######## design 1 ########
**Design 1: metal 2**

The bar under the picture is 20 um long.
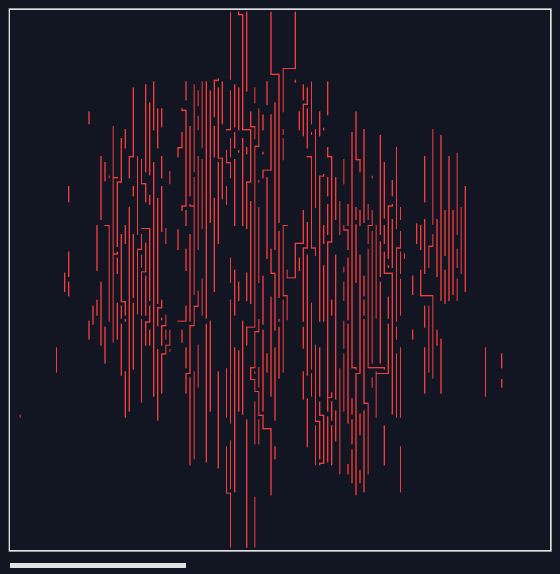

--- config.mk ---
export PLATFORM = sky130hd
export DESIGN_NAME = quad_encoder_gen
export DESIGN_NICKNAME = d
export VERILOG_FILES = /design/src/rtl/quad_pkg.sv /design/src/rtl/quad_phase_timer.sv /design/src/rtl/quad_encoder_gen.sv
export SDC_FILE = /design/constraint.sdc
export NUM_CORES = 1
export LEC_CHECK = 0
export ABC_AREA = 0
export CORE_MARGIN = 5
export CORE_UTILIZATION = 49
export CTS_CLUSTER_DIAMETER = 200
export DETAILED_ROUTE_END_ITERATION = 16
export DONT_BUFFER_PORTS = 1
export GPL_TIMING_DRIVEN = 0
export PLACE_DENSITY = 0.76
export SLEW_MARGIN = 40
export SYNTH_ARGS = -nofsm -noshare
export SYNTH_HDL_FRONTEND = slang
export SYNTH_SLANG_ARGS = --single-unit
--- constraint.sdc ---
create_clock -name clk -period 1.7 [get_ports clk]
set_input_delay 0.51 -clock clk [delete_from_list [all_inputs] [get_ports clk]]
set_output_delay 0.51 -clock clk [all_outputs]
set_load 0.05 [all_outputs]
--- src/rtl/quad_pkg.sv ---
// Shared definitions for the quadrature generator and the quadrature decoder:
// FSM states and the per-direction transition tables.
package quad_pkg;

  typedef enum logic [1:0] {
    IDLE,
    BOUNCE,
    HOLD,
    DONE
  } state_t;

  localparam logic [1:0] REST = 2'b00;

  // Transition i of a detent is held in bits [7-2i -: 2]; {b,a} order.
  localparam logic [7:0] SEQ_DIR1 = {2'b10, 2'b11, 2'b01, 2'b00};
  localparam logic [7:0] SEQ_DIR0 = {2'b01, 2'b11, 2'b10, 2'b00};

  function automatic logic [1:0] seq_at(input logic dir, input logic [1:0] idx);
    logic [7:0] tbl;
    tbl = dir ? SEQ_DIR1 : SEQ_DIR0;
    return tbl[7 - 2 * int'(idx) -: 2];
  endfunction

endpackage

--- src/rtl/quad_phase_timer.sv ---
// Loadable down-counter shared by the BOUNCE and HOLD intervals; tc flags
// the last cycle of an interval, odd exposes the count parity.
module quad_phase_timer #(
  parameter int W = 4
) (
  input  logic         clk,
  input  logic         rst,
  input  logic         load,
  input  logic [W-1:0] load_val,
  output logic         tc,
  output logic         odd
);

  logic [W-1:0] count;

  // NOTE: sequential state uses non-blocking assignments so every register
  // samples pre-edge values regardless of block ordering.
  always_ff @(posedge clk or posedge rst) begin
    if (rst) begin
      count <= '0;
    end else if (load) begin
      count <= load_val;
    end else if (count != '0) begin
      count <= count - W'(1);
    end
  end

  assign tc  = (count == '0);
  assign odd = count[0];

endmodule

--- src/rtl/quad_encoder_gen.sv ---
// Quadrature transmitter: turns detent step commands into registered A/B
// waveforms, optionally with contact bounce on every edge.
module quad_encoder_gen
  import quad_pkg::*;
#(
  parameter int PHASE_CYCLES  = 4,
  parameter int BOUNCE_PULSES = 0,
  parameter int CNT_W         = 8
) (
  input  logic             clk,
  input  logic             rst,
  input  logic             step_valid,
  input  logic             step_dir,
  input  logic [CNT_W-1:0] step_count,
  output logic             step_ready,
  output logic             busy,
  output logic             step_done,
  output logic             rot_a,
  output logic             rot_b
);

  localparam int SPAN = (PHASE_CYCLES > 2 * BOUNCE_PULSES) ? PHASE_CYCLES : 2 * BOUNCE_PULSES;
  localparam int TW   = $clog2(SPAN) + 1;
  localparam logic [TW-1:0] HOLD_LAST   = TW'(PHASE_CYCLES - 1);
  localparam logic [TW-1:0] BOUNCE_LAST = (BOUNCE_PULSES > 0) ? TW'(2 * BOUNCE_PULSES - 1) : '0;

  state_t           state_q, state_d;
  logic [1:0]       phase_q, phase_d;
  logic [CNT_W-1:0] cnt_q, cnt_d;
  logic             dir_q, dir_d;
  logic [1:0]       lines_q, lines_d;

  logic             tmr_load, tmr_tc, tmr_odd;
  logic [TW-1:0]    tmr_val;
  logic             start_tr, start_dir;
  logic [1:0]       start_idx;

  quad_phase_timer #(.W(TW)) u_timer (
    .clk      (clk),
    .rst      (rst),
    .load     (tmr_load),
    .load_val (tmr_val),
    .tc       (tmr_tc),
    .odd      (tmr_odd)
  );

  always_comb begin
    state_d   = state_q;
    phase_d   = phase_q;
    cnt_d     = cnt_q;
    dir_d     = dir_q;
    lines_d   = REST;
    tmr_load  = 1'b0;
    tmr_val   = '0;
    start_tr  = 1'b0;
    start_dir = dir_q;
    start_idx = 2'd0;

    case (state_q)
      IDLE: begin
        if (step_valid) begin
          dir_d   = step_dir;
          cnt_d   = step_count;
          phase_d = 2'd0;
          if (step_count == '0) begin
            state_d = DONE;
          end else begin
            start_tr  = 1'b1;
            start_dir = step_dir;
          end
        end
      end

      BOUNCE: begin
        if (tmr_tc) begin
          state_d  = HOLD;
          tmr_load = 1'b1;
          tmr_val  = HOLD_LAST;
          lines_d  = seq_at(dir_q, phase_q);
        end else begin
          // Next bounce index is odd exactly when the current count is odd.
          lines_d = tmr_odd ? seq_at(dir_q, phase_q - 2'd1) : seq_at(dir_q, phase_q);
        end
      end

      HOLD: begin
        lines_d = seq_at(dir_q, phase_q);
        if (tmr_tc) begin
          phase_d = phase_q + 2'd1;
          if (phase_q != 2'd3) begin
            start_tr  = 1'b1;
            start_idx = phase_q + 2'd1;
          end else begin
            cnt_d = cnt_q - CNT_W'(1);
            if (cnt_q != CNT_W'(1)) begin
              start_tr = 1'b1;
            end else begin
              state_d = DONE;
              lines_d = REST;
            end
          end
        end
      end

      DONE:    state_d = IDLE;
      default: state_d = IDLE;
    endcase

    // Every transition opens with its new value: first bounce half or settled.
    if (start_tr) begin
      tmr_load = 1'b1;
      lines_d  = seq_at(start_dir, start_idx);
      if (BOUNCE_PULSES > 0) begin
        state_d = BOUNCE;
        tmr_val = BOUNCE_LAST;
      end else begin
        state_d = HOLD;
        tmr_val = HOLD_LAST;
      end
    end
  end

  always_ff @(posedge clk or posedge rst) begin
    if (rst) begin
      state_q <= IDLE;
      phase_q <= 2'd0;
      cnt_q   <= '0;
      dir_q   <= 1'b0;
      lines_q <= REST;
    end else begin
      state_q <= state_d;
      phase_q <= phase_d;
      cnt_q   <= cnt_d;
      dir_q   <= dir_d;
      lines_q <= lines_d;
    end
  end

  assign step_ready = (state_q == IDLE);
  assign busy       = (state_q != IDLE);
  assign step_done  = (state_q == DONE);
  assign rot_b      = lines_q[1];
  assign rot_a      = lines_q[0];

endmodule

######## design 2 ########
<file path="src/rtl/regincr_window_accum_pkg.sv">
// Shared types and default widths for the window accumulator.
package regincr_accum_pkg;

   // Window FSM states.
   typedef enum logic [1:0] {
      IDLE  = 2'd0,
      ACCUM = 2'd1,
      DONE  = 2'd2
   } state_t;

   localparam int DATA_W_DEF = 8;
   localparam int SUM_W_DEF  = 16;

endpackage

</file>
<file path="src/rtl/regincr_window_accum_if.sv">
// Input sample stream and window result handshake bundle.
interface regincr_window_accum_if
   import regincr_accum_pkg::*;
#(
   parameter int DATA_W = DATA_W_DEF,
   parameter int SUM_W  = SUM_W_DEF
);
   logic              in_val;
   logic              in_rdy;
   logic [DATA_W-1:0] in_msg;
   logic              out_val;
   logic              out_rdy;
   logic [SUM_W-1:0]  out_sum;
   logic [DATA_W-1:0] out_max;
   logic              busy;

   // Producer of samples and consumer of results.
   modport master (
      output in_val, in_msg, out_rdy,
      input  in_rdy, out_val, out_sum, out_max, busy
   );

   // The accumulator itself.
   modport slave (
      input  in_val, in_msg, out_rdy,
      output in_rdy, out_val, out_sum, out_max, busy
   );
endinterface

</file>
<file path="src/rtl/regincr_window_accum.sv">
// Accumulates WIN accepted samples, then presents their sum and maximum.
module regincr_window_accum
   import regincr_accum_pkg::*;
#(
   parameter int DATA_W = DATA_W_DEF,
   parameter int WIN    = 4,
   parameter int SUM_W  = SUM_W_DEF
) (
   input  logic                   clk,
   input  logic                   reset,
   regincr_window_accum_if.slave  bus
);

   localparam logic [7:0] WIN_CNT = 8'(WIN);

   if (WIN < 1 || WIN > 255) begin : g_bad_win
      $error("regincr_window_accum: WIN must be in 1..255");
   end
   if (SUM_W < DATA_W + $clog2(WIN)) begin : g_bad_sum_w
      $error("regincr_window_accum: SUM_W too narrow for WIN samples");
   end

   state_t            state_q, state_d;
   logic [7:0]        cnt_q, cnt_d;
   logic [SUM_W-1:0]  sum_q, sum_d;
   logic [DATA_W-1:0] max_q, max_d;
   logic              out_val_q;
   logic              busy_q;
   logic              in_fire;
   logic              out_fire;

   // While a result is pending, a new sample may only enter when that result
   // leaves in the same cycle, so in_rdy follows out_rdy combinationally.
   assign bus.in_rdy  = (state_q == DONE) ? bus.out_rdy : 1'b1;
   assign in_fire     = bus.in_val && bus.in_rdy;
   assign out_fire    = out_val_q && bus.out_rdy;

   assign bus.out_val = out_val_q;
   assign bus.busy    = busy_q;
   assign bus.out_sum = sum_q;
   assign bus.out_max = max_q;

   // Next-state and datapath update; DONE holds its result until it is taken.
   always_comb begin
      state_d = state_q;
      cnt_d   = cnt_q;
      sum_d   = sum_q;
      max_d   = max_q;
      case (state_q)
         IDLE: begin
            if (in_fire) begin
               cnt_d   = 8'd1;
               sum_d   = SUM_W'(bus.in_msg);
               max_d   = bus.in_msg;
               state_d = (WIN_CNT == 8'd1) ? DONE : ACCUM;
            end
         end
         ACCUM: begin
            if (in_fire) begin
               cnt_d = cnt_q + 8'd1;
               sum_d = sum_q + SUM_W'(bus.in_msg);
               if (bus.in_msg > max_q) begin
                  max_d = bus.in_msg;
               end
               state_d = (cnt_d == WIN_CNT) ? DONE : ACCUM;
            end
         end
         DONE: begin
            if (out_fire) begin
               if (in_fire) begin
                  // Result leaves while the sample opens the next window.
                  cnt_d   = 8'd1;
                  sum_d   = SUM_W'(bus.in_msg);
                  max_d   = bus.in_msg;
                  state_d = (WIN_CNT == 8'd1) ? DONE : ACCUM;
               end else begin
                  state_d = IDLE;
               end
            end
         end
         default: begin
            state_d = IDLE;
         end
      endcase
   end

   // State, datapath and registered status flags; reset discards any window.
   always_ff @(posedge clk or negedge reset) begin
      if (!reset) begin
         state_q   <= IDLE;
         cnt_q     <= 8'd0;
         sum_q     <= '0;
         max_q     <= '0;
         out_val_q <= 1'b0;
         busy_q    <= 1'b0;
      end else begin
         state_q   <= state_d;
         cnt_q     <= cnt_d;
         sum_q     <= sum_d;
         max_q     <= max_d;
         out_val_q <= (state_d == DONE);
         busy_q    <= (state_d == ACCUM);
      end
   end

endmodule

</file>
<file path="src/flat_wrapper.sv">
// flat-port wrapper written by rule: the top's interface ports become plain ports
module regincr_window_accum_flat import regincr_accum_pkg::*;
#(
   parameter int DATA_W = DATA_W_DEF,
   parameter int WIN    = 4,
   parameter int SUM_W  = SUM_W_DEF
)
  (clk, reset, bus_in_val, bus_in_msg, bus_out_rdy, bus_in_rdy, bus_out_val, bus_out_sum, bus_out_max, bus_busy);
  regincr_window_accum_if #(.DATA_W(DATA_W), .SUM_W(SUM_W)) bus_i ();
  input  logic clk;
  input  logic reset;
  input wire logic [$bits(bus_i.in_val)-1:0] bus_in_val;
  input wire logic [$bits(bus_i.in_msg)-1:0] bus_in_msg;
  input wire logic [$bits(bus_i.out_rdy)-1:0] bus_out_rdy;
  output wire logic [$bits(bus_i.in_rdy)-1:0] bus_in_rdy;
  output wire logic [$bits(bus_i.out_val)-1:0] bus_out_val;
  output wire logic [$bits(bus_i.out_sum)-1:0] bus_out_sum;
  output wire logic [$bits(bus_i.out_max)-1:0] bus_out_max;
  output wire logic [$bits(bus_i.busy)-1:0] bus_busy;
  assign bus_i.in_val = bus_in_val;
  assign bus_i.in_msg = bus_in_msg;
  assign bus_i.out_rdy = bus_out_rdy;
  assign bus_in_rdy = bus_i.in_rdy;
  assign bus_out_val = bus_i.out_val;
  assign bus_out_sum = bus_i.out_sum;
  assign bus_out_max = bus_i.out_max;
  assign bus_busy = bus_i.busy;
  regincr_window_accum #(.DATA_W(DATA_W), .WIN(WIN), .SUM_W(SUM_W)) u_core (.clk(clk), .reset(reset), .bus(bus_i));
endmodule
</file>
<file path="config.mk">
export PLATFORM = sky130hd
export DESIGN_NAME = regincr_window_accum_flat
export DESIGN_NICKNAME = d
export VERILOG_FILES = /design/src/rtl/regincr_window_accum_pkg.sv /design/src/rtl/regincr_window_accum_if.sv /design/src/rtl/regincr_window_accum.sv /design/src/flat_wrapper.sv
export SDC_FILE = /design/constraint.sdc
export NUM_CORES = 1
export LEC_CHECK = 0
export CAP_MARGIN = 10
export CORE_ASPECT_RATIO = 1.1
export CORE_MARGIN = 5
export CORE_UTILIZATION = 58
export DETAILED_ROUTE_END_ITERATION = 7
export GPL_TIMING_DRIVEN = 0
export MAX_ROUTING_LAYER = met4
export PLACE_DENSITY = 0.86
export SETUP_SLACK_MARGIN = 0.3
export SYNTH_ARGS = -nofsm -noshare
export SYNTH_HDL_FRONTEND = slang
export SYNTH_SLANG_ARGS = --single-unit
</file>
<file path="constraint.sdc">
create_clock -name clk -period 4.4 [get_ports clk]
set_input_delay 0.88 -clock clk [delete_from_list [all_inputs] [get_ports clk]]
set_output_delay 0.88 -clock clk [all_outputs]
set_load 0.02 [all_outputs]
</file>
######## design 3 ########
<file path="src/rtl/instr_queue.sv">
// rtl/instr_queue.sv - fetch-to-decode instruction FIFO with branch flush and in-flight response discard
// Optional IQ_BYPASS_EN: 0-cycle forward of the incoming pair when the queue is empty.
module instr_queue #(
  parameter int bits  = 32,
  parameter int DEPTH = 4
) (
  input  logic                     clk,
  input  logic                     rst,
  input  logic                     in_valid,
  output logic                     in_ready,
  input  logic [bits-1:0]          in_pc,
  input  logic [bits-1:0]          in_instr,
  output logic                     out_valid,
  input  logic                     out_ready,
  output logic [bits-1:0]          out_pc,
  output logic [bits-1:0]          out_instr,
  input  logic                     flush,
  input  logic [1:0]               flush_inflight,
  output logic [$clog2(DEPTH):0]   count,
  output logic                     empty,
  output logic                     full
);

  localparam int AW = $clog2(DEPTH);
  localparam logic [AW:0]   CNT_ONE  = 1;
  localparam logic [AW:0]   CNT_FULL = DEPTH[AW:0];
  localparam logic [AW-1:0] PTR_ONE  = 1;

  typedef enum logic {PASS, DROP} drop_state_e;

  drop_state_e       state_q, state_d;
  logic [AW-1:0]     wr_ptr_q, wr_ptr_d;
  logic [AW-1:0]     rd_ptr_q, rd_ptr_d;
  logic [AW:0]       count_q, count_d;
  logic [1:0]        drop_cnt_q, drop_cnt_d;
  logic [2*bits-1:0] mem_q [DEPTH];
  logic              push, pop, discard, bypass;

  assign empty    = (count_q == '0);
  assign full     = (count_q == CNT_FULL);
  assign in_ready = !full;
  assign count    = count_q;

`ifdef IQ_BYPASS_EN
  assign bypass = empty && in_valid && out_ready && (state_q == PASS) && !flush;
`else
  assign bypass = 1'b0;
`endif

  // A bypassed pair is consumed by decode directly and never touches storage.
  assign push    = in_valid && in_ready && !flush && (state_q == PASS) && !bypass;
  assign discard = in_valid && in_ready && !flush && (state_q == DROP);
  assign pop     = !empty && out_ready && !flush;

  always_comb begin
    out_valid = !empty;
    {out_pc, out_instr} = empty ? '0 : mem_q[rd_ptr_q];
    if (bypass) begin
      out_valid = 1'b1;
      {out_pc, out_instr} = {in_pc, in_instr};
    end
  end

  always_comb begin
    state_d    = state_q;
    wr_ptr_d   = wr_ptr_q;
    rd_ptr_d   = rd_ptr_q;
    count_d    = count_q;
    drop_cnt_d = drop_cnt_q;
    if (flush) begin
      // A new flush replaces any outstanding drop count rather than adding to it.
      wr_ptr_d   = '0;
      rd_ptr_d   = '0;
      count_d    = '0;
      drop_cnt_d = flush_inflight;
      state_d    = (flush_inflight != 2'd0) ? DROP : PASS;
    end else begin
      if (push) wr_ptr_d = wr_ptr_q + PTR_ONE;
      if (pop)  rd_ptr_d = rd_ptr_q + PTR_ONE;
      case ({push, pop})
        2'b10:   count_d = count_q + CNT_ONE;
        2'b01:   count_d = count_q - CNT_ONE;
        default: count_d = count_q;
      endcase
      case (state_q)
        DROP: begin
          if (discard) begin
            drop_cnt_d = drop_cnt_q - 2'd1;
            if (drop_cnt_q == 2'd1) state_d = PASS;
          end
        end
        default: state_d = PASS;
      endcase
    end
  end

  always_ff @(posedge clk or negedge rst) begin
    if (!rst) begin
      state_q    <= PASS;
      wr_ptr_q   <= '0;
      rd_ptr_q   <= '0;
      count_q    <= '0;
      drop_cnt_q <= '0;
    end else begin
      state_q    <= state_d;
      wr_ptr_q   <= wr_ptr_d;
      rd_ptr_q   <= rd_ptr_d;
      count_q    <= count_d;
      drop_cnt_q <= drop_cnt_d;
    end
  end

  always_ff @(posedge clk) begin
    if (push) mem_q[wr_ptr_q] <= {in_pc, in_instr};
  end

endmodule
</file>
<file path="config.mk">
export PLATFORM = sky130hd
export DESIGN_NAME = instr_queue
export DESIGN_NICKNAME = d
export VERILOG_FILES = /design/src/rtl/instr_queue.sv
export SDC_FILE = /design/constraint.sdc
export NUM_CORES = 1
export LEC_CHECK = 0
export CAP_MARGIN = 10
export CORE_MARGIN = 8
export CORE_UTILIZATION = 59
export CTS_CLUSTER_DIAMETER = 150
export DETAILED_ROUTE_END_ITERATION = 7
export PLACE_DENSITY_LB_ADDON = 0.1
export SETUP_SLACK_MARGIN = 0.2
export SLEW_MARGIN = 20
export SYNTH_ARGS = -nofsm -noshare
export SYNTH_HDL_FRONTEND = slang
export SYNTH_SLANG_ARGS = --single-unit
</file>
<file path="constraint.sdc">
create_clock -name clk -period 5 [get_ports clk]
set_clock_uncertainty 0.2 [all_clocks]
set_input_delay 1.5 -clock clk [delete_from_list [all_inputs] [get_ports clk]]
set_output_delay 1.5 -clock clk [all_outputs]
set_load 0.02 [all_outputs]
</file>
######## design 4 ########
`config.mk`:
```
export PLATFORM = sky130hd
export DESIGN_NAME = scan_decoder_nbit
export DESIGN_NICKNAME = d
export VERILOG_FILES = /design/src/rtl/scan_decoder_nbit_pkg.sv /design/src/rtl/scan_decoder_nbit_onehot_dec.sv /design/src/rtl/scan_decoder_nbit.sv
export SDC_FILE = /design/constraint.sdc
export NUM_CORES = 1
export LEC_CHECK = 0
export CORE_AREA = 2 2 51 53
export CTS_CLUSTER_DIAMETER = 150
export DETAILED_ROUTE_END_ITERATION = 8
export DIE_AREA = 0 0 53 55
export PLACE_DENSITY = 0.72
export SYNTH_ARGS = -nofsm -noshare
export SYNTH_HDL_FRONTEND = slang
export SYNTH_SLANG_ARGS = --single-unit
export TNS_END_PERCENT = 20
```
`constraint.sdc`:
```
create_clock -name clk -period 1.8 [get_ports clk]
set_input_delay 0.45 -clock clk [delete_from_list [all_inputs] [get_ports clk]]
set_output_delay 0.45 -clock clk [all_outputs]
set_load 0.03 [all_outputs]
```
`src/rtl/scan_decoder_nbit_pkg.sv`:
```
// Shared encodings for the scan decoder: controller states and mode values.
package scan_decoder_pkg;

  // Controller state encoding; 2'd3 is unused and recovers to IDLE.
  typedef enum logic [1:0] {
    IDLE   = 2'd0,
    DIRECT = 2'd1,
    SCAN   = 2'd2
  } state_e;

  localparam logic MODE_DIRECT = 1'b0;
  localparam logic MODE_SCAN   = 1'b1;

  // True for the three legal controller encodings.
  function automatic logic state_is_legal(input logic [1:0] st);
    logic ok;
    case (st)
      2'd0, 2'd1, 2'd2: ok = 1'b1;
      default:          ok = 1'b0;
    endcase
    return ok;
  endfunction

endpackage

```
`src/rtl/scan_decoder_nbit_onehot_dec.sv`:
```
// Combinational N-to-2**N one-hot decoder.
module onehot_dec
  import scan_decoder_pkg::*;
#(
  parameter int N = 3
) (
  input  logic [N-1:0]    sel,
  output logic [2**N-1:0] out
);

  // Drive exactly one bit high at the selected position.
  always_comb begin
    out      = {(2**N){1'b0}};
    out[sel] = 1'b1;
  end

endmodule

```
`src/rtl/scan_decoder_nbit.sv`:
```
// Decoder that either follows a directly or steps through every output,
// holding each for dwell+1 enabled cycles. Outputs are registered.
module scan_decoder_nbit
  import scan_decoder_pkg::*;
#(
  parameter int N       = 3,
  parameter int DWELL_W = 4
) (
  input  logic               clk,
  input  logic               rst,
  input  logic               enable,
  input  logic               mode,
  input  logic [N-1:0]       a,
  input  logic [DWELL_W-1:0] dwell,
  output logic [2**N-1:0]    y,
  output logic [N-1:0]       idx,
  output logic               wrap
);

  localparam logic [N-1:0]       IDX_ONE = N'(1'b1);
  localparam logic [N-1:0]       IDX_MAX = {N{1'b1}};
  localparam logic [DWELL_W-1:0] CNT_ONE = DWELL_W'(1'b1);

  state_e             state_r;
  logic [N-1:0]       idx_r;
  logic [DWELL_W-1:0] cnt_r;
  logic [2**N-1:0]    y_r;
  logic               wrap_r;
  // Set while IDLE was reached by pausing a scan; re-enabling SCAN then
  // resumes at the held index and count instead of reloading a.
  logic               paused_r;

  logic               state_ok_s;
  logic               scan_load_s;
  logic               cnt_done_s;
  logic [N-1:0]       idx_nxt_s;
  logic [2**N-1:0]    dec_s;

  // Classify the current cycle: legal state, fresh scan entry, step end.
  always_comb begin
    state_ok_s  = state_is_legal(state_r);
    scan_load_s = (state_r != SCAN) && !paused_r;
    // >= so a dwell lowered below the running count ends the step at once.
    cnt_done_s  = (cnt_r >= dwell);
  end

  // Index that the next edge will register; it also feeds the decoder so y
  // always matches idx.
  always_comb begin
    if (!state_ok_s || !enable) begin
      idx_nxt_s = idx_r;
    end else if (mode == MODE_DIRECT) begin
      idx_nxt_s = a;
    end else if (scan_load_s) begin
      idx_nxt_s = a;
    end else if (cnt_done_s) begin
      idx_nxt_s = idx_r + IDX_ONE;
    end else begin
      idx_nxt_s = idx_r;
    end
  end

  onehot_dec #(.N(N)) u_dec (
    .sel (idx_nxt_s),
    .out (dec_s)
  );

  // Controller FSM with registered y/idx/wrap and dwell counter.
  always_ff @(posedge clk) begin
    if (rst) begin
      state_r  <= IDLE;
      idx_r    <= {N{1'b0}};
      cnt_r    <= {DWELL_W{1'b0}};
      y_r      <= {(2**N){1'b0}};
      wrap_r   <= 1'b0;
      paused_r <= 1'b0;
    end else if (!state_ok_s) begin
      state_r  <= IDLE;
      y_r      <= {(2**N){1'b0}};
      wrap_r   <= 1'b0;
      paused_r <= 1'b0;
    end else if (!enable) begin
      state_r  <= IDLE;
      y_r      <= {(2**N){1'b0}};
      wrap_r   <= 1'b0;
      paused_r <= paused_r | (state_r == SCAN);
    end else if (mode == MODE_DIRECT) begin
      state_r  <= DIRECT;
      idx_r    <= idx_nxt_s;
      y_r      <= dec_s;
      wrap_r   <= 1'b0;
      paused_r <= 1'b0;
    end else if (scan_load_s) begin
      state_r  <= SCAN;
      idx_r    <= idx_nxt_s;
      cnt_r    <= {DWELL_W{1'b0}};
      y_r      <= dec_s;
      wrap_r   <= 1'b0;
      paused_r <= 1'b0;
    end else begin
      state_r  <= SCAN;
      idx_r    <= idx_nxt_s;
      y_r      <= dec_s;
      paused_r <= 1'b0;
      if (cnt_done_s) begin
        cnt_r  <= {DWELL_W{1'b0}};
        wrap_r <= (idx_r == IDX_MAX);
      end else begin
        cnt_r  <= cnt_r + CNT_ONE;
        wrap_r <= 1'b0;
      end
    end
  end

  assign y    = y_r;
  assign idx  = idx_r;
  assign wrap = wrap_r;

endmodule

```
**Design 3: the metal 3 layer**

The bar under the picture is 50 um long.
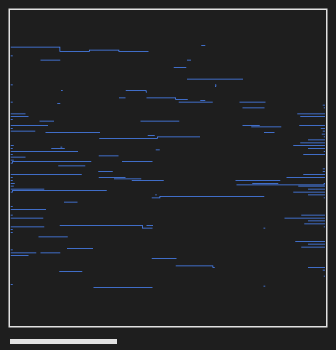
main direction: horizontal
longest straight run: 48.8 um
share of all routed wire: 6.3%
nets with wire on the layer: 92
drt total wl: 19.6 mm
met3 GRT Util: 4.16%

==> out/qor.yml, design 3 <==
cells_and_area:
  comb_area_share_pct: 17.5
  final-comb-area_mm2: 0.00226
  ff_count: 266
  fillers: 957
  buf_share_pct: 12.2
worst_setup_path:
  critical_path_buf_inv_count: 2
  worst-path-stages: 4
  critPathTopFamily: "buffers and inverters"
  crit_path_end_kind: "primary output"
  worstPathCellList: "buf_4 > mux4_2 > and2_1 > clkdlybuf4s50_1"
clock_tree:
  cts.repair.resized: 0
  cts_buffers: 26
  ctsHoldBuffers: 0
timing:
  rsz0062_at_grt: "no"
  final.min_clock_period_ns: 4.52
outcome:
  status: "complete, no violations"
pwr:
  powerComb_mw: 1.93
  powerSeq_mw: 2.59
place:
  post-dp-hpwl_mm: 12.0
yosys:
  ys_ff: 266
  compound_area_share_pct: 0.351
  yosysMostFrequentCell: "edfxtp_1"
die:
  die-width_um: 148
flow_run:
  warnings: 29
design 3: sequential cells by signal (all words and copies together), names as in the netlist:
| signal | count |
|---|---|
| drop_cnt_q | 2 |
| mem_q | 256 |
| count | 3 |
| rd_ptr_q | 2 |
| state_q | 1 |
| wr_ptr_q | 2 |
design 3: tightest hold or removal path: stages, from the launching register on:
cell and delay, ns:
dfrtp_1 0.39, mux2i_1 0.09, nor2_1 0.09
design 3: metal layers:
layer  vias up  part of all wire, %
li1       2214                    -
met1      2575                   40
met2       153                   52
met3        29                  6.3
met4         4                  1.5
met5         -                0.092
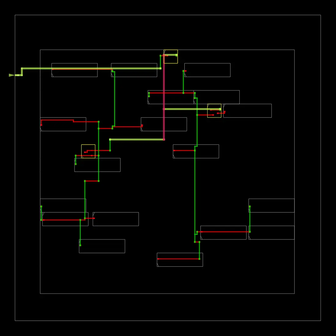
**Above:** design 1 (the clock network).
clock skew: 0.00639 ns
clk pwr: 225 uW
registers: 18
clkbuf count: 3
Inserted Clock Buffers: 3

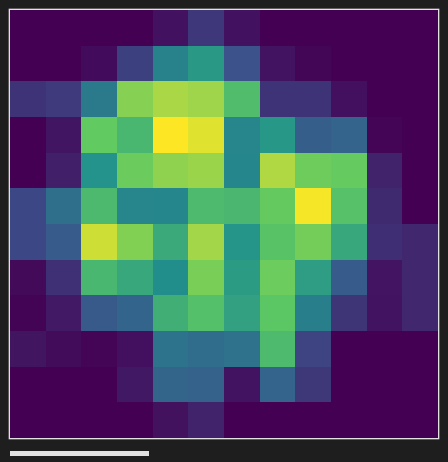
**Above:** design 1 (wiring heat map).
The bar under the picture is 20 um long. 12 x 12 tiles, from dark purple (low) to yellow (high), scaled to the fullest tile. Values are wire area over tile area, all layers added.
tiles over half the peak: 29%
nearly empty tiles: 31%
fullest tile: 0.50
densest ninth of the die: middle
mean over tiles: 0.15

Notes on 'metal 2' of design 1 above:
share of all routed wire: 52%
wire length on this layer: 1810 um
nets with wire on the layer: 176
longest straight run: 26.9 um
main direction: vertical
vias: 1274
drt total wl: 3.48 mm
GRT met2 Usage: 34.6%

==> out/qor.yml, design 1 <==
outcome:
  status: "finished with violations"
  violations: "setup timing"
die:
  pin_count: 17
  die-width_um: 61.4
pwr:
  irDropWorstVdd_v: 0.00131
  power_frac_seq_pct: 26.8
  power.internal_mw: 1.68
  switching_share_pct: 50.1
clock_tree:
  clk_latency_ns: 0.31
  cts_tree: "done"
  postCtsSetupBuffers: 10
  clk_pin_slew_worst_paths_ns: 0.11
yosys:
  edf_count: 0
  synthFlopType: "dfrtp_1"
  synth-area-yosys_mm2: 0.00129
place:
  gp_congestion: 0.922
  placed_cell_area_mm2: 0.00136
worst_setup_path:
  worstPathCellList: "inv_2 > ha_4 > clkinvlp_4 > o21ai_2 > nand2_2 > buf_4 > o22a_1"
cells_and_area:
  area_share_clock_buf_inv_pct: 1.41
  n_all_buffers: 21
  logic_gates: 121
  drive_gt1_share_pct: 27.8
timing:
  tightest_slew_ns: 0.726
  fin_hold_ws_ns: 0.195
  postLayoutSetupSlackWorst_ns: -0.231
  final.min_clock_period_ns: 1.93
  finalSetupViolations: 11
detailed_routing:
  wl_per_cell_um: 16.9
  vias_per_cell: 6.18
global_route:
  overflow: 0
  grt_use_met3_pct: 4.82
  busiest_layer: "met2"
flow_run:
  drv_cap: 0
[design 1: registers in the layout, summed over array words and instances, names as in the netlist]
register and cells:
dir_q 1, u_timer.count 3, cnt_q 8, phase_q 2
state_q 2, lines_q 2
[design 1: cells by family (layout without fill, tap and decap cells)]
group / after synthesis / in the layout / synth area share (%)
multiplexers: 3 / 3 / 2.42
AND/OR/NAND/NOR: 57 / 57 / 20.5
AND-OR/OR-AND: 47 / 47 / 23.8
adder cells (fa/ha/maj): 10 / 10 / 9.67
buffers and inverters: 20 / 37 / 6.09
flip-flops: 18 / 18 / 34.8
XOR/XNOR: 4 / 4 / 2.71
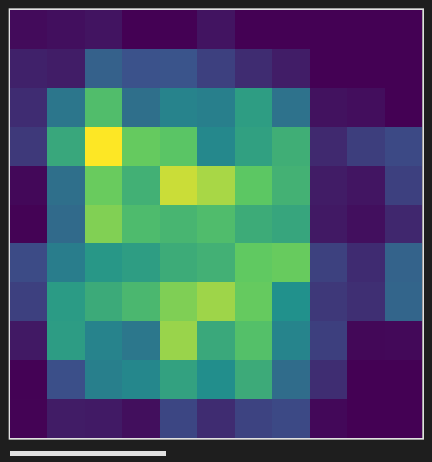
**Above:** design 4 (wiring heat map).
The bar under the picture is 20 um long. 11 x 11 tiles, from dark purple (low) to yellow (high), scaled to the fullest tile. Values are wire area over tile area, all layers added.
emptiest ninth of the die: top right
nearly empty tiles: 15%
tiles over half the peak: 32%
fullest tile: 0.49
mean over tiles: 0.16
densest ninth of the die: middle

==> out/qor.yml, design 4 <==
outcome:
  status: "finished with violations"
  violations: "setup timing"
global_route:
  antenna_found_initial: 0
  grt_pass1_wl_mm: 4.71
clock_tree:
  clk_path_buf_depth: 2
  cts_htree_levels: 1
timing:
  slew_viol_final: 0
  postLayoutSetupSlackWorst_ns: -0.0222
  slew-limit-headroom_pct: 74.5
  fin_skew_ns: 0.00330
  finalSetupViolations: 6
detailed_routing:
  wirelength_mm: 2.98
pwr:
  switching_share_pct: 29.8
  powerSeq_uw: 444
  powerDensity_mw_per_mm2: 541
yosys:
  ys_cells: 111
  synth_cells: 111
  ys_sh_mux_pct: 0
  synth_cell_types: 42
die:
  core_util_floorplan_pct: 41.8
  dieArea_mm2: 0.00292
  pin_count: 23
worst_setup_path:
  slowest_stage: "dlygate4sd2_1"
  critical_path_buf_inv_count: 4
  reg2reg_depth: 7
  r2r-start: "cnt_r[0]$_SDFFE_PP0P_"
  cp_max_fo: 5
cells_and_area:
  final_nets: 178
  seq_share_pct: 23.6
## design 4: what timing repair did
item / CTS / global route
endpoints found under the setup margin: 17 / 13
resized: 32 / 17
setup buffers: 2 / 2
pin swaps: 16 / 12
## design 4: cell families (layout without fill, tap and decap cells)
logic type | count (synthesis) | after routing
compound gates | 31 | 31
buf+inv | 8 | 56
simple gates | 46 | 46
flops | 19 | 19
fa+ha+maj | 7 | 7
## design 4: sequential cells by signal, indices dropped and copies added, names as in the netlist
register  cells
paused_r      1
cnt_r         4
y             8
state_r       2
wrap          1
idx           3
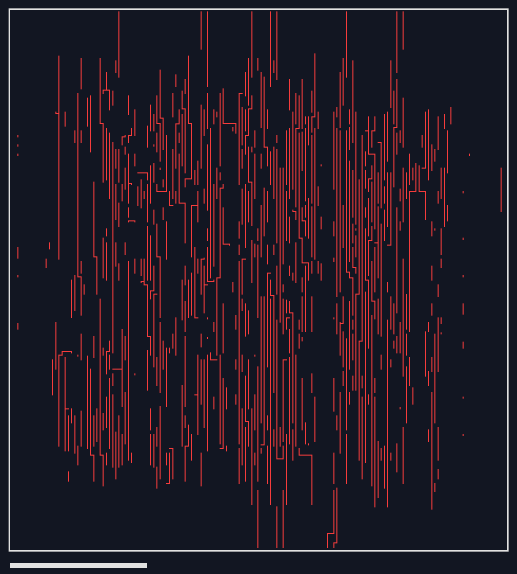
**Above:** design 2 (metal 2).
The bar under the picture is 20 um long.
nets with wire on the layer: 301
share of all routed wire: 50%
longest straight run: 30.6 um

==> out/qor.yml, design 2 <==
timing:
  slew_viol_final: 0
  postLayoutSetupSlackWorst_ns: 1.26
  tns_ns: 0
cells_and_area:
  layout_top_cells: "clkdlybuf4s50_1, dfrtp_1, nand2_1, o21ai_0, a21oi_1"
  final_nets: 357
  comb_area_share_pct: 48.6
  fin_area_mm2: 0.00300
  lay_top_count: "clkdlybuf4s50_1"
  final-comb-area_mm2: 0.00146
  logic_gates: 217
  n_antenna_cell: 0
  fillers: 337
yosys:
  top_cells_by_area: "dfrtp_1, ha_1, nand2_1, o21ai_0, a21oi_1"
  syn_nets: 312
  ys_sh_mux_pct: 0.806
  synth_seq_share_pct: 36.3
  synth-area-yosys_mm2: 0.00248
  syn-cell-area_mm2: 0.00248
  synthArstFlopShare_pct: 100
  ys_ff: 36
place:
  dp.cells: 373
clock_tree:
  cts.repair.resized: 0
  clk_latency_ns: 0.29
  cts_buffers: 5
min_path:
  hold_end: "u_core.bus.out_sum[2]$_DFFE_PN0P_"
  hold_path.startpoint: "u_core.bus.out_sum[2]$_DFFE_PN0P_"
  hold_path_class: "flip-flop to flip-flop"
  whs_path_depth: 2
pwr:
  power_mw: 1.89
  cellLeakagePower_nw: 1.31
worst_setup_path:
  r2r-start: "u_core.bus.out_sum[0]$_DFFE_PN0P_"
  worstPathCellList: "clkdlybuf4s50_1 > or3_1 > clkdlybuf4s50_1"
  r2r-end: "u_core.bus.out_sum[12]$_DFFE_PN0P_"
  max_stage_delay_ns: 0.55
  cp_max_fo: 3
  cp-endpoint: "bus_in_rdy"
  worst_ep_required_time_ns: 3.52
detailed_routing:
  ant_nets: 0
  route.vias.total: 2298
flow_run:
  drv_cap: 0
global_route:
  met1_usage_pct: 29.6
  antenna_found_initial: 0
  grt_pass1_wl_mm: 10.6
die:
  core_util_floorplan_pct: 58.8
outcome:
  status: "complete, no violations"
[design 2: metal layers]
metal,share of wire [%],up-vias
met5,0,-
met4,1.3,0
met3,6.0,8
met2,50,66
met1,43,1090
li1,-,1134
[design 2: power by group]
part | switching, mW | leakage, nW | internal, mW
Sequential | 0.106 | 0.449 | 0.444
Combinational | 0.613 | 0.818 | 0.502
Clock | 0.117 | 0.0410 | 0.108
[design 2: flip-flops by register name, summed over array words and instances (netlist names)]
name	flops
u_core.bus.out_sum	16
u_core.bus.out_max	8
u_core.cnt_q	8
u_core.state_q	2
u_core.bus.busy	1
u_core.bus.out_val	1

==> notes/layouts.md <==
Pictures saved along the way, in no particular order.

Signal wires on met1.
Cells faint in the background.
panel A
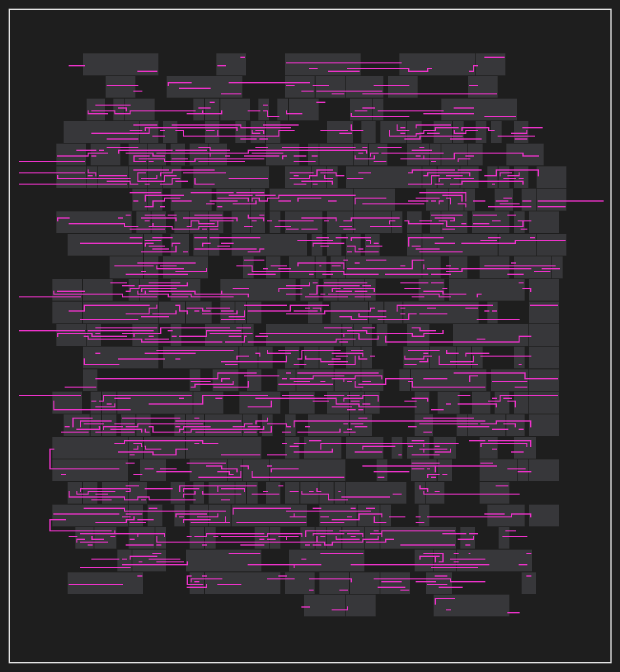
panel B
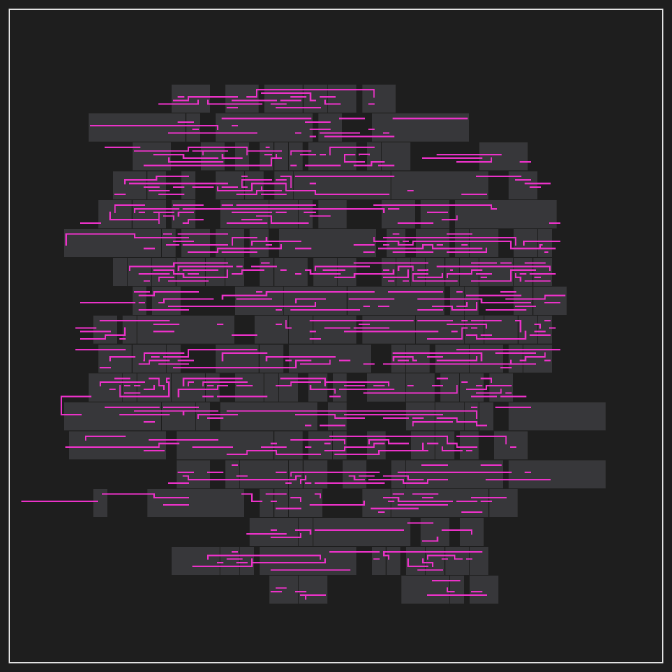
panel C
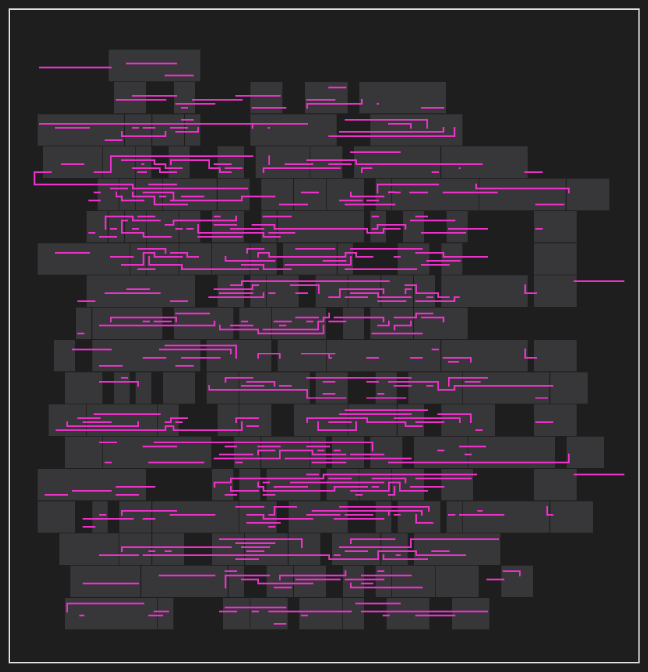
panel D
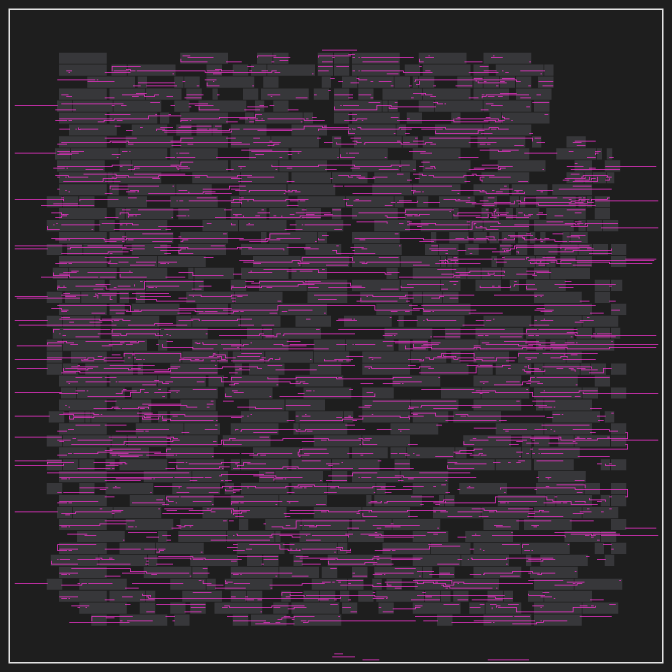
design 3: panel D
design 1: panel B
design 4: panel C
design 2: panel A

Key to panel C:
share of all routed wire: 39%
longest straight run: 22.5 um
nets with wire on the layer: 160
main direction: horizontal


######## design 5 ########
**Design 5: metal 2**

The bar under the picture is 20 um long.
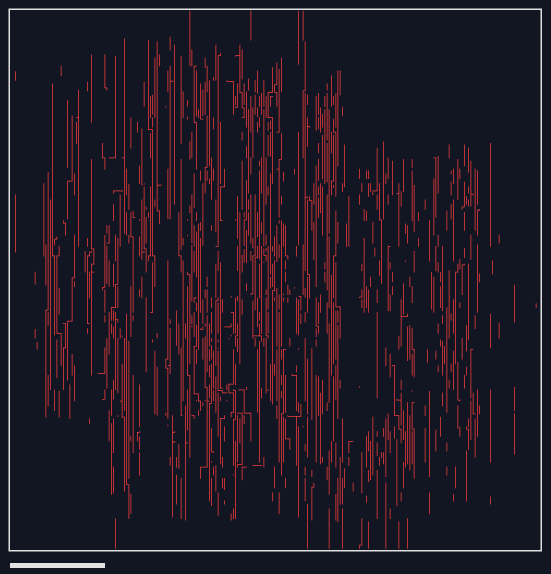

### config.mk
export PLATFORM = sky130hd
export DESIGN_NAME = spi_sample_tx
export DESIGN_NICKNAME = d
export VERILOG_FILES = /design/src/rtl/spi_sample_tx_pkg.sv /design/src/rtl/spi_sample_tx_fifo.sv /design/src/rtl/spi_sample_tx.sv
export SDC_FILE = /design/constraint.sdc
export NUM_CORES = 1
export LEC_CHECK = 0
export ABC_AREA = 1
export CAP_MARGIN = 20
export CORE_AREA = 5 5 107 109
export DETAILED_ROUTE_END_ITERATION = 10
export DIE_AREA = 0 0 112 114
export MAX_ROUTING_LAYER = met4
export PLACE_DENSITY = 0.64
export SYNTH_ARGS = -nofsm -noshare
export SYNTH_HDL_FRONTEND = slang
export SYNTH_SLANG_ARGS = --single-unit
### constraint.sdc
create_clock -name dest_clk -period 5.1 [get_ports dest_clk]
set_input_delay 0.51 -clock dest_clk [delete_from_list [all_inputs] [get_ports dest_clk]]
set_output_delay 0.51 -clock dest_clk [all_outputs]
set_load 0.05 [all_outputs]
### src/rtl/spi_sample_tx_pkg.sv
// Shared definitions for the SPI sample transmitter: FSM encoding,
// synchroniser depth and the SPI mode the serialiser implements.
package spi_sample_tx_pkg;

  typedef enum logic [1:0] {
    ST_WAIT_HIGH = 2'd0,
    ST_IDLE      = 2'd1,
    ST_LOAD      = 2'd2,
    ST_SHIFT     = 2'd3
  } spi_state_t;

  localparam int SYNC_STAGES = 2;
  localparam int SPI_MODE    = 0;

  // Modes 0 and 3 both change data on the falling SCLK edge.
  localparam bit SHIFT_ON_FALL = (SPI_MODE == 0) || (SPI_MODE == 3);

  // cs_b must look high this many consecutive cycles before leaving
  // WAIT_HIGH, so the reset value of the synchroniser cannot fake a high.
  localparam int WAIT_HIGH_CYCLES = SYNC_STAGES + 1;

endpackage

### src/rtl/spi_sample_tx_fifo.sv
// Circular sample FIFO with wrapping pointers. A pop always takes effect
// before a push in the same cycle, so a full FIFO can pop and push at once.
module sample_fifo #(
  parameter int DATA_LENGTH = 10,
  parameter int FIFO_DEPTH  = 8,
  localparam int PTR_W      = $clog2(FIFO_DEPTH),
  localparam int CNT_W      = PTR_W + 1
) (
  input  logic                   dest_clk,
  input  logic                   reset_b,
  input  logic                   push,
  input  logic                   pop,
  input  logic [DATA_LENGTH-1:0] din,
  output logic [DATA_LENGTH-1:0] dout,
  output logic                   full,
  output logic                   empty,
  output logic [CNT_W-1:0]       count
);

  logic [DATA_LENGTH-1:0] r_mem [FIFO_DEPTH];
  logic [PTR_W-1:0]       r_wr_ptr;
  logic [PTR_W-1:0]       r_rd_ptr;
  logic [CNT_W-1:0]       r_count;
  logic                   w_pop_ok;
  logic                   w_push_ok;

  assign empty     = (r_count == '0);
  assign full      = (r_count == CNT_W'(FIFO_DEPTH));
  assign w_pop_ok  = pop & ~empty;
  assign w_push_ok = push & (~full | w_pop_ok);
  assign dout      = r_mem[r_rd_ptr];
  assign count     = r_count;

  always_ff @(posedge dest_clk or negedge reset_b) begin
    if (!reset_b) begin
      r_wr_ptr <= '0;
      r_rd_ptr <= '0;
      r_count  <= '0;
    end else begin
      if (w_push_ok) r_wr_ptr <= r_wr_ptr + PTR_W'(1);
      if (w_pop_ok)  r_rd_ptr <= r_rd_ptr + PTR_W'(1);
      r_count <= r_count + CNT_W'(w_push_ok) - CNT_W'(w_pop_ok);
    end
  end

  always_ff @(posedge dest_clk) begin
    if (w_push_ok) r_mem[r_wr_ptr] <= din;
  end

endmodule

### src/rtl/spi_sample_tx.sv
// Queues words from the CDC handshake stage and shifts them MSB-first to an
// external SPI master; SCLK and CS are oversampled by dest_clk.
module spi_sample_tx
  import spi_sample_tx_pkg::*;
#(
  parameter int DATA_LENGTH = 10,
  parameter int FIFO_DEPTH  = 8,
  parameter int CNT_W       = $clog2(FIFO_DEPTH) + 1
) (
  input  logic                   dest_clk,
  input  logic                   reset_b,
  input  logic                   dest_req,
  input  logic [DATA_LENGTH-1:0] Data_in,
  input  logic                   spi_sclk,
  input  logic                   spi_cs_b,
  output logic                   spi_miso,
  output logic [CNT_W-1:0]       fifo_count,
  output logic                   overflow,
  output logic                   underflow,
  input  logic                   flags_clr
);

  localparam int BIT_W = $clog2(DATA_LENGTH);

  logic [SYNC_STAGES-1:0] r_sclk_sync;
  logic [SYNC_STAGES-1:0] r_cs_sync;
  logic                   r_sclk_d;
  logic                   r_cs_d;
  logic                   r_req_d;
  spi_state_t             r_state;
  logic [DATA_LENGTH-1:0] r_shift;
  logic [BIT_W-1:0]       r_bitcnt;
  logic [1:0]             r_wait_cnt;
  logic                   r_miso;
  logic                   r_overflow;
  logic                   r_underflow;

  logic                   w_sclk_s;
  logic                   w_cs_s;
  logic                   w_sclk_fall;
  logic                   w_sclk_rise;
  logic                   w_shift_edge;
  logic                   w_cs_fall;
  logic                   w_cs_rise;
  logic                   w_push;
  logic                   w_pop;
  logic                   w_full;
  logic                   w_empty;
  logic                   w_ovf_set;
  logic                   w_unf_set;
  logic [DATA_LENGTH-1:0] w_fifo_dout;

  always_ff @(posedge dest_clk or negedge reset_b) begin
    if (!reset_b) begin
      r_sclk_sync <= '1;
      r_cs_sync   <= '1;
      r_sclk_d    <= 1'b1;
      r_cs_d      <= 1'b1;
      r_req_d     <= 1'b0;
    end else begin
      r_sclk_sync <= {r_sclk_sync[SYNC_STAGES-2:0], spi_sclk};
      r_cs_sync   <= {r_cs_sync[SYNC_STAGES-2:0], spi_cs_b};
      r_sclk_d    <= r_sclk_sync[SYNC_STAGES-1];
      r_cs_d      <= r_cs_sync[SYNC_STAGES-1];
      r_req_d     <= dest_req;
    end
  end

  assign w_sclk_s     = r_sclk_sync[SYNC_STAGES-1];
  assign w_cs_s       = r_cs_sync[SYNC_STAGES-1];
  assign w_sclk_fall  = r_sclk_d & ~w_sclk_s;
  assign w_sclk_rise  = ~r_sclk_d & w_sclk_s;
  assign w_shift_edge = SHIFT_ON_FALL ? w_sclk_fall : w_sclk_rise;
  assign w_cs_fall    = r_cs_d & ~w_cs_s;
  assign w_cs_rise    = ~r_cs_d & w_cs_s;

  assign w_push    = dest_req & ~r_req_d;
  assign w_pop     = (r_state == ST_LOAD) & ~w_empty;
  assign w_ovf_set = w_push & w_full & ~w_pop;
  assign w_unf_set = (r_state == ST_LOAD) & w_empty;

  sample_fifo #(
    .DATA_LENGTH (DATA_LENGTH),
    .FIFO_DEPTH  (FIFO_DEPTH)
  ) u_fifo (
    .dest_clk (dest_clk),
    .reset_b  (reset_b),
    .push     (w_push),
    .pop      (w_pop),
    .din      (Data_in),
    .dout     (w_fifo_dout),
    .full     (w_full),
    .empty    (w_empty),
    .count    (fifo_count)
  );

  always_ff @(posedge dest_clk or negedge reset_b) begin
    if (!reset_b) begin
      r_state    <= ST_WAIT_HIGH;
      r_miso     <= 1'b0;
      r_shift    <= '0;
      r_bitcnt   <= '0;
      r_wait_cnt <= '0;
    end else begin
      case (r_state)
        ST_WAIT_HIGH: begin
          r_miso <= 1'b0;
          if (w_cs_s) begin
            if (r_wait_cnt == 2'(WAIT_HIGH_CYCLES - 1)) r_state <= ST_IDLE;
            else                                        r_wait_cnt <= r_wait_cnt + 2'd1;
          end else begin
            r_wait_cnt <= '0;
          end
        end
        ST_IDLE: begin
          r_miso     <= 1'b0;
          r_wait_cnt <= '0;
          if (w_cs_fall) r_state <= ST_LOAD;
        end
        ST_LOAD: begin
          r_shift  <= w_empty ? '0 : w_fifo_dout;
          r_bitcnt <= BIT_W'(DATA_LENGTH - 1);
          if (w_cs_rise) begin
            r_miso  <= 1'b0;
            r_state <= ST_IDLE;
          end else begin
            r_miso  <= ~w_empty & w_fifo_dout[DATA_LENGTH-1];
            r_state <= ST_SHIFT;
          end
        end
        ST_SHIFT: begin
          if (w_cs_rise) begin
            r_miso  <= 1'b0;
            r_state <= ST_IDLE;
          end else if (w_shift_edge) begin
            // Once the counter bottoms out, extra clocks only shift zeros.
            r_shift  <= {r_shift[DATA_LENGTH-2:0], 1'b0};
            r_miso   <= (r_bitcnt != '0) & r_shift[DATA_LENGTH-2];
            r_bitcnt <= (r_bitcnt == '0) ? '0 : r_bitcnt - BIT_W'(1);
          end
        end
        default: r_state <= ST_WAIT_HIGH;
      endcase
    end
  end

  // A set event in the same cycle as flags_clr wins.
  always_ff @(posedge dest_clk or negedge reset_b) begin
    if (!reset_b) begin
      r_overflow  <= 1'b0;
      r_underflow <= 1'b0;
    end else begin
      if (w_ovf_set)      r_overflow <= 1'b1;
      else if (flags_clr) r_overflow <= 1'b0;
      if (w_unf_set)      r_underflow <= 1'b1;
      else if (flags_clr) r_underflow <= 1'b0;
    end
  end

  assign spi_miso  = r_miso;
  assign overflow  = r_overflow;
  assign underflow = r_underflow;

endmodule
######## design 6 ########
$ cat config.mk
export PLATFORM = sky130hd
export DESIGN_NAME = rs232_avs_uart_flat
export DESIGN_NICKNAME = d
export VERILOG_FILES = /design/src/rtl/rs232_avs_uart_if.sv /design/src/rtl/rs232_avs_uart.sv /design/src/flat_wrapper.sv
export SDC_FILE = /design/constraint.sdc
export NUM_CORES = 1
export LEC_CHECK = 0
export CAP_MARGIN = 5
export CORE_MARGIN = 4
export CORE_UTILIZATION = 47
export CTS_BUF_LIST = sky130_fd_sc_hd__clkbuf_8
export DETAILED_ROUTE_END_ITERATION = 8
export HOLD_SLACK_MARGIN = 0.12
export PLACE_DENSITY = 0.79
export REMOVE_ABC_BUFFERS = 1
export SLEW_MARGIN = 20
export SYNTH_ARGS = -nofsm -noshare
export SYNTH_HDL_FRONTEND = slang
export SYNTH_SLANG_ARGS = --single-unit
export TNS_END_PERCENT = 30
$ cat constraint.sdc
create_clock -name avm_clk -period 2.3 [get_ports avm_clk]
set_clock_uncertainty 0.15 [all_clocks]
set_input_delay 0.46 -clock avm_clk [delete_from_list [all_inputs] [get_ports avm_clk]]
set_output_delay 0.46 -clock avm_clk [all_outputs]
set_load 0.02 [all_outputs]
$ cat src/rtl/rs232_avs_uart_if.sv
// Avalon-MM slave bus bundle for the RS232 UART register block.
interface rs232_avs_uart_if;
    logic [4:0]  avs_address;
    logic        avs_read;
    logic [31:0] avs_readdata;
    logic        avs_write;
    logic [31:0] avs_writedata;
    logic        avs_waitrequest;

    modport slave (
        input  avs_address,
        input  avs_read,
        input  avs_write,
        input  avs_writedata,
        output avs_readdata,
        output avs_waitrequest
    );

    modport master (
        output avs_address,
        output avs_read,
        output avs_write,
        output avs_writedata,
        input  avs_readdata,
        input  avs_waitrequest
    );
endinterface

$ cat src/rtl/rs232_avs_uart.sv
// Avalon-MM UART: RX data at 0, TX data at 4, status at 8; 8N1 framing on uart_rxd/uart_txd.
module rs232_avs_uart #(
    parameter int unsigned CLKS_PER_BIT = 434
) (
    input  logic            avm_clk,
    input  logic            avm_rst,
    rs232_avs_uart_if.slave avs,
    input  logic            uart_rxd,
    output logic            uart_txd
);
    localparam logic [15:0] BitLast  = 16'(CLKS_PER_BIT - 1);
    localparam logic [15:0] HalfLast = 16'(CLKS_PER_BIT / 2 - 1);

    typedef enum logic [1:0] {TIdle, TStart, TData, TStop} tx_state_e;
    typedef enum logic [1:0] {RIdle, RStart, RData, RStop} rx_state_e;

    tx_state_e   tx_state_q, tx_state_d;
    rx_state_e   rx_state_q, rx_state_d;
    logic        ack_q, ack_d;
    logic [31:0] readdata_q, readdata_d;
    logic        rrdy_q, rrdy_d, trdy_q, trdy_d;
    logic        toe_q, toe_d, roe_q, roe_d, fe_q, fe_d;
    logic [7:0]  hold_q, hold_d, tx_shift_q, tx_shift_d;
    logic [7:0]  rx_shift_q, rx_shift_d, rx_data_q, rx_data_d;
    logic [15:0] tx_cnt_q, tx_cnt_d, rx_cnt_q, rx_cnt_d;
    logic [2:0]  tx_idx_q, tx_idx_d, rx_idx_q, rx_idx_d;
    logic        txd_q, txd_d;
    logic        rx_s1_q, rx_s2_q, rx_prev_q;

    logic       req, rd_done, wr_done, sel_rx, sel_tx, sel_st;
    logic [7:0] status;
    logic       unused_wdata;

    assign req                 = avs.avs_read | avs.avs_write;
    assign avs.avs_waitrequest = req & ~ack_q;
    assign avs.avs_readdata    = readdata_q;
    assign uart_txd            = txd_q;
    assign sel_rx              = (avs.avs_address == 5'd0);
    assign sel_tx              = (avs.avs_address == 5'd4);
    assign sel_st              = (avs.avs_address == 5'd8);
    assign rd_done             = ack_q & avs.avs_read;
    assign wr_done             = ack_q & avs.avs_write & ~avs.avs_read;
    assign status              = {rrdy_q, trdy_q, 1'b0, toe_q, roe_q, fe_q, 2'b00};
    assign unused_wdata        = ^avs.avs_writedata[31:8];

    always_comb begin
        ack_d      = req & ~ack_q;
        readdata_d = readdata_q;
        if (avs.avs_read && !ack_q) begin
            if (sel_st)      readdata_d = {24'b0, status};
            else if (sel_rx) readdata_d = {24'b0, rx_data_q};
            else             readdata_d = '0;
        end
    end

    always_comb begin
        tx_state_d = tx_state_q;
        tx_cnt_d   = tx_cnt_q;
        tx_idx_d   = tx_idx_q;
        tx_shift_d = tx_shift_q;
        txd_d      = txd_q;
        hold_d     = hold_q;
        trdy_d     = trdy_q;
        toe_d      = toe_q;
        roe_d      = roe_q;
        fe_d       = fe_q;
        rrdy_d     = rrdy_q;
        rx_state_d = rx_state_q;
        rx_cnt_d   = rx_cnt_q;
        rx_idx_d   = rx_idx_q;
        rx_shift_d = rx_shift_q;
        rx_data_d  = rx_data_q;

        // Bus clears come first so that same-cycle flag sets below win.
        if (wr_done && sel_st) begin
            toe_d = 1'b0;
            roe_d = 1'b0;
            fe_d  = 1'b0;
        end
        if (rd_done && sel_rx) rrdy_d = 1'b0;
        if (wr_done && sel_tx) begin
            if (trdy_q) begin
                hold_d = avs.avs_writedata[7:0];
                trdy_d = 1'b0;
            end else begin
                toe_d = 1'b1;
            end
        end

        unique case (tx_state_q)
            TIdle: begin
                if (!trdy_q) begin
                    tx_shift_d = hold_q;
                    trdy_d     = 1'b1;
                    txd_d      = 1'b0;
                    tx_cnt_d   = '0;
                    tx_state_d = TStart;
                end
            end
            TStart: begin
                if (tx_cnt_q == BitLast) begin
                    tx_cnt_d   = '0;
                    tx_idx_d   = '0;
                    txd_d      = tx_shift_q[0];
                    tx_state_d = TData;
                end else begin
                    tx_cnt_d = tx_cnt_q + 16'd1;
                end
            end
            TData: begin
                if (tx_cnt_q == BitLast) begin
                    tx_cnt_d = '0;
                    if (tx_idx_q == 3'd7) begin
                        txd_d      = 1'b1;
                        tx_state_d = TStop;
                    end else begin
                        tx_shift_d = {1'b0, tx_shift_q[7:1]};
                        txd_d      = tx_shift_q[1];
                        tx_idx_d   = tx_idx_q + 3'd1;
                    end
                end else begin
                    tx_cnt_d = tx_cnt_q + 16'd1;
                end
            end
            TStop: begin
                if (tx_cnt_q == BitLast) begin
                    tx_cnt_d = '0;
                    // Chain straight into the next start bit when a byte is waiting.
                    if (!trdy_q) begin
                        tx_shift_d = hold_q;
                        trdy_d     = 1'b1;
                        txd_d      = 1'b0;
                        tx_state_d = TStart;
                    end else begin
                        tx_state_d = TIdle;
                    end
                end else begin
                    tx_cnt_d = tx_cnt_q + 16'd1;
                end
            end
            default: tx_state_d = TIdle;
        endcase

        unique case (rx_state_q)
            RIdle: begin
                if (rx_prev_q && !rx_s2_q) begin
                    rx_cnt_d   = '0;
                    rx_state_d = RStart;
                end
            end
            RStart: begin
                if (rx_cnt_q == HalfLast) begin
                    rx_cnt_d = '0;
                    rx_idx_d = '0;
                    rx_state_d = rx_s2_q ? RIdle : RData;
                end else begin
                    rx_cnt_d = rx_cnt_q + 16'd1;
                end
            end
            RData: begin
                if (rx_cnt_q == BitLast) begin
                    rx_cnt_d   = '0;
                    rx_shift_d = {rx_s2_q, rx_shift_q[7:1]};
                    if (rx_idx_q == 3'd7) rx_state_d = RStop;
                    else                  rx_idx_d   = rx_idx_q + 3'd1;
                end else begin
                    rx_cnt_d = rx_cnt_q + 16'd1;
                end
            end
            RStop: begin
                if (rx_cnt_q == BitLast) begin
                    rx_cnt_d   = '0;
                    rx_state_d = RIdle;
                    if (rx_s2_q) begin
                        rx_data_d = rx_shift_q;
                        rrdy_d    = 1'b1;
                        // A byte read out in this same cycle is not an overrun.
                        if (rrdy_q && !(rd_done && sel_rx)) roe_d = 1'b1;
                    end else begin
                        fe_d = 1'b1;
                    end
                end else begin
                    rx_cnt_d = rx_cnt_q + 16'd1;
                end
            end
            default: rx_state_d = RIdle;
        endcase
    end

    always_ff @(posedge avm_clk) begin
        if (avm_rst) begin
            ack_q      <= 1'b0;
            readdata_q <= '0;
            rrdy_q     <= 1'b0;
            trdy_q     <= 1'b1;
            toe_q      <= 1'b0;
            roe_q      <= 1'b0;
            fe_q       <= 1'b0;
            hold_q     <= '0;
            tx_state_q <= TIdle;
            tx_cnt_q   <= '0;
            tx_idx_q   <= '0;
            tx_shift_q <= '0;
            txd_q      <= 1'b1;
            rx_state_q <= RIdle;
            rx_cnt_q   <= '0;
            rx_idx_q   <= '0;
            rx_shift_q <= '0;
            rx_data_q  <= '0;
            rx_s1_q    <= 1'b1;
            rx_s2_q    <= 1'b1;
            rx_prev_q  <= 1'b1;
        end else begin
            ack_q      <= ack_d;
            readdata_q <= readdata_d;
            rrdy_q     <= rrdy_d;
            trdy_q     <= trdy_d;
            toe_q      <= toe_d;
            roe_q      <= roe_d;
            fe_q       <= fe_d;
            hold_q     <= hold_d;
            tx_state_q <= tx_state_d;
            tx_cnt_q   <= tx_cnt_d;
            tx_idx_q   <= tx_idx_d;
            tx_shift_q <= tx_shift_d;
            txd_q      <= txd_d;
            rx_state_q <= rx_state_d;
            rx_cnt_q   <= rx_cnt_d;
            rx_idx_q   <= rx_idx_d;
            rx_shift_q <= rx_shift_d;
            rx_data_q  <= rx_data_d;
            rx_s1_q    <= uart_rxd;
            rx_s2_q    <= rx_s1_q;
            rx_prev_q  <= rx_s2_q;
        end
    end
endmodule

$ cat src/flat_wrapper.sv
// flat-port wrapper written by rule: the top's interface ports become plain ports
module rs232_avs_uart_flat 
#(
    parameter int unsigned CLKS_PER_BIT = 434
)
  (avm_clk, avm_rst, uart_rxd, uart_txd, avs_avs_address, avs_avs_read, avs_avs_write, avs_avs_writedata, avs_avs_readdata, avs_avs_waitrequest);
  rs232_avs_uart_if avs_i ();
  input  logic avm_clk;
  input  logic avm_rst;
  input  logic uart_rxd;
  output logic uart_txd;
  input wire logic [$bits(avs_i.avs_address)-1:0] avs_avs_address;
  input wire logic [$bits(avs_i.avs_read)-1:0] avs_avs_read;
  input wire logic [$bits(avs_i.avs_write)-1:0] avs_avs_write;
  input wire logic [$bits(avs_i.avs_writedata)-1:0] avs_avs_writedata;
  output wire logic [$bits(avs_i.avs_readdata)-1:0] avs_avs_readdata;
  output wire logic [$bits(avs_i.avs_waitrequest)-1:0] avs_avs_waitrequest;
  assign avs_i.avs_address = avs_avs_address;
  assign avs_i.avs_read = avs_avs_read;
  assign avs_i.avs_write = avs_avs_write;
  assign avs_i.avs_writedata = avs_avs_writedata;
  assign avs_avs_readdata = avs_i.avs_readdata;
  assign avs_avs_waitrequest = avs_i.avs_waitrequest;
  rs232_avs_uart #(.CLKS_PER_BIT(CLKS_PER_BIT)) u_core (.avm_clk(avm_clk), .avm_rst(avm_rst), .avs(avs_i), .uart_rxd(uart_rxd), .uart_txd(uart_txd));
endmodule
######## design 7 ########
File: src/rtl/sevenseg_pkg.sv
// Shared seven-segment definitions: dark pattern, blink phase type, hex decoder.
package sevenseg_pkg;

  localparam logic [6:0] SEG_OFF = 7'h7F;

  typedef enum logic {PH_VISIBLE = 1'b0, PH_HIDDEN = 1'b1} blink_ph_t;

  // Active-low hex decode, bit0=a .. bit6=g.
  function automatic logic [6:0] hex_to_seg(input logic [3:0] nib);
    logic [6:0] seg;
    case (nib)
      4'h0: seg = 7'b1000000;
      4'h1: seg = 7'b1111001;
      4'h2: seg = 7'b0100100;
      4'h3: seg = 7'b0110000;
      4'h4: seg = 7'b0011001;
      4'h5: seg = 7'b0010010;
      4'h6: seg = 7'b0000010;
      4'h7: seg = 7'b1111000;
      4'h8: seg = 7'b0000000;
      4'h9: seg = 7'b0011000;
      4'hA: seg = 7'b0001000;
      4'hB: seg = 7'b0000011;
      4'hC: seg = 7'b1000110;
      4'hD: seg = 7'b0100001;
      4'hE: seg = 7'b0000110;
      default: seg = 7'b0001110;
    endcase
    return seg;
  endfunction

endpackage

File: src/rtl/sevenseg_scan_display_if.sv
// Data/control bundle between the status logic (master) and the scan driver (slave).
interface sevenseg_scan_display_if #(parameter int NUM_DIGITS = 4);
  logic [4*NUM_DIGITS-1:0] iNum;
  logic                    iLoad;
  logic [NUM_DIGITS-1:0]   iDp;
  logic [NUM_DIGITS-1:0]   iBlinkMask;
  logic [NUM_DIGITS-1:0]   iBlankMask;
  logic                    iLzb;
  logic [6:0]              oSeg;
  logic                    oDp;
  logic [NUM_DIGITS-1:0]   oAn;
  logic                    oFrame;

  modport master (output iNum, iLoad, iDp, iBlinkMask, iBlankMask, iLzb,
                  input  oSeg, oDp, oAn, oFrame);
  modport slave  (input  iNum, iLoad, iDp, iBlinkMask, iBlankMask, iLzb,
                  output oSeg, oDp, oAn, oFrame);
endinterface

File: src/rtl/sevenseg_blink_timer.sv
// Shared blink phase generator; held at visible whenever no digit blinks.
module sevenseg_blink_timer
  import sevenseg_pkg::*;
#(
  parameter logic [31:0] BLINK_HALF = 32'd25_000_000
) (
  input  logic iClk,
  input  logic nRst,
  input  logic iEn,
  output logic oHidden
);
  localparam int BW = (BLINK_HALF > 32'd1) ? $clog2(BLINK_HALF) : 1;

  logic [BW-1:0] r_cnt;
  blink_ph_t     r_phase;

  // Half-period counter; phase flips each time it wraps.
  always_ff @(posedge iClk or negedge nRst) begin
    if (!nRst) begin
      r_cnt   <= '0;
      r_phase <= PH_VISIBLE;
    end else if (!iEn) begin
      r_cnt   <= '0;
      r_phase <= PH_VISIBLE;
    end else if (r_cnt == BW'(BLINK_HALF - 32'd1)) begin
      r_cnt   <= '0;
      r_phase <= (r_phase == PH_VISIBLE) ? PH_HIDDEN : PH_VISIBLE;
    end else begin
      r_cnt   <= r_cnt + 1'b1;
    end
  end

  assign oHidden = (r_phase == PH_HIDDEN);
endmodule

File: src/rtl/sevenseg_scan_display.sv
// Time-multiplexed hex display driver for a common-anode multi-digit display.
module sevenseg_scan_display
  import sevenseg_pkg::*;
#(
  parameter int          NUM_DIGITS  = 4,
  parameter logic [31:0] REFRESH_DIV = 32'd50_000,
  parameter logic [31:0] BLINK_HALF  = 32'd25_000_000
) (
  input  logic iClk,
  input  logic nRst,
  sevenseg_scan_display_if.slave bus
);
  localparam int CW = $clog2(REFRESH_DIV);
  localparam int IW = (NUM_DIGITS > 1) ? $clog2(NUM_DIGITS) : 1;

  logic [4*NUM_DIGITS-1:0] r_disp;
  logic [NUM_DIGITS-1:0]   r_dpreg;
  logic [CW-1:0]           r_cnt;
  logic [IW-1:0]           r_idx;
  logic [6:0]              r_seg;
  logic                    r_dp;
  logic [NUM_DIGITS-1:0]   r_an;
  logic                    r_frame;

  logic       w_slot_end;
  logic       w_dead;
  logic       w_hidden;
  logic [3:0] w_digit;
  logic       w_dp_sel;
  logic       w_blank_sel;
  logic       w_blink_sel;
  logic       w_hi_zero;
  logic       w_dark;

  assign w_slot_end = (r_cnt == CW'(REFRESH_DIV - 32'd1));
  assign w_dead     = (r_cnt == '0);

  sevenseg_blink_timer #(.BLINK_HALF(BLINK_HALF)) u_blink (
    .iClk    (iClk),
    .nRst    (nRst),
    .iEn     (|bus.iBlinkMask),
    .oHidden (w_hidden)
  );

  // Snapshot of the digits and decimal points being shown.
  always_ff @(posedge iClk or negedge nRst) begin
    if (!nRst) begin
      r_disp  <= '0;
      r_dpreg <= '0;
    end else if (bus.iLoad) begin
      r_disp  <= bus.iNum;
      r_dpreg <= bus.iDp;
    end
  end

  // Slot counter and digit index; slot count 0 is the dead cycle.
  always_ff @(posedge iClk or negedge nRst) begin
    if (!nRst) begin
      r_cnt <= '0;
      r_idx <= '0;
    end else if (w_slot_end) begin
      r_cnt <= '0;
      r_idx <= (r_idx == IW'(NUM_DIGITS - 1)) ? '0 : r_idx + 1'b1;
    end else begin
      r_cnt <= r_cnt + 1'b1;
    end
  end

  // Pick the scanned digit and decide whether its zero is a leading one.
  always_comb begin
    w_digit     = 4'h0;
    w_dp_sel    = 1'b0;
    w_blank_sel = 1'b0;
    w_blink_sel = 1'b0;
    w_hi_zero   = 1'b1;
    for (int k = 0; k < NUM_DIGITS; k++) begin
      if (k == int'(r_idx)) begin
        w_digit     = r_disp[4*k +: 4];
        w_dp_sel    = r_dpreg[k];
        w_blank_sel = bus.iBlankMask[k];
        w_blink_sel = bus.iBlinkMask[k];
      end
      if (k >= int'(r_idx) && r_disp[4*k +: 4] != 4'h0) w_hi_zero = 1'b0;
    end
    w_dark = w_blank_sel
           | (bus.iLzb & (r_idx != '0) & w_hi_zero)
           | (w_blink_sel & w_hidden);
  end

  // Registered pins; segments are also held dark through the dead cycle.
  always_ff @(posedge iClk or negedge nRst) begin
    if (!nRst) begin
      r_seg   <= SEG_OFF;
      r_dp    <= 1'b1;
      r_an    <= '1;
      r_frame <= 1'b0;
    end else begin
      r_frame <= w_slot_end & (r_idx == IW'(NUM_DIGITS - 1));
      r_an    <= w_dead ? '1 : ~(NUM_DIGITS'(1) << r_idx);
      r_seg   <= (w_dead | w_dark) ? SEG_OFF : hex_to_seg(w_digit);
      r_dp    <= (w_dead | w_dark) ? 1'b1 : ~w_dp_sel;
    end
  end

  assign bus.oSeg   = r_seg;
  assign bus.oDp    = r_dp;
  assign bus.oAn    = r_an;
  assign bus.oFrame = r_frame;
endmodule

File: src/flat_wrapper.sv
// flat-port wrapper written by rule: the top's interface ports become plain ports
module sevenseg_scan_display_flat import sevenseg_pkg::*;
#(
  parameter int          NUM_DIGITS  = 4,
  parameter logic [31:0] REFRESH_DIV = 32'd50_000,
  parameter logic [31:0] BLINK_HALF  = 32'd25_000_000
)
  (iClk, nRst, bus_iNum, bus_iLoad, bus_iDp, bus_iBlinkMask, bus_iBlankMask, bus_iLzb, bus_oSeg, bus_oDp, bus_oAn, bus_oFrame);
  sevenseg_scan_display_if #(.NUM_DIGITS(NUM_DIGITS)) bus_i ();
  input  logic iClk;
  input  logic nRst;
  input wire logic [$bits(bus_i.iNum)-1:0] bus_iNum;
  input wire logic [$bits(bus_i.iLoad)-1:0] bus_iLoad;
  input wire logic [$bits(bus_i.iDp)-1:0] bus_iDp;
  input wire logic [$bits(bus_i.iBlinkMask)-1:0] bus_iBlinkMask;
  input wire logic [$bits(bus_i.iBlankMask)-1:0] bus_iBlankMask;
  input wire logic [$bits(bus_i.iLzb)-1:0] bus_iLzb;
  output wire logic [$bits(bus_i.oSeg)-1:0] bus_oSeg;
  output wire logic [$bits(bus_i.oDp)-1:0] bus_oDp;
  output wire logic [$bits(bus_i.oAn)-1:0] bus_oAn;
  output wire logic [$bits(bus_i.oFrame)-1:0] bus_oFrame;
  assign bus_i.iNum = bus_iNum;
  assign bus_i.iLoad = bus_iLoad;
  assign bus_i.iDp = bus_iDp;
  assign bus_i.iBlinkMask = bus_iBlinkMask;
  assign bus_i.iBlankMask = bus_iBlankMask;
  assign bus_i.iLzb = bus_iLzb;
  assign bus_oSeg = bus_i.oSeg;
  assign bus_oDp = bus_i.oDp;
  assign bus_oAn = bus_i.oAn;
  assign bus_oFrame = bus_i.oFrame;
  sevenseg_scan_display #(.NUM_DIGITS(NUM_DIGITS), .REFRESH_DIV(REFRESH_DIV), .BLINK_HALF(BLINK_HALF)) u_core (.iClk(iClk), .nRst(nRst), .bus(bus_i));
endmodule
File: config.mk
export PLATFORM = sky130hd
export DESIGN_NAME = sevenseg_scan_display_flat
export DESIGN_NICKNAME = d
export VERILOG_FILES = /design/src/rtl/sevenseg_pkg.sv /design/src/rtl/sevenseg_scan_display_if.sv /design/src/rtl/sevenseg_blink_timer.sv /design/src/rtl/sevenseg_scan_display.sv /design/src/flat_wrapper.sv
export SDC_FILE = /design/constraint.sdc
export NUM_CORES = 1
export LEC_CHECK = 0
export ABC_CLOCK_PERIOD_IN_PS = 2800
export CORE_ASPECT_RATIO = 0.9
export CORE_MARGIN = 1.5
export CORE_UTILIZATION = 40
export DETAILED_ROUTE_END_ITERATION = 8
export PLACE_DENSITY_LB_ADDON = 0.2
export SYNTH_ARGS = -nofsm -noshare
export SYNTH_HDL_FRONTEND = slang
export SYNTH_HIERARCHICAL = 1
export SYNTH_SLANG_ARGS = --single-unit
File: constraint.sdc
create_clock -name iClk -period 2.8 [get_ports iClk]
set_clock_uncertainty 0.15 [all_clocks]
set_input_delay 0.28 -clock iClk [delete_from_list [all_inputs] [get_ports iClk]]
set_output_delay 0.28 -clock iClk [all_outputs]
set_load 0.1 [all_outputs]
**Design 7: the clock network**

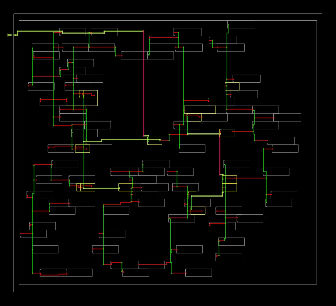
clk pwr: 940 uW
Worst-Skew Late Latency: 0.34 ns
clk sinks: 77
clkbuf count: 13

==> out/qor.yml, design 7 <==
detailed_routing:
  top_layer_used: "met4"
  route.vias.total: 3103
  wl_met1_mm: 4.28
  wl_per_cell_um: 15.2
global_route:
  grt_usage_pct: 18.1
  grt_max_degree: 78
pwr:
  power_frac_seq_pct: 48.2
  switching_share_pct: 27.9
cells_and_area:
  num-nonclk-inverters: 14
  area_share_clock_buf_inv_pct: 4.77
  fin_area_mm2: 0.00474
  final_nets: 481
  layout_top_cells: "dfrtp_1, nand2_1, clkdlybuf4s50_1, nor2_1, nand3_1"
yosys:
  ys_ff: 77
  xor_share_pct: 5.73
  synth_seq_share_pct: 48.8
timing:
  slew_viol_final: 0
clock_tree:
  clk_pin_slew_worst_paths_ns: 0.08
  postCtsSetupBuffers: 0
  cts_tree: "done"
die:
  die-width_um: 108
worst_setup_path:
  slowest_stage: "dfrtp_1"
  cp-endpoint: "u_core/bus.oSeg[3]$_DFF_PN1_"
outcome:
  status: "complete, no violations"
design 7: power groups by stage:
stage                     Sequential (mW)  Clock [mW]  Combinational [mW]
after floorplan                      1.41           0               0.198
after global placement               1.31           0               0.439
after detailed placement             1.31           0               0.445
after CTS                            1.29       0.973               0.449
after global routing                 1.30        1.03               0.492
final                                1.29       0.940               0.448
design 7: per-stage QoR:
stage,power [mW],cells
finish,2.68,567
floorplan,1.61,389
global route,2.82,567
global placement,1.75,550
CTS,2.71,567
detailed placement,1.76,550
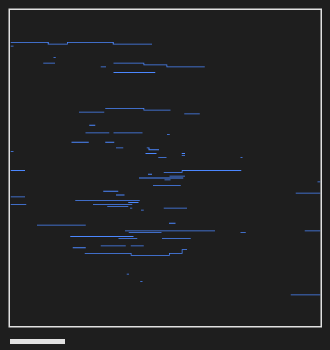
**Above:** design 5 (the metal 3 layer).
The bar under the picture is 20 um long.
wire length on this layer: 519 um
nets with wire on the layer: 36
share of all routed wire: 4.8%
main direction: horizontal
met3 GRT Util: 4.93%
vias: 3401
drt total wl: 10.8 mm

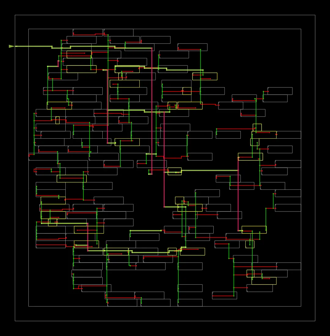
**Above:** design 5 (the clock network).
registers: 117
Worst-Skew Late Latency: 0.54 ns
Inserted Clock Buffers: 17
clock skew: 0.0110 ns
clkbuf count: 18

Notes on 'metal 2' of design 5 above:
share of all routed wire: 49%
longest straight run: 41.1 um
nets with wire on the layer: 436
main direction: vertical

==> out/qor.yml, design 5 <==
timing:
  finalCritPeriodShare_pct: 46.1
  fmax_ghz: 0.426
  tns_ns: 0
  final.min_clock_period_ns: 2.35
  hold_viol_final: 0
  rsz0062_at_grt: "no"
  finalSetupViolations: 0
yosys:
  top_cells_by_count: "nand2_1, edfxtp_1, nor2_1, inv_1, nand3_1"
  synthArstFlopShare_pct: 31.6
  ys_ff: 117
  ys_cells: 484
  top_cell_area_share_pct: 46.5
  ys_sh_simple_pct: 18.8
  avgSynthCellArea_um2: 10.7
  edf_count: 80
  ys_sh_mux_pct: 0.194
  yosysMostFrequentCell: "nand2_1"
  xor_share_pct: 1.02
  logic_family: "simple AND/OR/NAND/NOR gates"
worst_setup_path:
  critical_path_buf_inv_count: 1
  critPathTopFamily: "buffers and inverters"
  worstPathCellList: "clkdlybuf4s50_1"
  reg2reg_depth: 9
cells_and_area:
  finalNonFillerCells: 660
  lay_top_count: "nand2_1"
  layout_top_cells: "nand2_1, edfxtp_1, nor2_1, inv_1, nand3_1"
  n_antenna_cell: 0
  syn_to_final_growth_pct: 16.7
flow_run:
  warnings: 31
  drv_cap: 0
clock_tree:
  cts.repair.resized: 0
  cts.sinks: 117
pwr:
  cellLeakagePower_nw: 2.53
  power_mw: 3.65
place:
  dp.cells: 628
  io_buffers: 22
die:
  pin_count: 23
global_route:
  busiest_layer: "met2"
  grt_pass1_wl_mm: 17.6
  overflow: 0
  met1_usage_pct: 23.8
outcome:
  status: "complete, no violations"
-- design 5: area by class of cell --
| class | instances | area [um2] |
|---|---|---|
| Fill cell | 869 | 4480 |
| Clock inverter | 14 | 201 |
| Timing Repair Buffer | 23 | 223 |
| Clock buffer | 18 | 418 |
| Tap cell | 140 | 175 |
| Inverter | 43 | 164 |
| Sequential cell | 117 | 3340 |
| Multi-Input combinational cell | 305 | 1510 |
-- design 5: power by group --
group	internal, mW	switching, mW
registers	1.18	0.152
clock network	0.798	0.444
logic	0.372	0.706
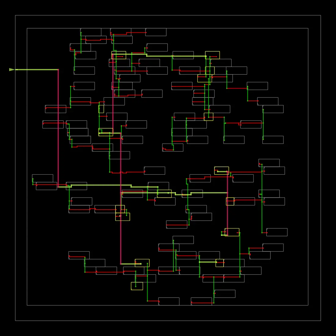
**Above:** design 6 (the clock network).
clk pwr: 1.02 mW
Worst-Skew Late Latency: 0.37 ns

==> out/qor.yml, design 6 <==
outcome:
  status: "complete, no violations"
pwr:
  power.internal_mw: 2.30
  power_frac_seq_pct: 50.0
  powerDensity_mw_per_mm2: 646
  pwr-share-comb_pct: 19.7
worst_setup_path:
  r2r-end: "u_core.rx_idx_q[1]$_SDFFE_PP0P_"
  cp_common_cell: "a21oi_1"
  arrival_ns: 2.37
  slowest_stage: "or4b_1"
  critPathTopFamily: "simple AND/OR/NAND/NOR gates"
  worst-path-stages: 7
yosys:
  yosysMostFrequentCell: "dfxtp_1"
  logic_family: "simple AND/OR/NAND/NOR gates"
  ys_cells: 562
  top_area_cell: "dfxtp_1"
  synth_cells: 562
  compound_area_share_pct: 14.8
  synth_seq_share_pct: 39.2
  fa_ha_area_share_pct: 3.73
cells_and_area:
  fin_area_mm2: 0.00521
  num-nonclk-inverters: 13
  lay_top_count: "dfxtp_1"
  comb_area_share_pct: 49.1
  buf_share_pct: 7.95
  ff_count: 92
  drive_gt1_share_pct: 8.64
timing:
  slew-limit-headroom_pct: 66.5
  fin_hold_ws_ns: 0.232
detailed_routing:
  top_layer_used: "met4"
  route.met2.wl_mm: 4.94
place:
  dp.cells: 707
die:
  core_mm2: 0.00973
  die-width_um: 108
  tapCellCount: 133
global_route:
  grt_max_degree: 51
flow_run:
  warnings: 56
min_path:
  whs_path_depth: 2
## design 6: registers in the layout (all words and copies together), names as in the netlist, 2 cells and up, named ones only
| register | flops |
|---|---|
| u_core.rx_idx_q | 3 |
| u_core.rx_data_q | 8 |
| u_core.tx_cnt_q | 16 |
| u_core.tx_shift_q | 8 |
| u_core.rx_shift_q | 8 |
| u_core.avs.avs_readdata | 8 |
| u_core.hold_q | 8 |
| u_core.tx_state_q | 2 |
| u_core.tx_idx_q | 3 |
| u_core.rx_cnt_q | 16 |

######## design 8 ########
<file path="config.mk">
export PLATFORM = sky130hd
export DESIGN_NAME = crossbar_nxn_write_rr_flat
export DESIGN_NICKNAME = d
export VERILOG_FILES = /design/src/rtl/xbar_pkg.sv /design/src/rtl/crossbar_nxn_write_rr_if.sv /design/src/rtl/rr_arbiter.sv /design/src/rtl/crossbar_nxn_write_rr.sv /design/src/flat_wrapper.sv
export SDC_FILE = /design/constraint.sdc
export NUM_CORES = 1
export LEC_CHECK = 0
export CAP_MARGIN = 20
export CORE_ASPECT_RATIO = 1.25
export CORE_MARGIN = 10
export CORE_UTILIZATION = 49
export CTS_CLUSTER_DIAMETER = 120
export DETAILED_ROUTE_END_ITERATION = 8
export GPL_ROUTABILITY_DRIVEN = 0
export HOLD_SLACK_MARGIN = 0.08
export PLACE_DENSITY_LB_ADDON = 0.05
export SLEW_MARGIN = 30
export SYNTH_ARGS = -nofsm -noshare
export SYNTH_HDL_FRONTEND = slang
export SYNTH_HIERARCHICAL = 1
export SYNTH_SLANG_ARGS = --single-unit
</file>
<file path="constraint.sdc">
create_clock -name clk -period 3.8 [get_ports clk]
set_input_delay 0.76 -clock clk [delete_from_list [all_inputs] [get_ports clk]]
set_output_delay 0.76 -clock clk [all_outputs]
set_load 0.01 [all_outputs]
</file>
<file path="src/rtl/xbar_pkg.sv">
`default_nettype none
// +----------------------------------------------------------------------+
// | Module   : xbar_pkg                                                  |
// | Brief    : Shared sizing and packed-slice helpers for the crossbar.  |
// | Revision : 1.0                                                       |
// +----------------------------------------------------------------------+
package xbar_pkg;

    function automatic int bank_bits(input int nport);
        return $clog2(nport);
    endfunction

    function automatic int row_width(input int addrw, input int nport);
        return addrw - $clog2(nport);
    endfunction

    function automatic int slice_lo(input int idx, input int width);
        return idx * width;
    endfunction

endpackage
`default_nettype wire

</file>
<file path="src/rtl/crossbar_nxn_write_rr_if.sv">
`default_nettype none
// +----------------------------------------------------------------------+
// | Module   : crossbar_nxn_write_rr_if                                  |
// | Brief    : Request and bank-side bundle of the write crossbar.       |
// | Revision : 1.0                                                       |
// +----------------------------------------------------------------------+
interface crossbar_nxn_write_rr_if
    import xbar_pkg::*;
#(
    parameter int NPORT = 4,
    parameter int ADDRW = 16,
    parameter int WL    = 32,
    parameter int CNTW  = 16
);
    localparam int c_RW = row_width(ADDRW, NPORT);

    logic                    ena;
    logic [NPORT-1:0]        req_valid;
    logic [NPORT*ADDRW-1:0]  req_addr;
    logic [NPORT*WL-1:0]     req_data;
    logic [NPORT-1:0]        req_ready;
    logic [NPORT-1:0]        bank_we;
    logic [NPORT*c_RW-1:0]   bank_addr;
    logic [NPORT*WL-1:0]     bank_data;
    logic [CNTW-1:0]         conflict_cnt;

    modport master (
        output ena, req_valid, req_addr, req_data,
        input  req_ready, bank_we, bank_addr, bank_data, conflict_cnt
    );

    modport slave (
        input  ena, req_valid, req_addr, req_data,
        output req_ready, bank_we, bank_addr, bank_data, conflict_cnt
    );
endinterface
`default_nettype wire

</file>
<file path="src/rtl/rr_arbiter.sv">
`default_nettype none
// +----------------------------------------------------------------------+
// | Module   : rr_arbiter                                                |
// | Brief    : Round-robin arbiter, one-hot grant, rotating priority.    |
// | Revision : 1.0                                                       |
// +----------------------------------------------------------------------+
module rr_arbiter
    import xbar_pkg::*;
#(
    parameter int N = 4
) (
    input  wire logic         clk,
    input  wire logic         rst,
    input  wire logic         i_ena,
    input  wire logic [N-1:0] i_req,
    output logic      [N-1:0] o_gnt
);
    localparam int c_B = bank_bits(N);

    logic [c_B-1:0] r_ptr;
    logic [c_B-1:0] w_idx;
    logic [c_B-1:0] w_win;
    logic           w_found;

    // N is a power of two, so the index wraps naturally at c_B bits
    always_comb begin
        w_idx   = '0;
        w_win   = '0;
        w_found = 1'b0;
        o_gnt   = '0;
        for (int off = 0; off < N; off++) begin
            w_idx = r_ptr + c_B'(off);
            if (!w_found && i_req[w_idx]) begin
                w_found = 1'b1;
                w_win   = w_idx;
            end
        end
        if (i_ena && w_found) begin
            o_gnt[w_win] = 1'b1;
        end
    end

    always_ff @(posedge clk) begin
        if (rst) begin
            r_ptr <= '0;
        end else if (i_ena && w_found) begin
            r_ptr <= w_win + c_B'(1);
        end
    end
endmodule
`default_nettype wire

</file>
<file path="src/rtl/crossbar_nxn_write_rr.sv">
`default_nettype none
// +----------------------------------------------------------------------+
// | Module   : crossbar_nxn_write_rr                                     |
// | Brief    : NxN write crossbar, per-bank round-robin, registered out. |
// | Revision : 1.0                                                       |
// +----------------------------------------------------------------------+
module crossbar_nxn_write_rr
    import xbar_pkg::*;
#(
    parameter int NPORT = 4,
    parameter int ADDRW = 16,
    parameter int WL    = 32,
    parameter int CNTW  = 16
) (
    input  wire logic               clk,
    input  wire logic               rst,
    crossbar_nxn_write_rr_if.slave  bus
);
    localparam int              c_B       = bank_bits(NPORT);
    localparam int              c_RW      = row_width(ADDRW, NPORT);
    localparam logic [CNTW-1:0] c_CNT_MAX = {CNTW{1'b1}};

    logic [NPORT-1:0][NPORT-1:0] w_req;
    logic [NPORT-1:0][NPORT-1:0] w_gnt;
    logic [NPORT-1:0][c_RW-1:0]  w_row;
    logic [NPORT-1:0][WL-1:0]    w_dat;
    logic [NPORT-1:0]            w_ready;
    logic                        w_arb_ena;
    logic                        w_conflict;

    logic [NPORT-1:0]            r_we;
    logic [NPORT*c_RW-1:0]       r_addr;
    logic [NPORT*WL-1:0]         r_data;
    logic [CNTW-1:0]             r_cnt;

    // Grants are suppressed while reset is high so no transfer is lost silently
    assign w_arb_ena = bus.ena & ~rst;

    always_comb begin
        w_req = '0;
        for (int b = 0; b < NPORT; b++) begin
            for (int p = 0; p < NPORT; p++) begin
                w_req[b][p] = bus.req_valid[p] &&
                              (bus.req_addr[slice_lo(p, ADDRW) +: c_B] == c_B'(b));
            end
        end
    end

    generate
        for (genvar b = 0; b < NPORT; b++) begin : g_bank
            rr_arbiter #(
                .N(NPORT)
            ) u_arb (
                .clk   (clk),
                .rst   (rst),
                .i_ena (w_arb_ena),
                .i_req (w_req[b]),
                .o_gnt (w_gnt[b])
            );
        end
    endgenerate

    always_comb begin
        w_ready = '0;
        w_row   = '0;
        w_dat   = '0;
        for (int b = 0; b < NPORT; b++) begin
            for (int p = 0; p < NPORT; p++) begin
                if (w_gnt[b][p]) begin
                    w_ready[p] = 1'b1;
                    w_row[b]   = bus.req_addr[slice_lo(p, ADDRW) + c_B +: c_RW];
                    w_dat[b]   = bus.req_data[slice_lo(p, WL) +: WL];
                end
            end
        end
    end

    assign w_conflict = bus.ena & (|(bus.req_valid & ~w_ready));

    always_ff @(posedge clk) begin
        if (rst) begin
            r_we   <= '0;
            r_addr <= '0;
            r_data <= '0;
            r_cnt  <= '0;
        end else begin
            for (int b = 0; b < NPORT; b++) begin
                r_we[b] <= |w_gnt[b];
                if (|w_gnt[b]) begin
                    r_addr[slice_lo(b, c_RW) +: c_RW] <= w_row[b];
                    r_data[slice_lo(b, WL) +: WL]     <= w_dat[b];
                end
            end
            if (w_conflict && (r_cnt != c_CNT_MAX)) begin
                r_cnt <= r_cnt + CNTW'(1);
            end
        end
    end

    assign bus.req_ready    = w_ready;
    assign bus.bank_we      = r_we;
    assign bus.bank_addr    = r_addr;
    assign bus.bank_data    = r_data;
    assign bus.conflict_cnt = r_cnt;
endmodule
`default_nettype wire

</file>
<file path="src/flat_wrapper.sv">
// flat-port wrapper written by rule: the top's interface ports become plain ports
module crossbar_nxn_write_rr_flat import xbar_pkg::*;
#(
    parameter int NPORT = 4,
    parameter int ADDRW = 16,
    parameter int WL    = 32,
    parameter int CNTW  = 16
)
  (clk, rst, bus_ena, bus_req_valid, bus_req_addr, bus_req_data, bus_req_ready, bus_bank_we, bus_bank_addr, bus_bank_data, bus_conflict_cnt);
  crossbar_nxn_write_rr_if #(.NPORT(NPORT), .ADDRW(ADDRW), .WL(WL), .CNTW(CNTW)) bus_i ();
  input  wire logic clk;
  input  wire logic rst;
  input wire logic [$bits(bus_i.ena)-1:0] bus_ena;
  input wire logic [$bits(bus_i.req_valid)-1:0] bus_req_valid;
  input wire logic [$bits(bus_i.req_addr)-1:0] bus_req_addr;
  input wire logic [$bits(bus_i.req_data)-1:0] bus_req_data;
  output wire logic [$bits(bus_i.req_ready)-1:0] bus_req_ready;
  output wire logic [$bits(bus_i.bank_we)-1:0] bus_bank_we;
  output wire logic [$bits(bus_i.bank_addr)-1:0] bus_bank_addr;
  output wire logic [$bits(bus_i.bank_data)-1:0] bus_bank_data;
  output wire logic [$bits(bus_i.conflict_cnt)-1:0] bus_conflict_cnt;
  assign bus_i.ena = bus_ena;
  assign bus_i.req_valid = bus_req_valid;
  assign bus_i.req_addr = bus_req_addr;
  assign bus_i.req_data = bus_req_data;
  assign bus_req_ready = bus_i.req_ready;
  assign bus_bank_we = bus_i.bank_we;
  assign bus_bank_addr = bus_i.bank_addr;
  assign bus_bank_data = bus_i.bank_data;
  assign bus_conflict_cnt = bus_i.conflict_cnt;
  crossbar_nxn_write_rr #(.NPORT(NPORT), .ADDRW(ADDRW), .WL(WL), .CNTW(CNTW)) u_core (.clk(clk), .rst(rst), .bus(bus_i));
endmodule
</file>
######## design 9 ########
[config.mk]
export PLATFORM = sky130hd
export DESIGN_NAME = idu_issue
export DESIGN_NICKNAME = d
export VERILOG_FILES = /design/src/rtl/npc_pkg.sv /design/src/rtl/idu_scoreboard.sv /design/src/rtl/idu_issue.sv
export SDC_FILE = /design/constraint.sdc
export NUM_CORES = 1
export LEC_CHECK = 0
export CAP_MARGIN = 5
export CORE_MARGIN = 2
export CORE_UTILIZATION = 43
export CTS_BUF_LIST = sky130_fd_sc_hd__clkbuf_16
export DETAILED_ROUTE_END_ITERATION = 8
export HOLD_SLACK_MARGIN = 0.08
export PLACE_DENSITY = 0.86
export SYNTH_ARGS = -nofsm -noshare
export SYNTH_HDL_FRONTEND = slang
export SYNTH_SLANG_ARGS = --single-unit
[constraint.sdc]
create_clock -name clk -period 3.15 [get_ports clk]
set_input_delay 0.4725 -clock clk [delete_from_list [all_inputs] [get_ports clk]]
set_output_delay 0.4725 -clock clk [all_outputs]
set_load 0.03 [all_outputs]
[src/rtl/npc_pkg.sv]
// npc_pkg: shared opcode, funct7 and execute-mode encodings for the decode/issue path.
package npc_pkg;
   localparam logic [6:0]  OP          = 7'b0110011;
   localparam logic [6:0]  OP_IMM      = 7'b0010011;
   localparam logic [6:0]  F7_ADD      = 7'b0000000;
   localparam logic [6:0]  F7_SUB      = 7'b0100000;
   localparam logic [31:0] EBREAK      = 32'h00100073;
   localparam logic [1:0]  MODE_RR_ADD = 2'b00;
   localparam logic [1:0]  MODE_RI_ADD = 2'b01;
   localparam logic [1:0]  MODE_RR_SUB = 2'b10;
endpackage

[src/rtl/idu_scoreboard.sv]
// idu_scoreboard: one busy bit per GPR for in-flight destinations.
// A set and a clear of the same index in one cycle leave the bit set; x0 is never busy.
module idu_scoreboard #(
   parameter int NREG = 32,
   parameter int RAW  = 5
) (
   input  logic           clk,
   input  logic           rst_n,
   input  logic           i_set_en,
   input  logic [RAW-1:0] i_set_idx,
   input  logic           i_clr_en,
   input  logic [RAW-1:0] i_clr_idx,
   input  logic [RAW-1:0] i_q1_idx,
   input  logic [RAW-1:0] i_q2_idx,
   output logic           o_q1_busy,
   output logic           o_q2_busy
);
   logic [NREG-1:0] r_sb;
   logic [NREG-1:0] w_sb_nxt;

   always_comb begin
      w_sb_nxt = r_sb;
      if (i_clr_en) w_sb_nxt[i_clr_idx] = 1'b0;
      if (i_set_en) w_sb_nxt[i_set_idx] = 1'b1;
      w_sb_nxt[0] = 1'b0;
   end

   always_ff @(posedge clk or negedge rst_n)
      if (!rst_n) r_sb <= '0;
      else        r_sb <= w_sb_nxt;

   assign o_q1_busy = r_sb[i_q1_idx];
   assign o_q2_busy = r_sb[i_q2_idx];
endmodule

[src/rtl/idu_issue.sv]
// idu_issue: decodes add/sub/addi/ebreak, reads the GPR file and issues a registered
// operand bundle to the execute unit, stalling on RAW hazards tracked by a scoreboard.
module idu_issue
   import npc_pkg::*;
#(
   parameter int XLEN = 32,
   parameter int NREG = 32,
   parameter int RAW  = 5
) (
   input  logic            clk,
   input  logic            rst_n,
   input  logic            inst_valid,
   output logic            inst_ready,
   input  logic [31:0]     inst,
   output logic [RAW-1:0]  rs1_addr,
   output logic [RAW-1:0]  rs2_addr,
   input  logic [XLEN-1:0] rs1_data,
   input  logic [XLEN-1:0] rs2_data,
   output logic            out_valid,
   input  logic            out_ready,
   output logic [XLEN-1:0] gpr_rdata1_out,
   output logic [XLEN-1:0] gpr_rdata2_out,
   output logic [XLEN-1:0] imm,
   output logic [1:0]      EXU_mode,
   output logic [RAW-1:0]  rd_addr,
   output logic            rd_wen,
   output logic            ebreak,
   output logic            illegal,
   input  logic            wb_valid,
   input  logic [RAW-1:0]  wb_rd
);
   logic            w_is_add, w_is_sub, w_is_addi, w_is_ebreak, w_is_illegal;
   logic            w_uses_rs1, w_uses_rs2, w_rd_wen, w_busy1, w_busy2, w_hazard, w_xfer;
   logic [RAW-1:0]  w_rd;
   logic [1:0]      w_mode;
   logic [XLEN-1:0] w_imm;
   logic            r_valid;

   assign rs1_addr     = inst[15 +: RAW];
   assign rs2_addr     = inst[20 +: RAW];
   assign w_rd         = inst[7 +: RAW];
   assign w_is_add     = inst[6:0] == OP && inst[14:12] == 3'b000 && inst[31:25] == F7_ADD;
   assign w_is_sub     = inst[6:0] == OP && inst[14:12] == 3'b000 && inst[31:25] == F7_SUB;
   assign w_is_addi    = inst[6:0] == OP_IMM && inst[14:12] == 3'b000;
   assign w_is_ebreak  = inst == EBREAK;
   assign w_is_illegal = !(w_is_add | w_is_sub | w_is_addi | w_is_ebreak);
   assign w_uses_rs2   = w_is_add | w_is_sub;
   assign w_uses_rs1   = w_uses_rs2 | w_is_addi;
   assign w_rd_wen     = w_uses_rs1 && w_rd != '0;
   assign w_mode       = w_is_sub ? MODE_RR_SUB : w_is_addi ? MODE_RI_ADD : MODE_RR_ADD;
   assign w_imm        = w_is_addi ? {{(XLEN-12){inst[31]}}, inst[31:20]} : '0;

   // No write-back bypass: a retiring register unblocks its consumer one cycle later.
   assign w_hazard   = (w_uses_rs1 && rs1_addr != '0 && w_busy1) ||
                       (w_uses_rs2 && rs2_addr != '0 && w_busy2);
   assign inst_ready = (!r_valid || out_ready) && !w_hazard;
   assign w_xfer     = inst_valid && inst_ready;
   assign out_valid  = r_valid;

   idu_scoreboard #(.NREG(NREG), .RAW(RAW)) u_sb (
      .clk       (clk),
      .rst_n     (rst_n),
      .i_set_en  (w_xfer && w_rd_wen),
      .i_set_idx (w_rd),
      .i_clr_en  (wb_valid),
      .i_clr_idx (wb_rd),
      .i_q1_idx  (rs1_addr),
      .i_q2_idx  (rs2_addr),
      .o_q1_busy (w_busy1),
      .o_q2_busy (w_busy2)
   );

   always_ff @(posedge clk or negedge rst_n)
      if (!rst_n) begin
         r_valid        <= 1'b0;
         gpr_rdata1_out <= '0;
         gpr_rdata2_out <= '0;
         imm            <= '0;
         EXU_mode       <= 2'b00;
         rd_addr        <= '0;
         rd_wen         <= 1'b0;
         ebreak         <= 1'b0;
         illegal        <= 1'b0;
      end else if (w_xfer) begin
         r_valid        <= 1'b1;
         gpr_rdata1_out <= rs1_data;
         gpr_rdata2_out <= rs2_data;
         imm            <= w_imm;
         EXU_mode       <= w_mode;
         rd_addr        <= w_rd;
         rd_wen         <= w_rd_wen;
         ebreak         <= w_is_ebreak;
         illegal        <= w_is_illegal;
      end else if (out_ready) begin
         r_valid <= 1'b0;
      end
endmodule

######## design 10 ########
==> config.mk <==
export PLATFORM = sky130hd
export DESIGN_NAME = stream_mux_rr
export DESIGN_NICKNAME = d
export VERILOG_FILES = /design/src/rtl/stream_mux_rr_pkg.sv /design/src/rtl/rr_pick.sv /design/src/rtl/stream_mux_rr.sv
export SDC_FILE = /design/constraint.sdc
export NUM_CORES = 1
export LEC_CHECK = 0
export CAP_MARGIN = 0
export CORE_MARGIN = 5
export CORE_UTILIZATION = 23
export CTS_BUF_LIST = sky130_fd_sc_hd__clkbuf_4 sky130_fd_sc_hd__clkbuf_8
export CTS_CLUSTER_DIAMETER = 100
export DETAILED_ROUTE_END_ITERATION = 8
export PLACE_DENSITY_LB_ADDON = 0.05
export SLEW_MARGIN = 10
export SYNTH_ARGS = -nofsm -noshare
export SYNTH_HDL_FRONTEND = slang
export SYNTH_SLANG_ARGS = --single-unit
==> constraint.sdc <==
create_clock -name clk -period 4.4 [get_ports clk]
set_clock_uncertainty 0.05 [all_clocks]
set_input_delay 0.88 -clock clk [delete_from_list [all_inputs] [get_ports clk]]
set_output_delay 0.88 -clock clk [all_outputs]
set_load 0.005 [all_outputs]
==> src/rtl/stream_mux_rr_pkg.sv <==
// Shared constants and helpers for the round-robin stream multiplexer.
package stream_mux_rr_pkg;

    localparam logic MODE_FIXED = 1'b0;
    localparam logic MODE_RR    = 1'b1;

    localparam int unsigned DEF_N     = 4;
    localparam int unsigned DEF_WIDTH = 8;
    localparam int unsigned DEF_BURST = 2;

    function automatic int unsigned clog2(input int unsigned v);
        int unsigned r;
        r = 0;
        while ((64'd1 << r) < 64'(v)) begin
            r++;
        end
        return r;
    endfunction

endpackage

==> src/rtl/rr_pick.sv <==
// Rotating-priority picker: first set request at or after ptr_i, wrapping modulo N.
module rr_pick #(
    parameter int unsigned N     = 4,
    parameter int unsigned SEL_W = 2
) (
    input  logic [N-1:0]     req_i,
    input  logic [SEL_W-1:0] ptr_i,
    output logic [SEL_W-1:0] idx_o,
    output logic             found_o
);

    always_comb begin
        int unsigned j;
        idx_o   = '0;
        found_o = 1'b0;
        j       = 0;
        for (int unsigned k = 0; k < N; k++) begin
            j = (32'(ptr_i) + k) % N;
            if (!found_o && req_i[j]) begin
                found_o = 1'b1;
                idx_o   = SEL_W'(j);
            end
        end
    end

endmodule

==> src/rtl/stream_mux_rr.sv <==
// N-channel registered stream mux with fixed or round-robin (burst-locked) selection.
module stream_mux_rr
    import stream_mux_rr_pkg::*;
#(
    parameter int unsigned N     = DEF_N,
    parameter int unsigned WIDTH = DEF_WIDTH,
    parameter int unsigned BURST = DEF_BURST,
    parameter int unsigned SEL_W = clog2(N)
) (
    input  logic               clk,
    input  logic               rst,
    input  logic               mode,
    input  logic [SEL_W-1:0]   s,
    input  logic [N*WIDTH-1:0] a,
    input  logic [N-1:0]       a_valid,
    output logic [N-1:0]       a_ready,
    output logic [WIDTH-1:0]   z,
    output logic               z_valid,
    input  logic               z_ready,
    output logic [SEL_W-1:0]   z_ch
);

    localparam int unsigned CNT_W = clog2(BURST) + 1;

    logic [WIDTH-1:0] z_q, z_d;
    logic             z_valid_q, z_valid_d;
    logic [SEL_W-1:0] z_ch_q, z_ch_d;
    logic [SEL_W-1:0] ptr_q, ptr_d;
    logic [SEL_W-1:0] lock_ch_q, lock_ch_d;
    logic             lock_q, lock_d;
    logic [CNT_W-1:0] cnt_q, cnt_d;
    logic             mode_q;

    logic             mode_chg, lock_eff, can_load, accept, idle_rel;
    logic [CNT_W-1:0] cnt_eff;
    logic [SEL_W-1:0] pick_idx, g, g_next;
    logic             pick_found, g_valid, has_grant;
    logic [WIDTH-1:0] g_data;

    rr_pick #(
        .N     (N),
        .SEL_W (SEL_W)
    ) u_pick (
        .req_i   (a_valid),
        .ptr_i   (ptr_q),
        .idx_o   (pick_idx),
        .found_o (pick_found)
    );

    // A mode change acts as if lock/cnt were already cleared in that same cycle.
    assign mode_chg = (mode != mode_q);
    assign lock_eff = lock_q && !mode_chg;
    assign cnt_eff  = mode_chg ? '0 : cnt_q;
    assign can_load = !z_valid_q || z_ready;

    always_comb begin
        g       = '0;
        g_valid = 1'b0;
        g_data  = '0;
        if (mode == MODE_FIXED) begin
            g = s;
        end else if (lock_eff) begin
            g = lock_ch_q;
        end else begin
            g = pick_idx;
        end
        // Loop-based select keeps out-of-range indices (s >= N) from ever matching.
        for (int unsigned i = 0; i < N; i++) begin
            if (SEL_W'(i) == g) begin
                g_valid = a_valid[i];
                g_data  = a[i*WIDTH +: WIDTH];
            end
        end
        has_grant = (mode == MODE_RR && !lock_eff) ? pick_found : g_valid;
    end

    assign g_next   = (g == SEL_W'(N - 1)) ? '0 : g + SEL_W'(1);
    assign accept   = !rst && has_grant && can_load;
    assign idle_rel = (mode == MODE_RR) && lock_eff && can_load && !g_valid;

    always_comb begin
        a_ready = '0;
        if (accept) begin
            for (int unsigned i = 0; i < N; i++) begin
                if (SEL_W'(i) == g) begin
                    a_ready[i] = 1'b1;
                end
            end
        end
    end

    always_comb begin
        z_d       = z_q;
        z_valid_d = z_valid_q;
        z_ch_d    = z_ch_q;
        ptr_d     = ptr_q;
        lock_d    = lock_eff;
        lock_ch_d = lock_ch_q;
        cnt_d     = cnt_eff;

        if (accept) begin
            z_d       = g_data;
            z_valid_d = 1'b1;
            z_ch_d    = g;
            if (mode == MODE_RR) begin
                if (cnt_eff == CNT_W'(BURST - 1)) begin
                    lock_d = 1'b0;
                    cnt_d  = '0;
                    ptr_d  = g_next;
                end else begin
                    lock_d    = 1'b1;
                    lock_ch_d = g;
                    cnt_d     = cnt_eff + CNT_W'(1);
                end
            end
        end else if (z_valid_q && z_ready) begin
            z_valid_d = 1'b0;
        end

        if (idle_rel) begin
            lock_d = 1'b0;
            cnt_d  = '0;
            ptr_d  = g_next;
        end
    end

    always_ff @(posedge clk) begin
        if (rst) begin
            z_q       <= '0;
            z_valid_q <= 1'b0;
            z_ch_q    <= '0;
            ptr_q     <= '0;
            lock_ch_q <= '0;
            lock_q    <= 1'b0;
            cnt_q     <= '0;
            mode_q    <= MODE_FIXED;
        end else begin
            z_q       <= z_d;
            z_valid_q <= z_valid_d;
            z_ch_q    <= z_ch_d;
            ptr_q     <= ptr_d;
            lock_ch_q <= lock_ch_d;
            lock_q    <= lock_d;
            cnt_q     <= cnt_d;
            mode_q    <= mode;
        end
    end

    assign z       = z_q;
    assign z_valid = z_valid_q;
    assign z_ch    = z_ch_q;

endmodule

######## design 11 ########
$ cat src/rtl/ram_loader.sv
// Streams a block of source words into a RAM window starting at base_adr.
// Write-side outputs are all-zero when idle so the consumer can OR its own read address in.
module ram_loader #(
   parameter int                  ACP_WIDTH = 64,
   parameter int                  REGSEL_W  = 12,
   parameter int                  MEMSEL_W  = 3,
   parameter logic [MEMSEL_W-1:0] MEM_ADDR  = '0
) (
   input  logic                  CLK,
   input  logic                  RST_N,
   input  logic                  start,
   input  logic [REGSEL_W-1:0]   base_adr,
   input  logic [REGSEL_W:0]     length,
   input  logic                  abort,
   input  logic                  s_valid,
   input  logic [ACP_WIDTH-1:0]  s_data,
   output logic                  s_ready,
   output logic [ACP_WIDTH-1:0]  ram_din,
   output logic [REGSEL_W-1:0]   ram_reg_adr,
   output logic [MEMSEL_W-1:0]   ram_mem_adr,
   output logic                  ram_we,
   output logic                  busy,
   output logic                  done,
   output logic                  err
);

   typedef enum logic [1:0] {IDLE, LOAD, FLUSH} state_t;

   localparam logic [REGSEL_W:0] DEPTH = {1'b1, {REGSEL_W{1'b0}}};
   localparam logic [REGSEL_W:0] ONE   = {{REGSEL_W{1'b0}}, 1'b1};

   state_t                r_state, w_next;
   logic [REGSEL_W-1:0]   r_addr;
   logic [REGSEL_W:0]     r_rem;
   logic [ACP_WIDTH-1:0]  r_din;
   logic [REGSEL_W-1:0]   r_reg_adr;
   logic [MEMSEL_W-1:0]   r_mem_adr;
   logic                  r_we;
   logic                  r_err;

   logic w_len_ok, w_accept, w_reject, w_hs, w_wr;

   assign w_len_ok = (length != '0) && (length <= DEPTH);
   assign w_accept = (r_state == IDLE) && start && w_len_ok;
   assign w_reject = (r_state == IDLE) && start && !w_len_ok;
   assign w_hs     = s_valid && (r_state == LOAD);
   // An abort in the same cycle as a handshake drops that word.
   assign w_wr     = w_hs && !abort;

   always_comb begin
      w_next = r_state;
      case (r_state)
         IDLE:    if (w_accept) w_next = LOAD;
         LOAD: begin
            if (abort)                      w_next = IDLE;
            else if (w_hs && (r_rem == ONE)) w_next = FLUSH;
         end
         FLUSH:   w_next = IDLE;
         default: w_next = IDLE;
      endcase
   end

   always_ff @(posedge CLK) begin
      if (!RST_N) begin
         r_state   <= IDLE;
         r_addr    <= '0;
         r_rem     <= '0;
         r_din     <= '0;
         r_reg_adr <= '0;
         r_mem_adr <= '0;
         r_we      <= 1'b0;
         r_err     <= 1'b0;
      end else begin
         r_state <= w_next;
         if (w_accept) begin
            r_addr <= base_adr;
            r_rem  <= length;
         end else if (w_wr) begin
            r_addr <= r_addr + 1'b1;
            r_rem  <= r_rem - ONE;
         end
         r_we      <= w_wr;
         r_din     <= w_wr ? s_data : '0;
         r_reg_adr <= w_wr ? r_addr : '0;
         r_mem_adr <= w_wr ? MEM_ADDR : '0;
         r_err     <= w_reject;
      end
   end

   assign s_ready     = (r_state == LOAD);
   assign busy        = (r_state != IDLE);
   // The final write lands in the FLUSH cycle, so done lines up with it.
   assign done        = (r_state == FLUSH);
   assign ram_we      = r_we;
   assign ram_din     = r_din;
   assign ram_reg_adr = r_reg_adr;
   assign ram_mem_adr = r_mem_adr;
   assign err         = r_err;

endmodule

$ cat config.mk
export PLATFORM = sky130hd
export DESIGN_NAME = ram_loader
export DESIGN_NICKNAME = d
export VERILOG_FILES = /design/src/rtl/ram_loader.sv
export SDC_FILE = /design/constraint.sdc
export NUM_CORES = 1
export LEC_CHECK = 0
export CAP_MARGIN = 5
export CORE_MARGIN = 8
export CORE_UTILIZATION = 44
export DETAILED_ROUTE_END_ITERATION = 16
export HOLD_SLACK_MARGIN = 0.08
export PLACE_DENSITY = 0.9
export SKIP_CTS_REPAIR_TIMING = 1
export SLEW_MARGIN = 5
export SYNTH_ARGS = -nofsm -noshare
export SYNTH_HDL_FRONTEND = slang
export SYNTH_SLANG_ARGS = --single-unit
$ cat constraint.sdc
create_clock -name CLK -period 3.4 [get_ports CLK]
set_input_delay 0.68 -clock CLK [delete_from_list [all_inputs] [get_ports CLK]]
set_output_delay 0.68 -clock CLK [all_outputs]
set_load 0.01 [all_outputs]
**Design 11: signal wires on met1**

Cells faint in the background.
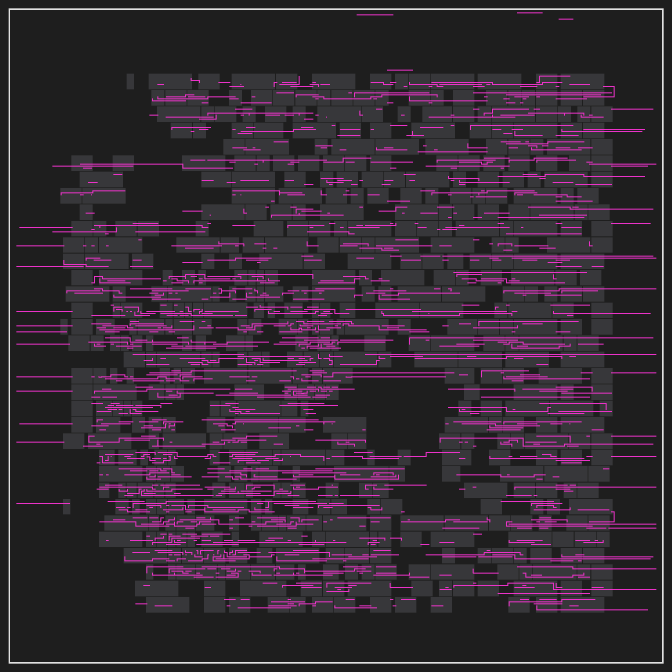
longest straight run: 48.3 um
nets with wire on the layer: 593

==> out/qor.yml, design 11 <==
yosys:
  top_cells_by_area: "dfxtp_1, and2_1, nand2_1, a21oi_1, nor2_1"
  top_area_cell: "dfxtp_1"
  yosysWarnings: 0
  synthFlopType: "dfxtp_1"
  yosysMostFrequentCell: "dfxtp_1"
  ys_sh_mux_pct: 0
detailed_routing:
  ant_nets: 0
  wirelength_mm: 11.6
  wl_met1_mm: 4.64
flow_run:
  warnings: 27
clock_tree:
  cts_htree_levels: 3
  cts_buffers: 9
outcome:
  status: "complete, no violations"
worst_setup_path:
  max_stage_delay_ns: 0.58
  critPathTopFamily: "simple AND/OR/NAND/NOR gates"
pwr:
  cellLeakagePower_nw: 2.24
timing:
  fmax_ghz: 0.353
global_route:
  grt_usage_pct: 18.8
-- design 11: final timing paths --
check	startpoint	to	cells past startpoint
worst max-delay path	length[8]	r_addr[8]$_SDFFE_PN0P_	7
worst min-delay path	r_rem[6]$_SDFFE_PN0P_	r_rem[6]$_SDFFE_PN0P_	2
worst max register to register	r_state[1]$_SDFFE_PN0P_	r_addr[8]$_SDFFE_PN0P_	6
worst min register to register	r_rem[6]$_SDFFE_PN0P_	r_rem[6]$_SDFFE_PN0P_	2
-- design 11: tightest hold or removal path, cell delays in order (launching register included) --
cell and delay [ns]:
dfxtp_1 0.33, o21ai_1 0.07, a21oi_1 0.06
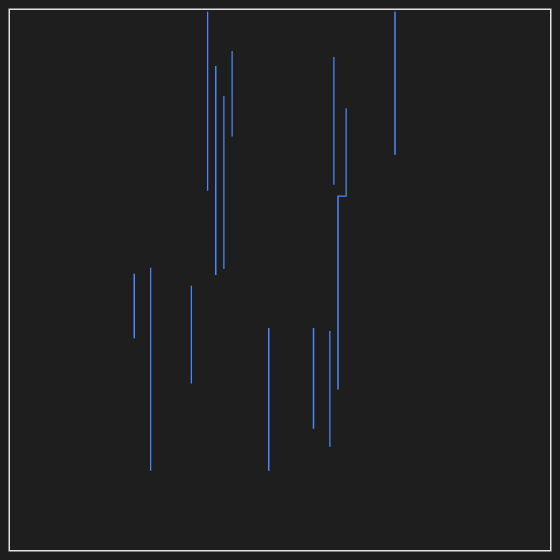
**Above:** design 9 (M4 wires).
longest straight run: 46.9 um
nets with wire on the layer: 11
wire length on this layer: 432 um
share of all routed wire: 2.5%

==> out/qor.yml, design 9 <==
outcome:
  status: "complete, no violations"
worst_setup_path:
  critical_path_buf_inv_count: 3
  critPathTopFamily: "buffers and inverters"
  crit_start: "inst[17]"
  slowest_stage: "mux4_2"
  crit_type: "input pin to primary output"
  max_stage_delay_ns: 0.52
  crit_path_end_kind: "primary output"
  cp-endpoint: "inst_ready"
  worst-path-stages: 8
pwr:
  top_power_group: "the clock network"
  power.internal_mw: 3.59
clock_tree:
  cts_buffers: 17
  clk_latency_ns: 0.42
  ctsHoldBuffers: 0
cells_and_area:
  n_all_buffers: 262
  syn_to_final_growth_pct: 49.9
  utilization_pct: 65.4
min_path:
  hold_path_class: "input pin to asynchronous set/reset pin"
yosys:
  edf_count: 0
  syn-cell-area_mm2: 0.00598
  syn_nets: 548
detailed_routing:
  firstDrtPassIters: 4
  wirelength_mm: 17.5
global_route:
  grt_max_degree: 64
place:
  dp.cells: 832
timing:
  postLayoutSetupSlackWorst_ns: 0.0968
[design 9: what timing repair did]
item	in CTS	in global routing
pin swaps	1	5
gates resized	2	3
setup buffers	0	6
cloned	0	0
endpoints found under the setup margin	1	1
[design 9: cells by family (layout without fill, tap and decap cells)]
logic type | count (synthesis) | count (layout) | synth area share, %
DFF | 118 | 118 | 49.4
AOI/OAI and AO/OA | 73 | 73 | 7.51
and+or+nand+nor | 80 | 80 | 7.70
muxes | 109 | 109 | 27.0
buffers and inverters | 62 | 310 | 8.45
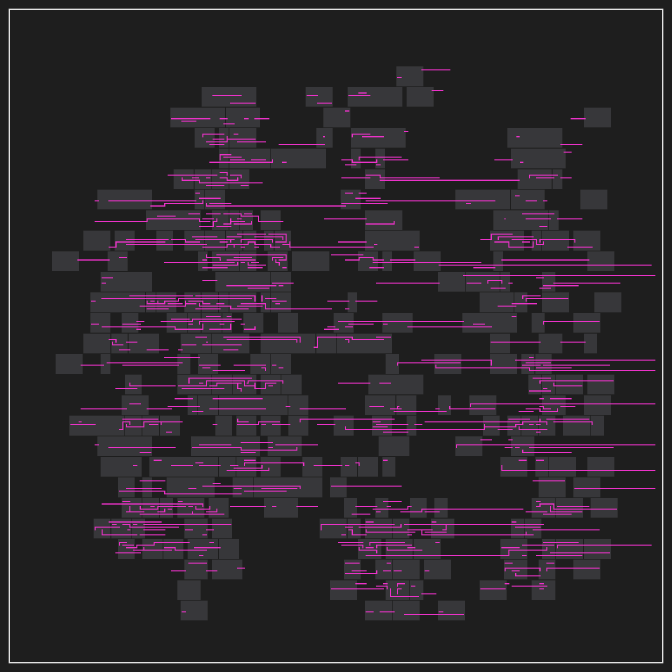
**Above:** design 10 (signal wires on met1).
Cells faint in the background.
longest straight run: 28.1 um
wire length on this layer: 1950 um
drt total wl: 4.66 mm
vias: 1555
met1 Track Usage GR: 15.1%

==> out/qor.yml, design 10 <==
cells_and_area:
  area_share_clock_buf_inv_pct: 2.08
  fin_area_mm2: 0.00235
  logic_gates: 126
  drive_gt1_share_pct: 29.6
  comb_area_share_pct: 41.5
flow_run:
  warnings: 29
pwr:
  irDropWorstVdd_v: 0.000103
  powerDensity_mw_per_mm2: 241
yosys:
  synthFlopType: "dfxtp_1"
  synth_cell_types: 44
  ys_ff: 19
  top_cell_area_share_pct: 28.4
place:
  post-dp-hpwl_mm: 3.50
worst_setup_path:
  reg2reg_depth: 20
  start_kind: "input pin"
  critPathTopFamily: "AND-OR/OR-AND gates"
  cp-endpoint: "a_ready[3]"
outcome:
  status: "complete, no violations"
clock_tree:
  clk_path_buf_depth: 2
  cts-root-buf: "clkbuf_8"
detailed_routing:
  wl_per_cell_um: 14.6
timing:
  finalCritPeriodShare_pct: 96.4
global_route:
  busiest_layer: "met2"
die:
  die-width_um: 86.3
design 10: timing repair:
action	in CTS	in global routing
pin swaps	12	6
setup buffers	13	2
gates resized	30	15
endpoints found under the setup margin	4	5
hold buffers	0	0
gates cloned	0	0
design 10: where the power goes:
part           switching, mW  internal [mW]  total [mW]
Sequential            0.0112          0.187       0.198
Clock                 0.0575         0.0705       0.128
Combinational          0.103          0.138       0.241
design 10: logic make-up after synthesis:
logic type,Yosys count
simple gates,65
compound gates,53
flops,19
buf+inv,17
mux,4
fa+ha+maj,4
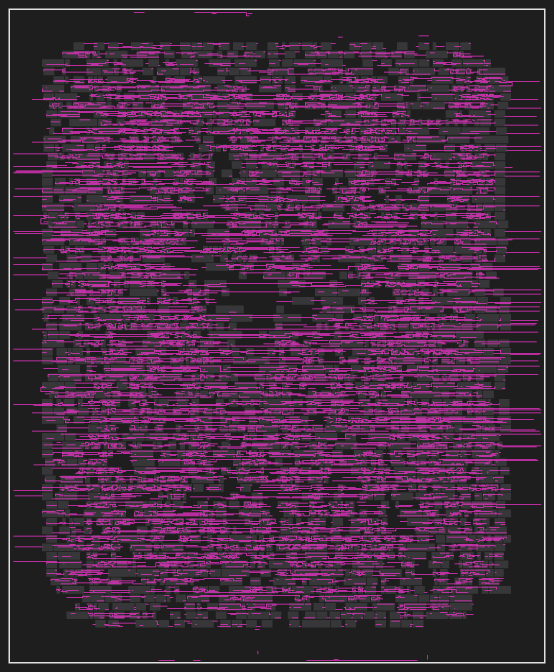
**Above:** design 8 (signal wires on met1).
Cells faint in the background.
nets with wire on the layer: 2308
wire length on this layer: 23.2 mm
share of all routed wire: 36%
longest straight run: 62.6 um
main direction: horizontal
vias: 17.4k
met1 Track Usage GR: 39.8%
drt total wl: 63.9 mm

==> out/qor.yml, design 8 <==
yosys:
  synth_seq_share_pct: 30.4
  synth_cell_types: 48
  top_area_cell: "dfxtp_1"
  synthArstFlopShare_pct: 0
pwr:
  powerDensity_mw_per_mm2: 351
  cellLeakagePower_nw: 6.85
  power_mw: 6.95
worst_setup_path:
  critPathTopFamily: "simple AND/OR/NAND/NOR gates"
outcome:
  status: "complete, no violations"
clock_tree:
  cts_buffers: 24
  cts.sinks: 212
  cts_tree: "done"
cells_and_area:
  seq_share_pct: 21.4
  flop_area_mm2: 0.00424
  comb_area_share_pct: 46.0
min_path:
  whs_path_depth: 2
  hold_end: "u_core/bus.bank_data[13]$_SDFFE_PP0P_"
## design 8: cells by family (layout without fill, tap and decap cells)
kind of cell               after synthesis  count (layout)  share of synthesized area, %
and+or+nand+nor                        862             862                          31.5
AOI/OAI and AO/OA                      695             695                          31.3
other                                    0              13                             0
muxes                                    7               7                         0.520
xor gates and xnor gates                 4               4                         0.251
adders and majority gates                1               1                        0.0896
DFF                                    212             212                          30.4
buffers and inverters                  218             582                          6.02
## design 8: repair_timing
action | in CTS | in global routing
resized | 39 | 18
endpoints found under the setup margin | 4 | 5
buffers inserted | 10 | 1
pin swaps | 11 | 11

==> layout pictures side by side <==
The clock network.
Plate I
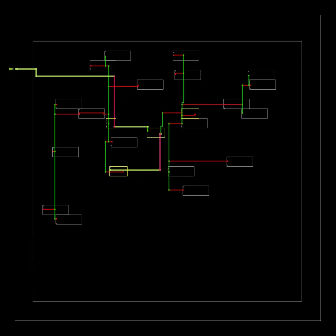
Plate II
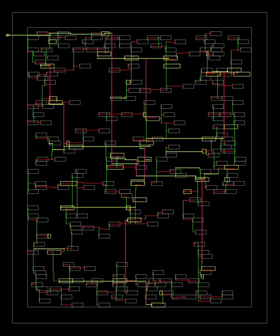
Plate III
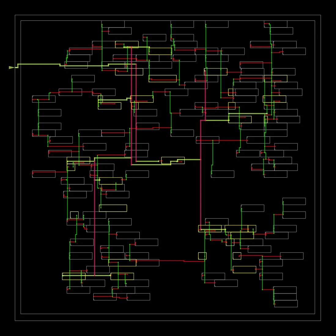
Plate IV
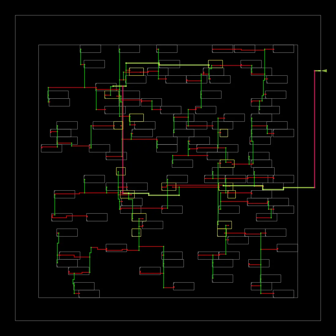
- Plate I = design 10
- Plate II = design 8
- Plate III = design 9
- Plate IV = design 11



==> gallery <==
M4 wires.
shot_01.png
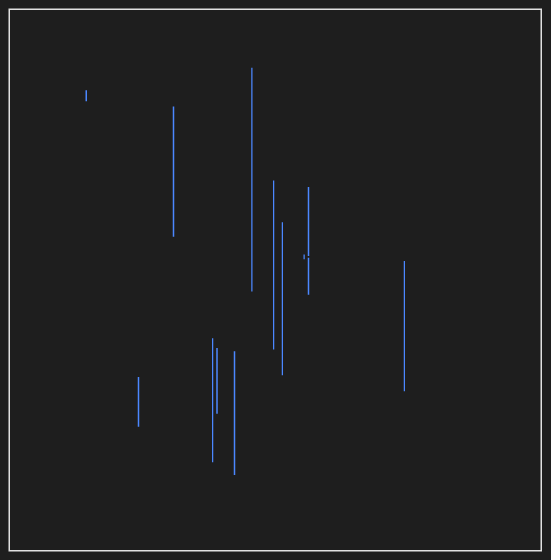
shot_02.png
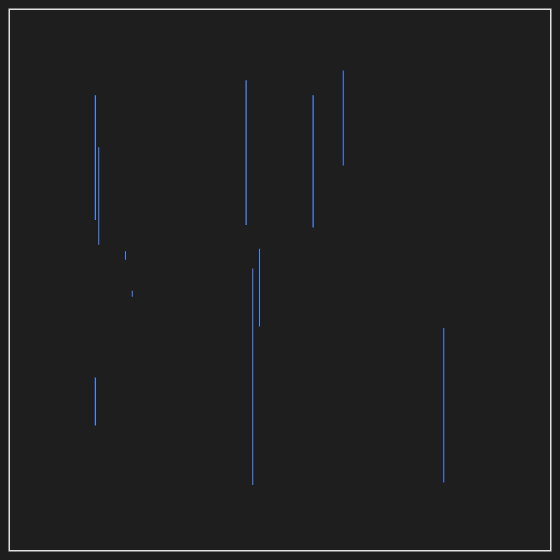
shot_03.png
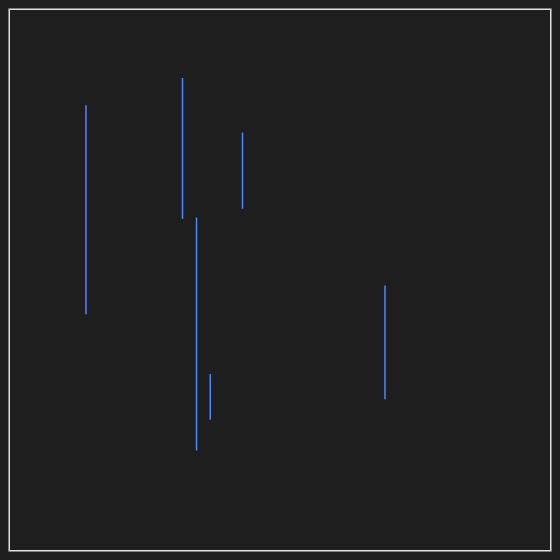
shot_04.png
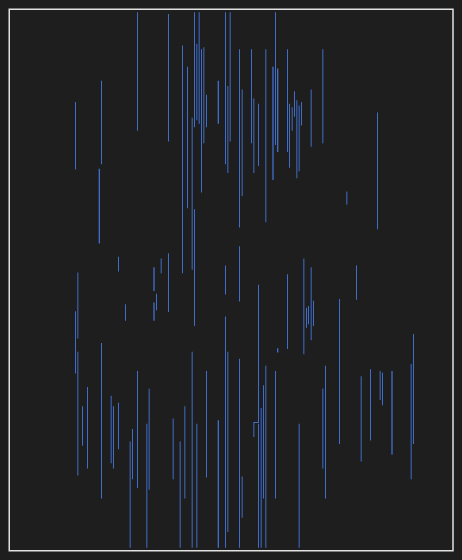
shot_03.png -> design 6
shot_01.png -> design 5
shot_02.png -> design 3
shot_04.png -> design 8


==> gallery <==
Wiring heat map.
image #1
The bar under the picture is 20 um long. 17 x 17 tiles, from dark purple (low) to yellow (high), scaled to the fullest tile. Values are wire area over tile area, all layers added.
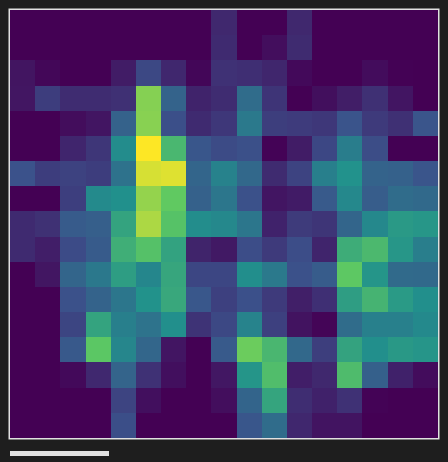
image #2
The bar under the picture is 20 um long. 14 x 16 tiles, from dark purple (low) to yellow (high), scaled to the fullest tile. Values are wire area over tile area, all layers added.
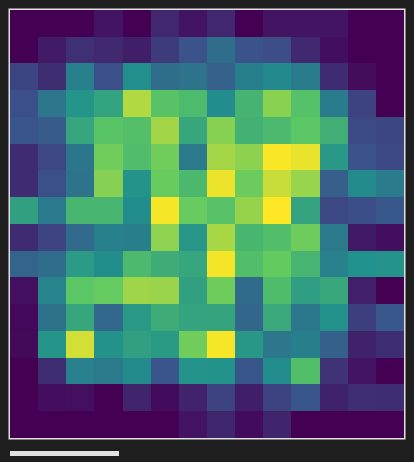
image #3
The bar under the picture is 20 um long. 22 x 20 tiles, from dark purple (low) to yellow (high), scaled to the fullest tile. Values are wire area over tile area, all layers added.
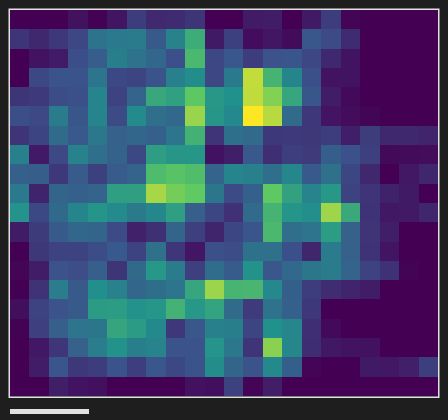
image #4
The bar under the picture is 20 um long. 22 x 22 tiles, from dark purple (low) to yellow (high), scaled to the fullest tile. Values are wire area over tile area, all layers added.
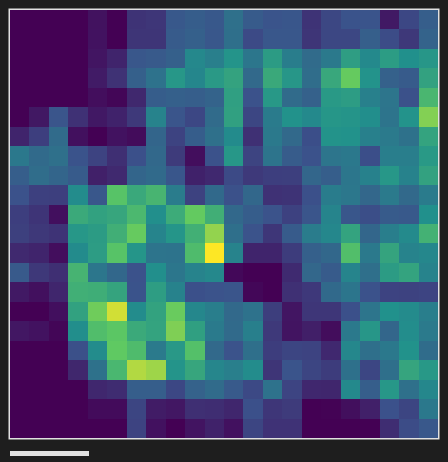
| picture | from |
|---|---|
| image #1 | design 10 |
| image #4 | design 11 |
| image #2 | design 2 |
| image #3 | design 7 |

Key to image #3:
tiles over half the peak: 13%
fullest tile: 0.51
nearly empty tiles: 19%
mean over tiles: 0.13

No activity file was given, so power comes from the tool's default toggle rates.
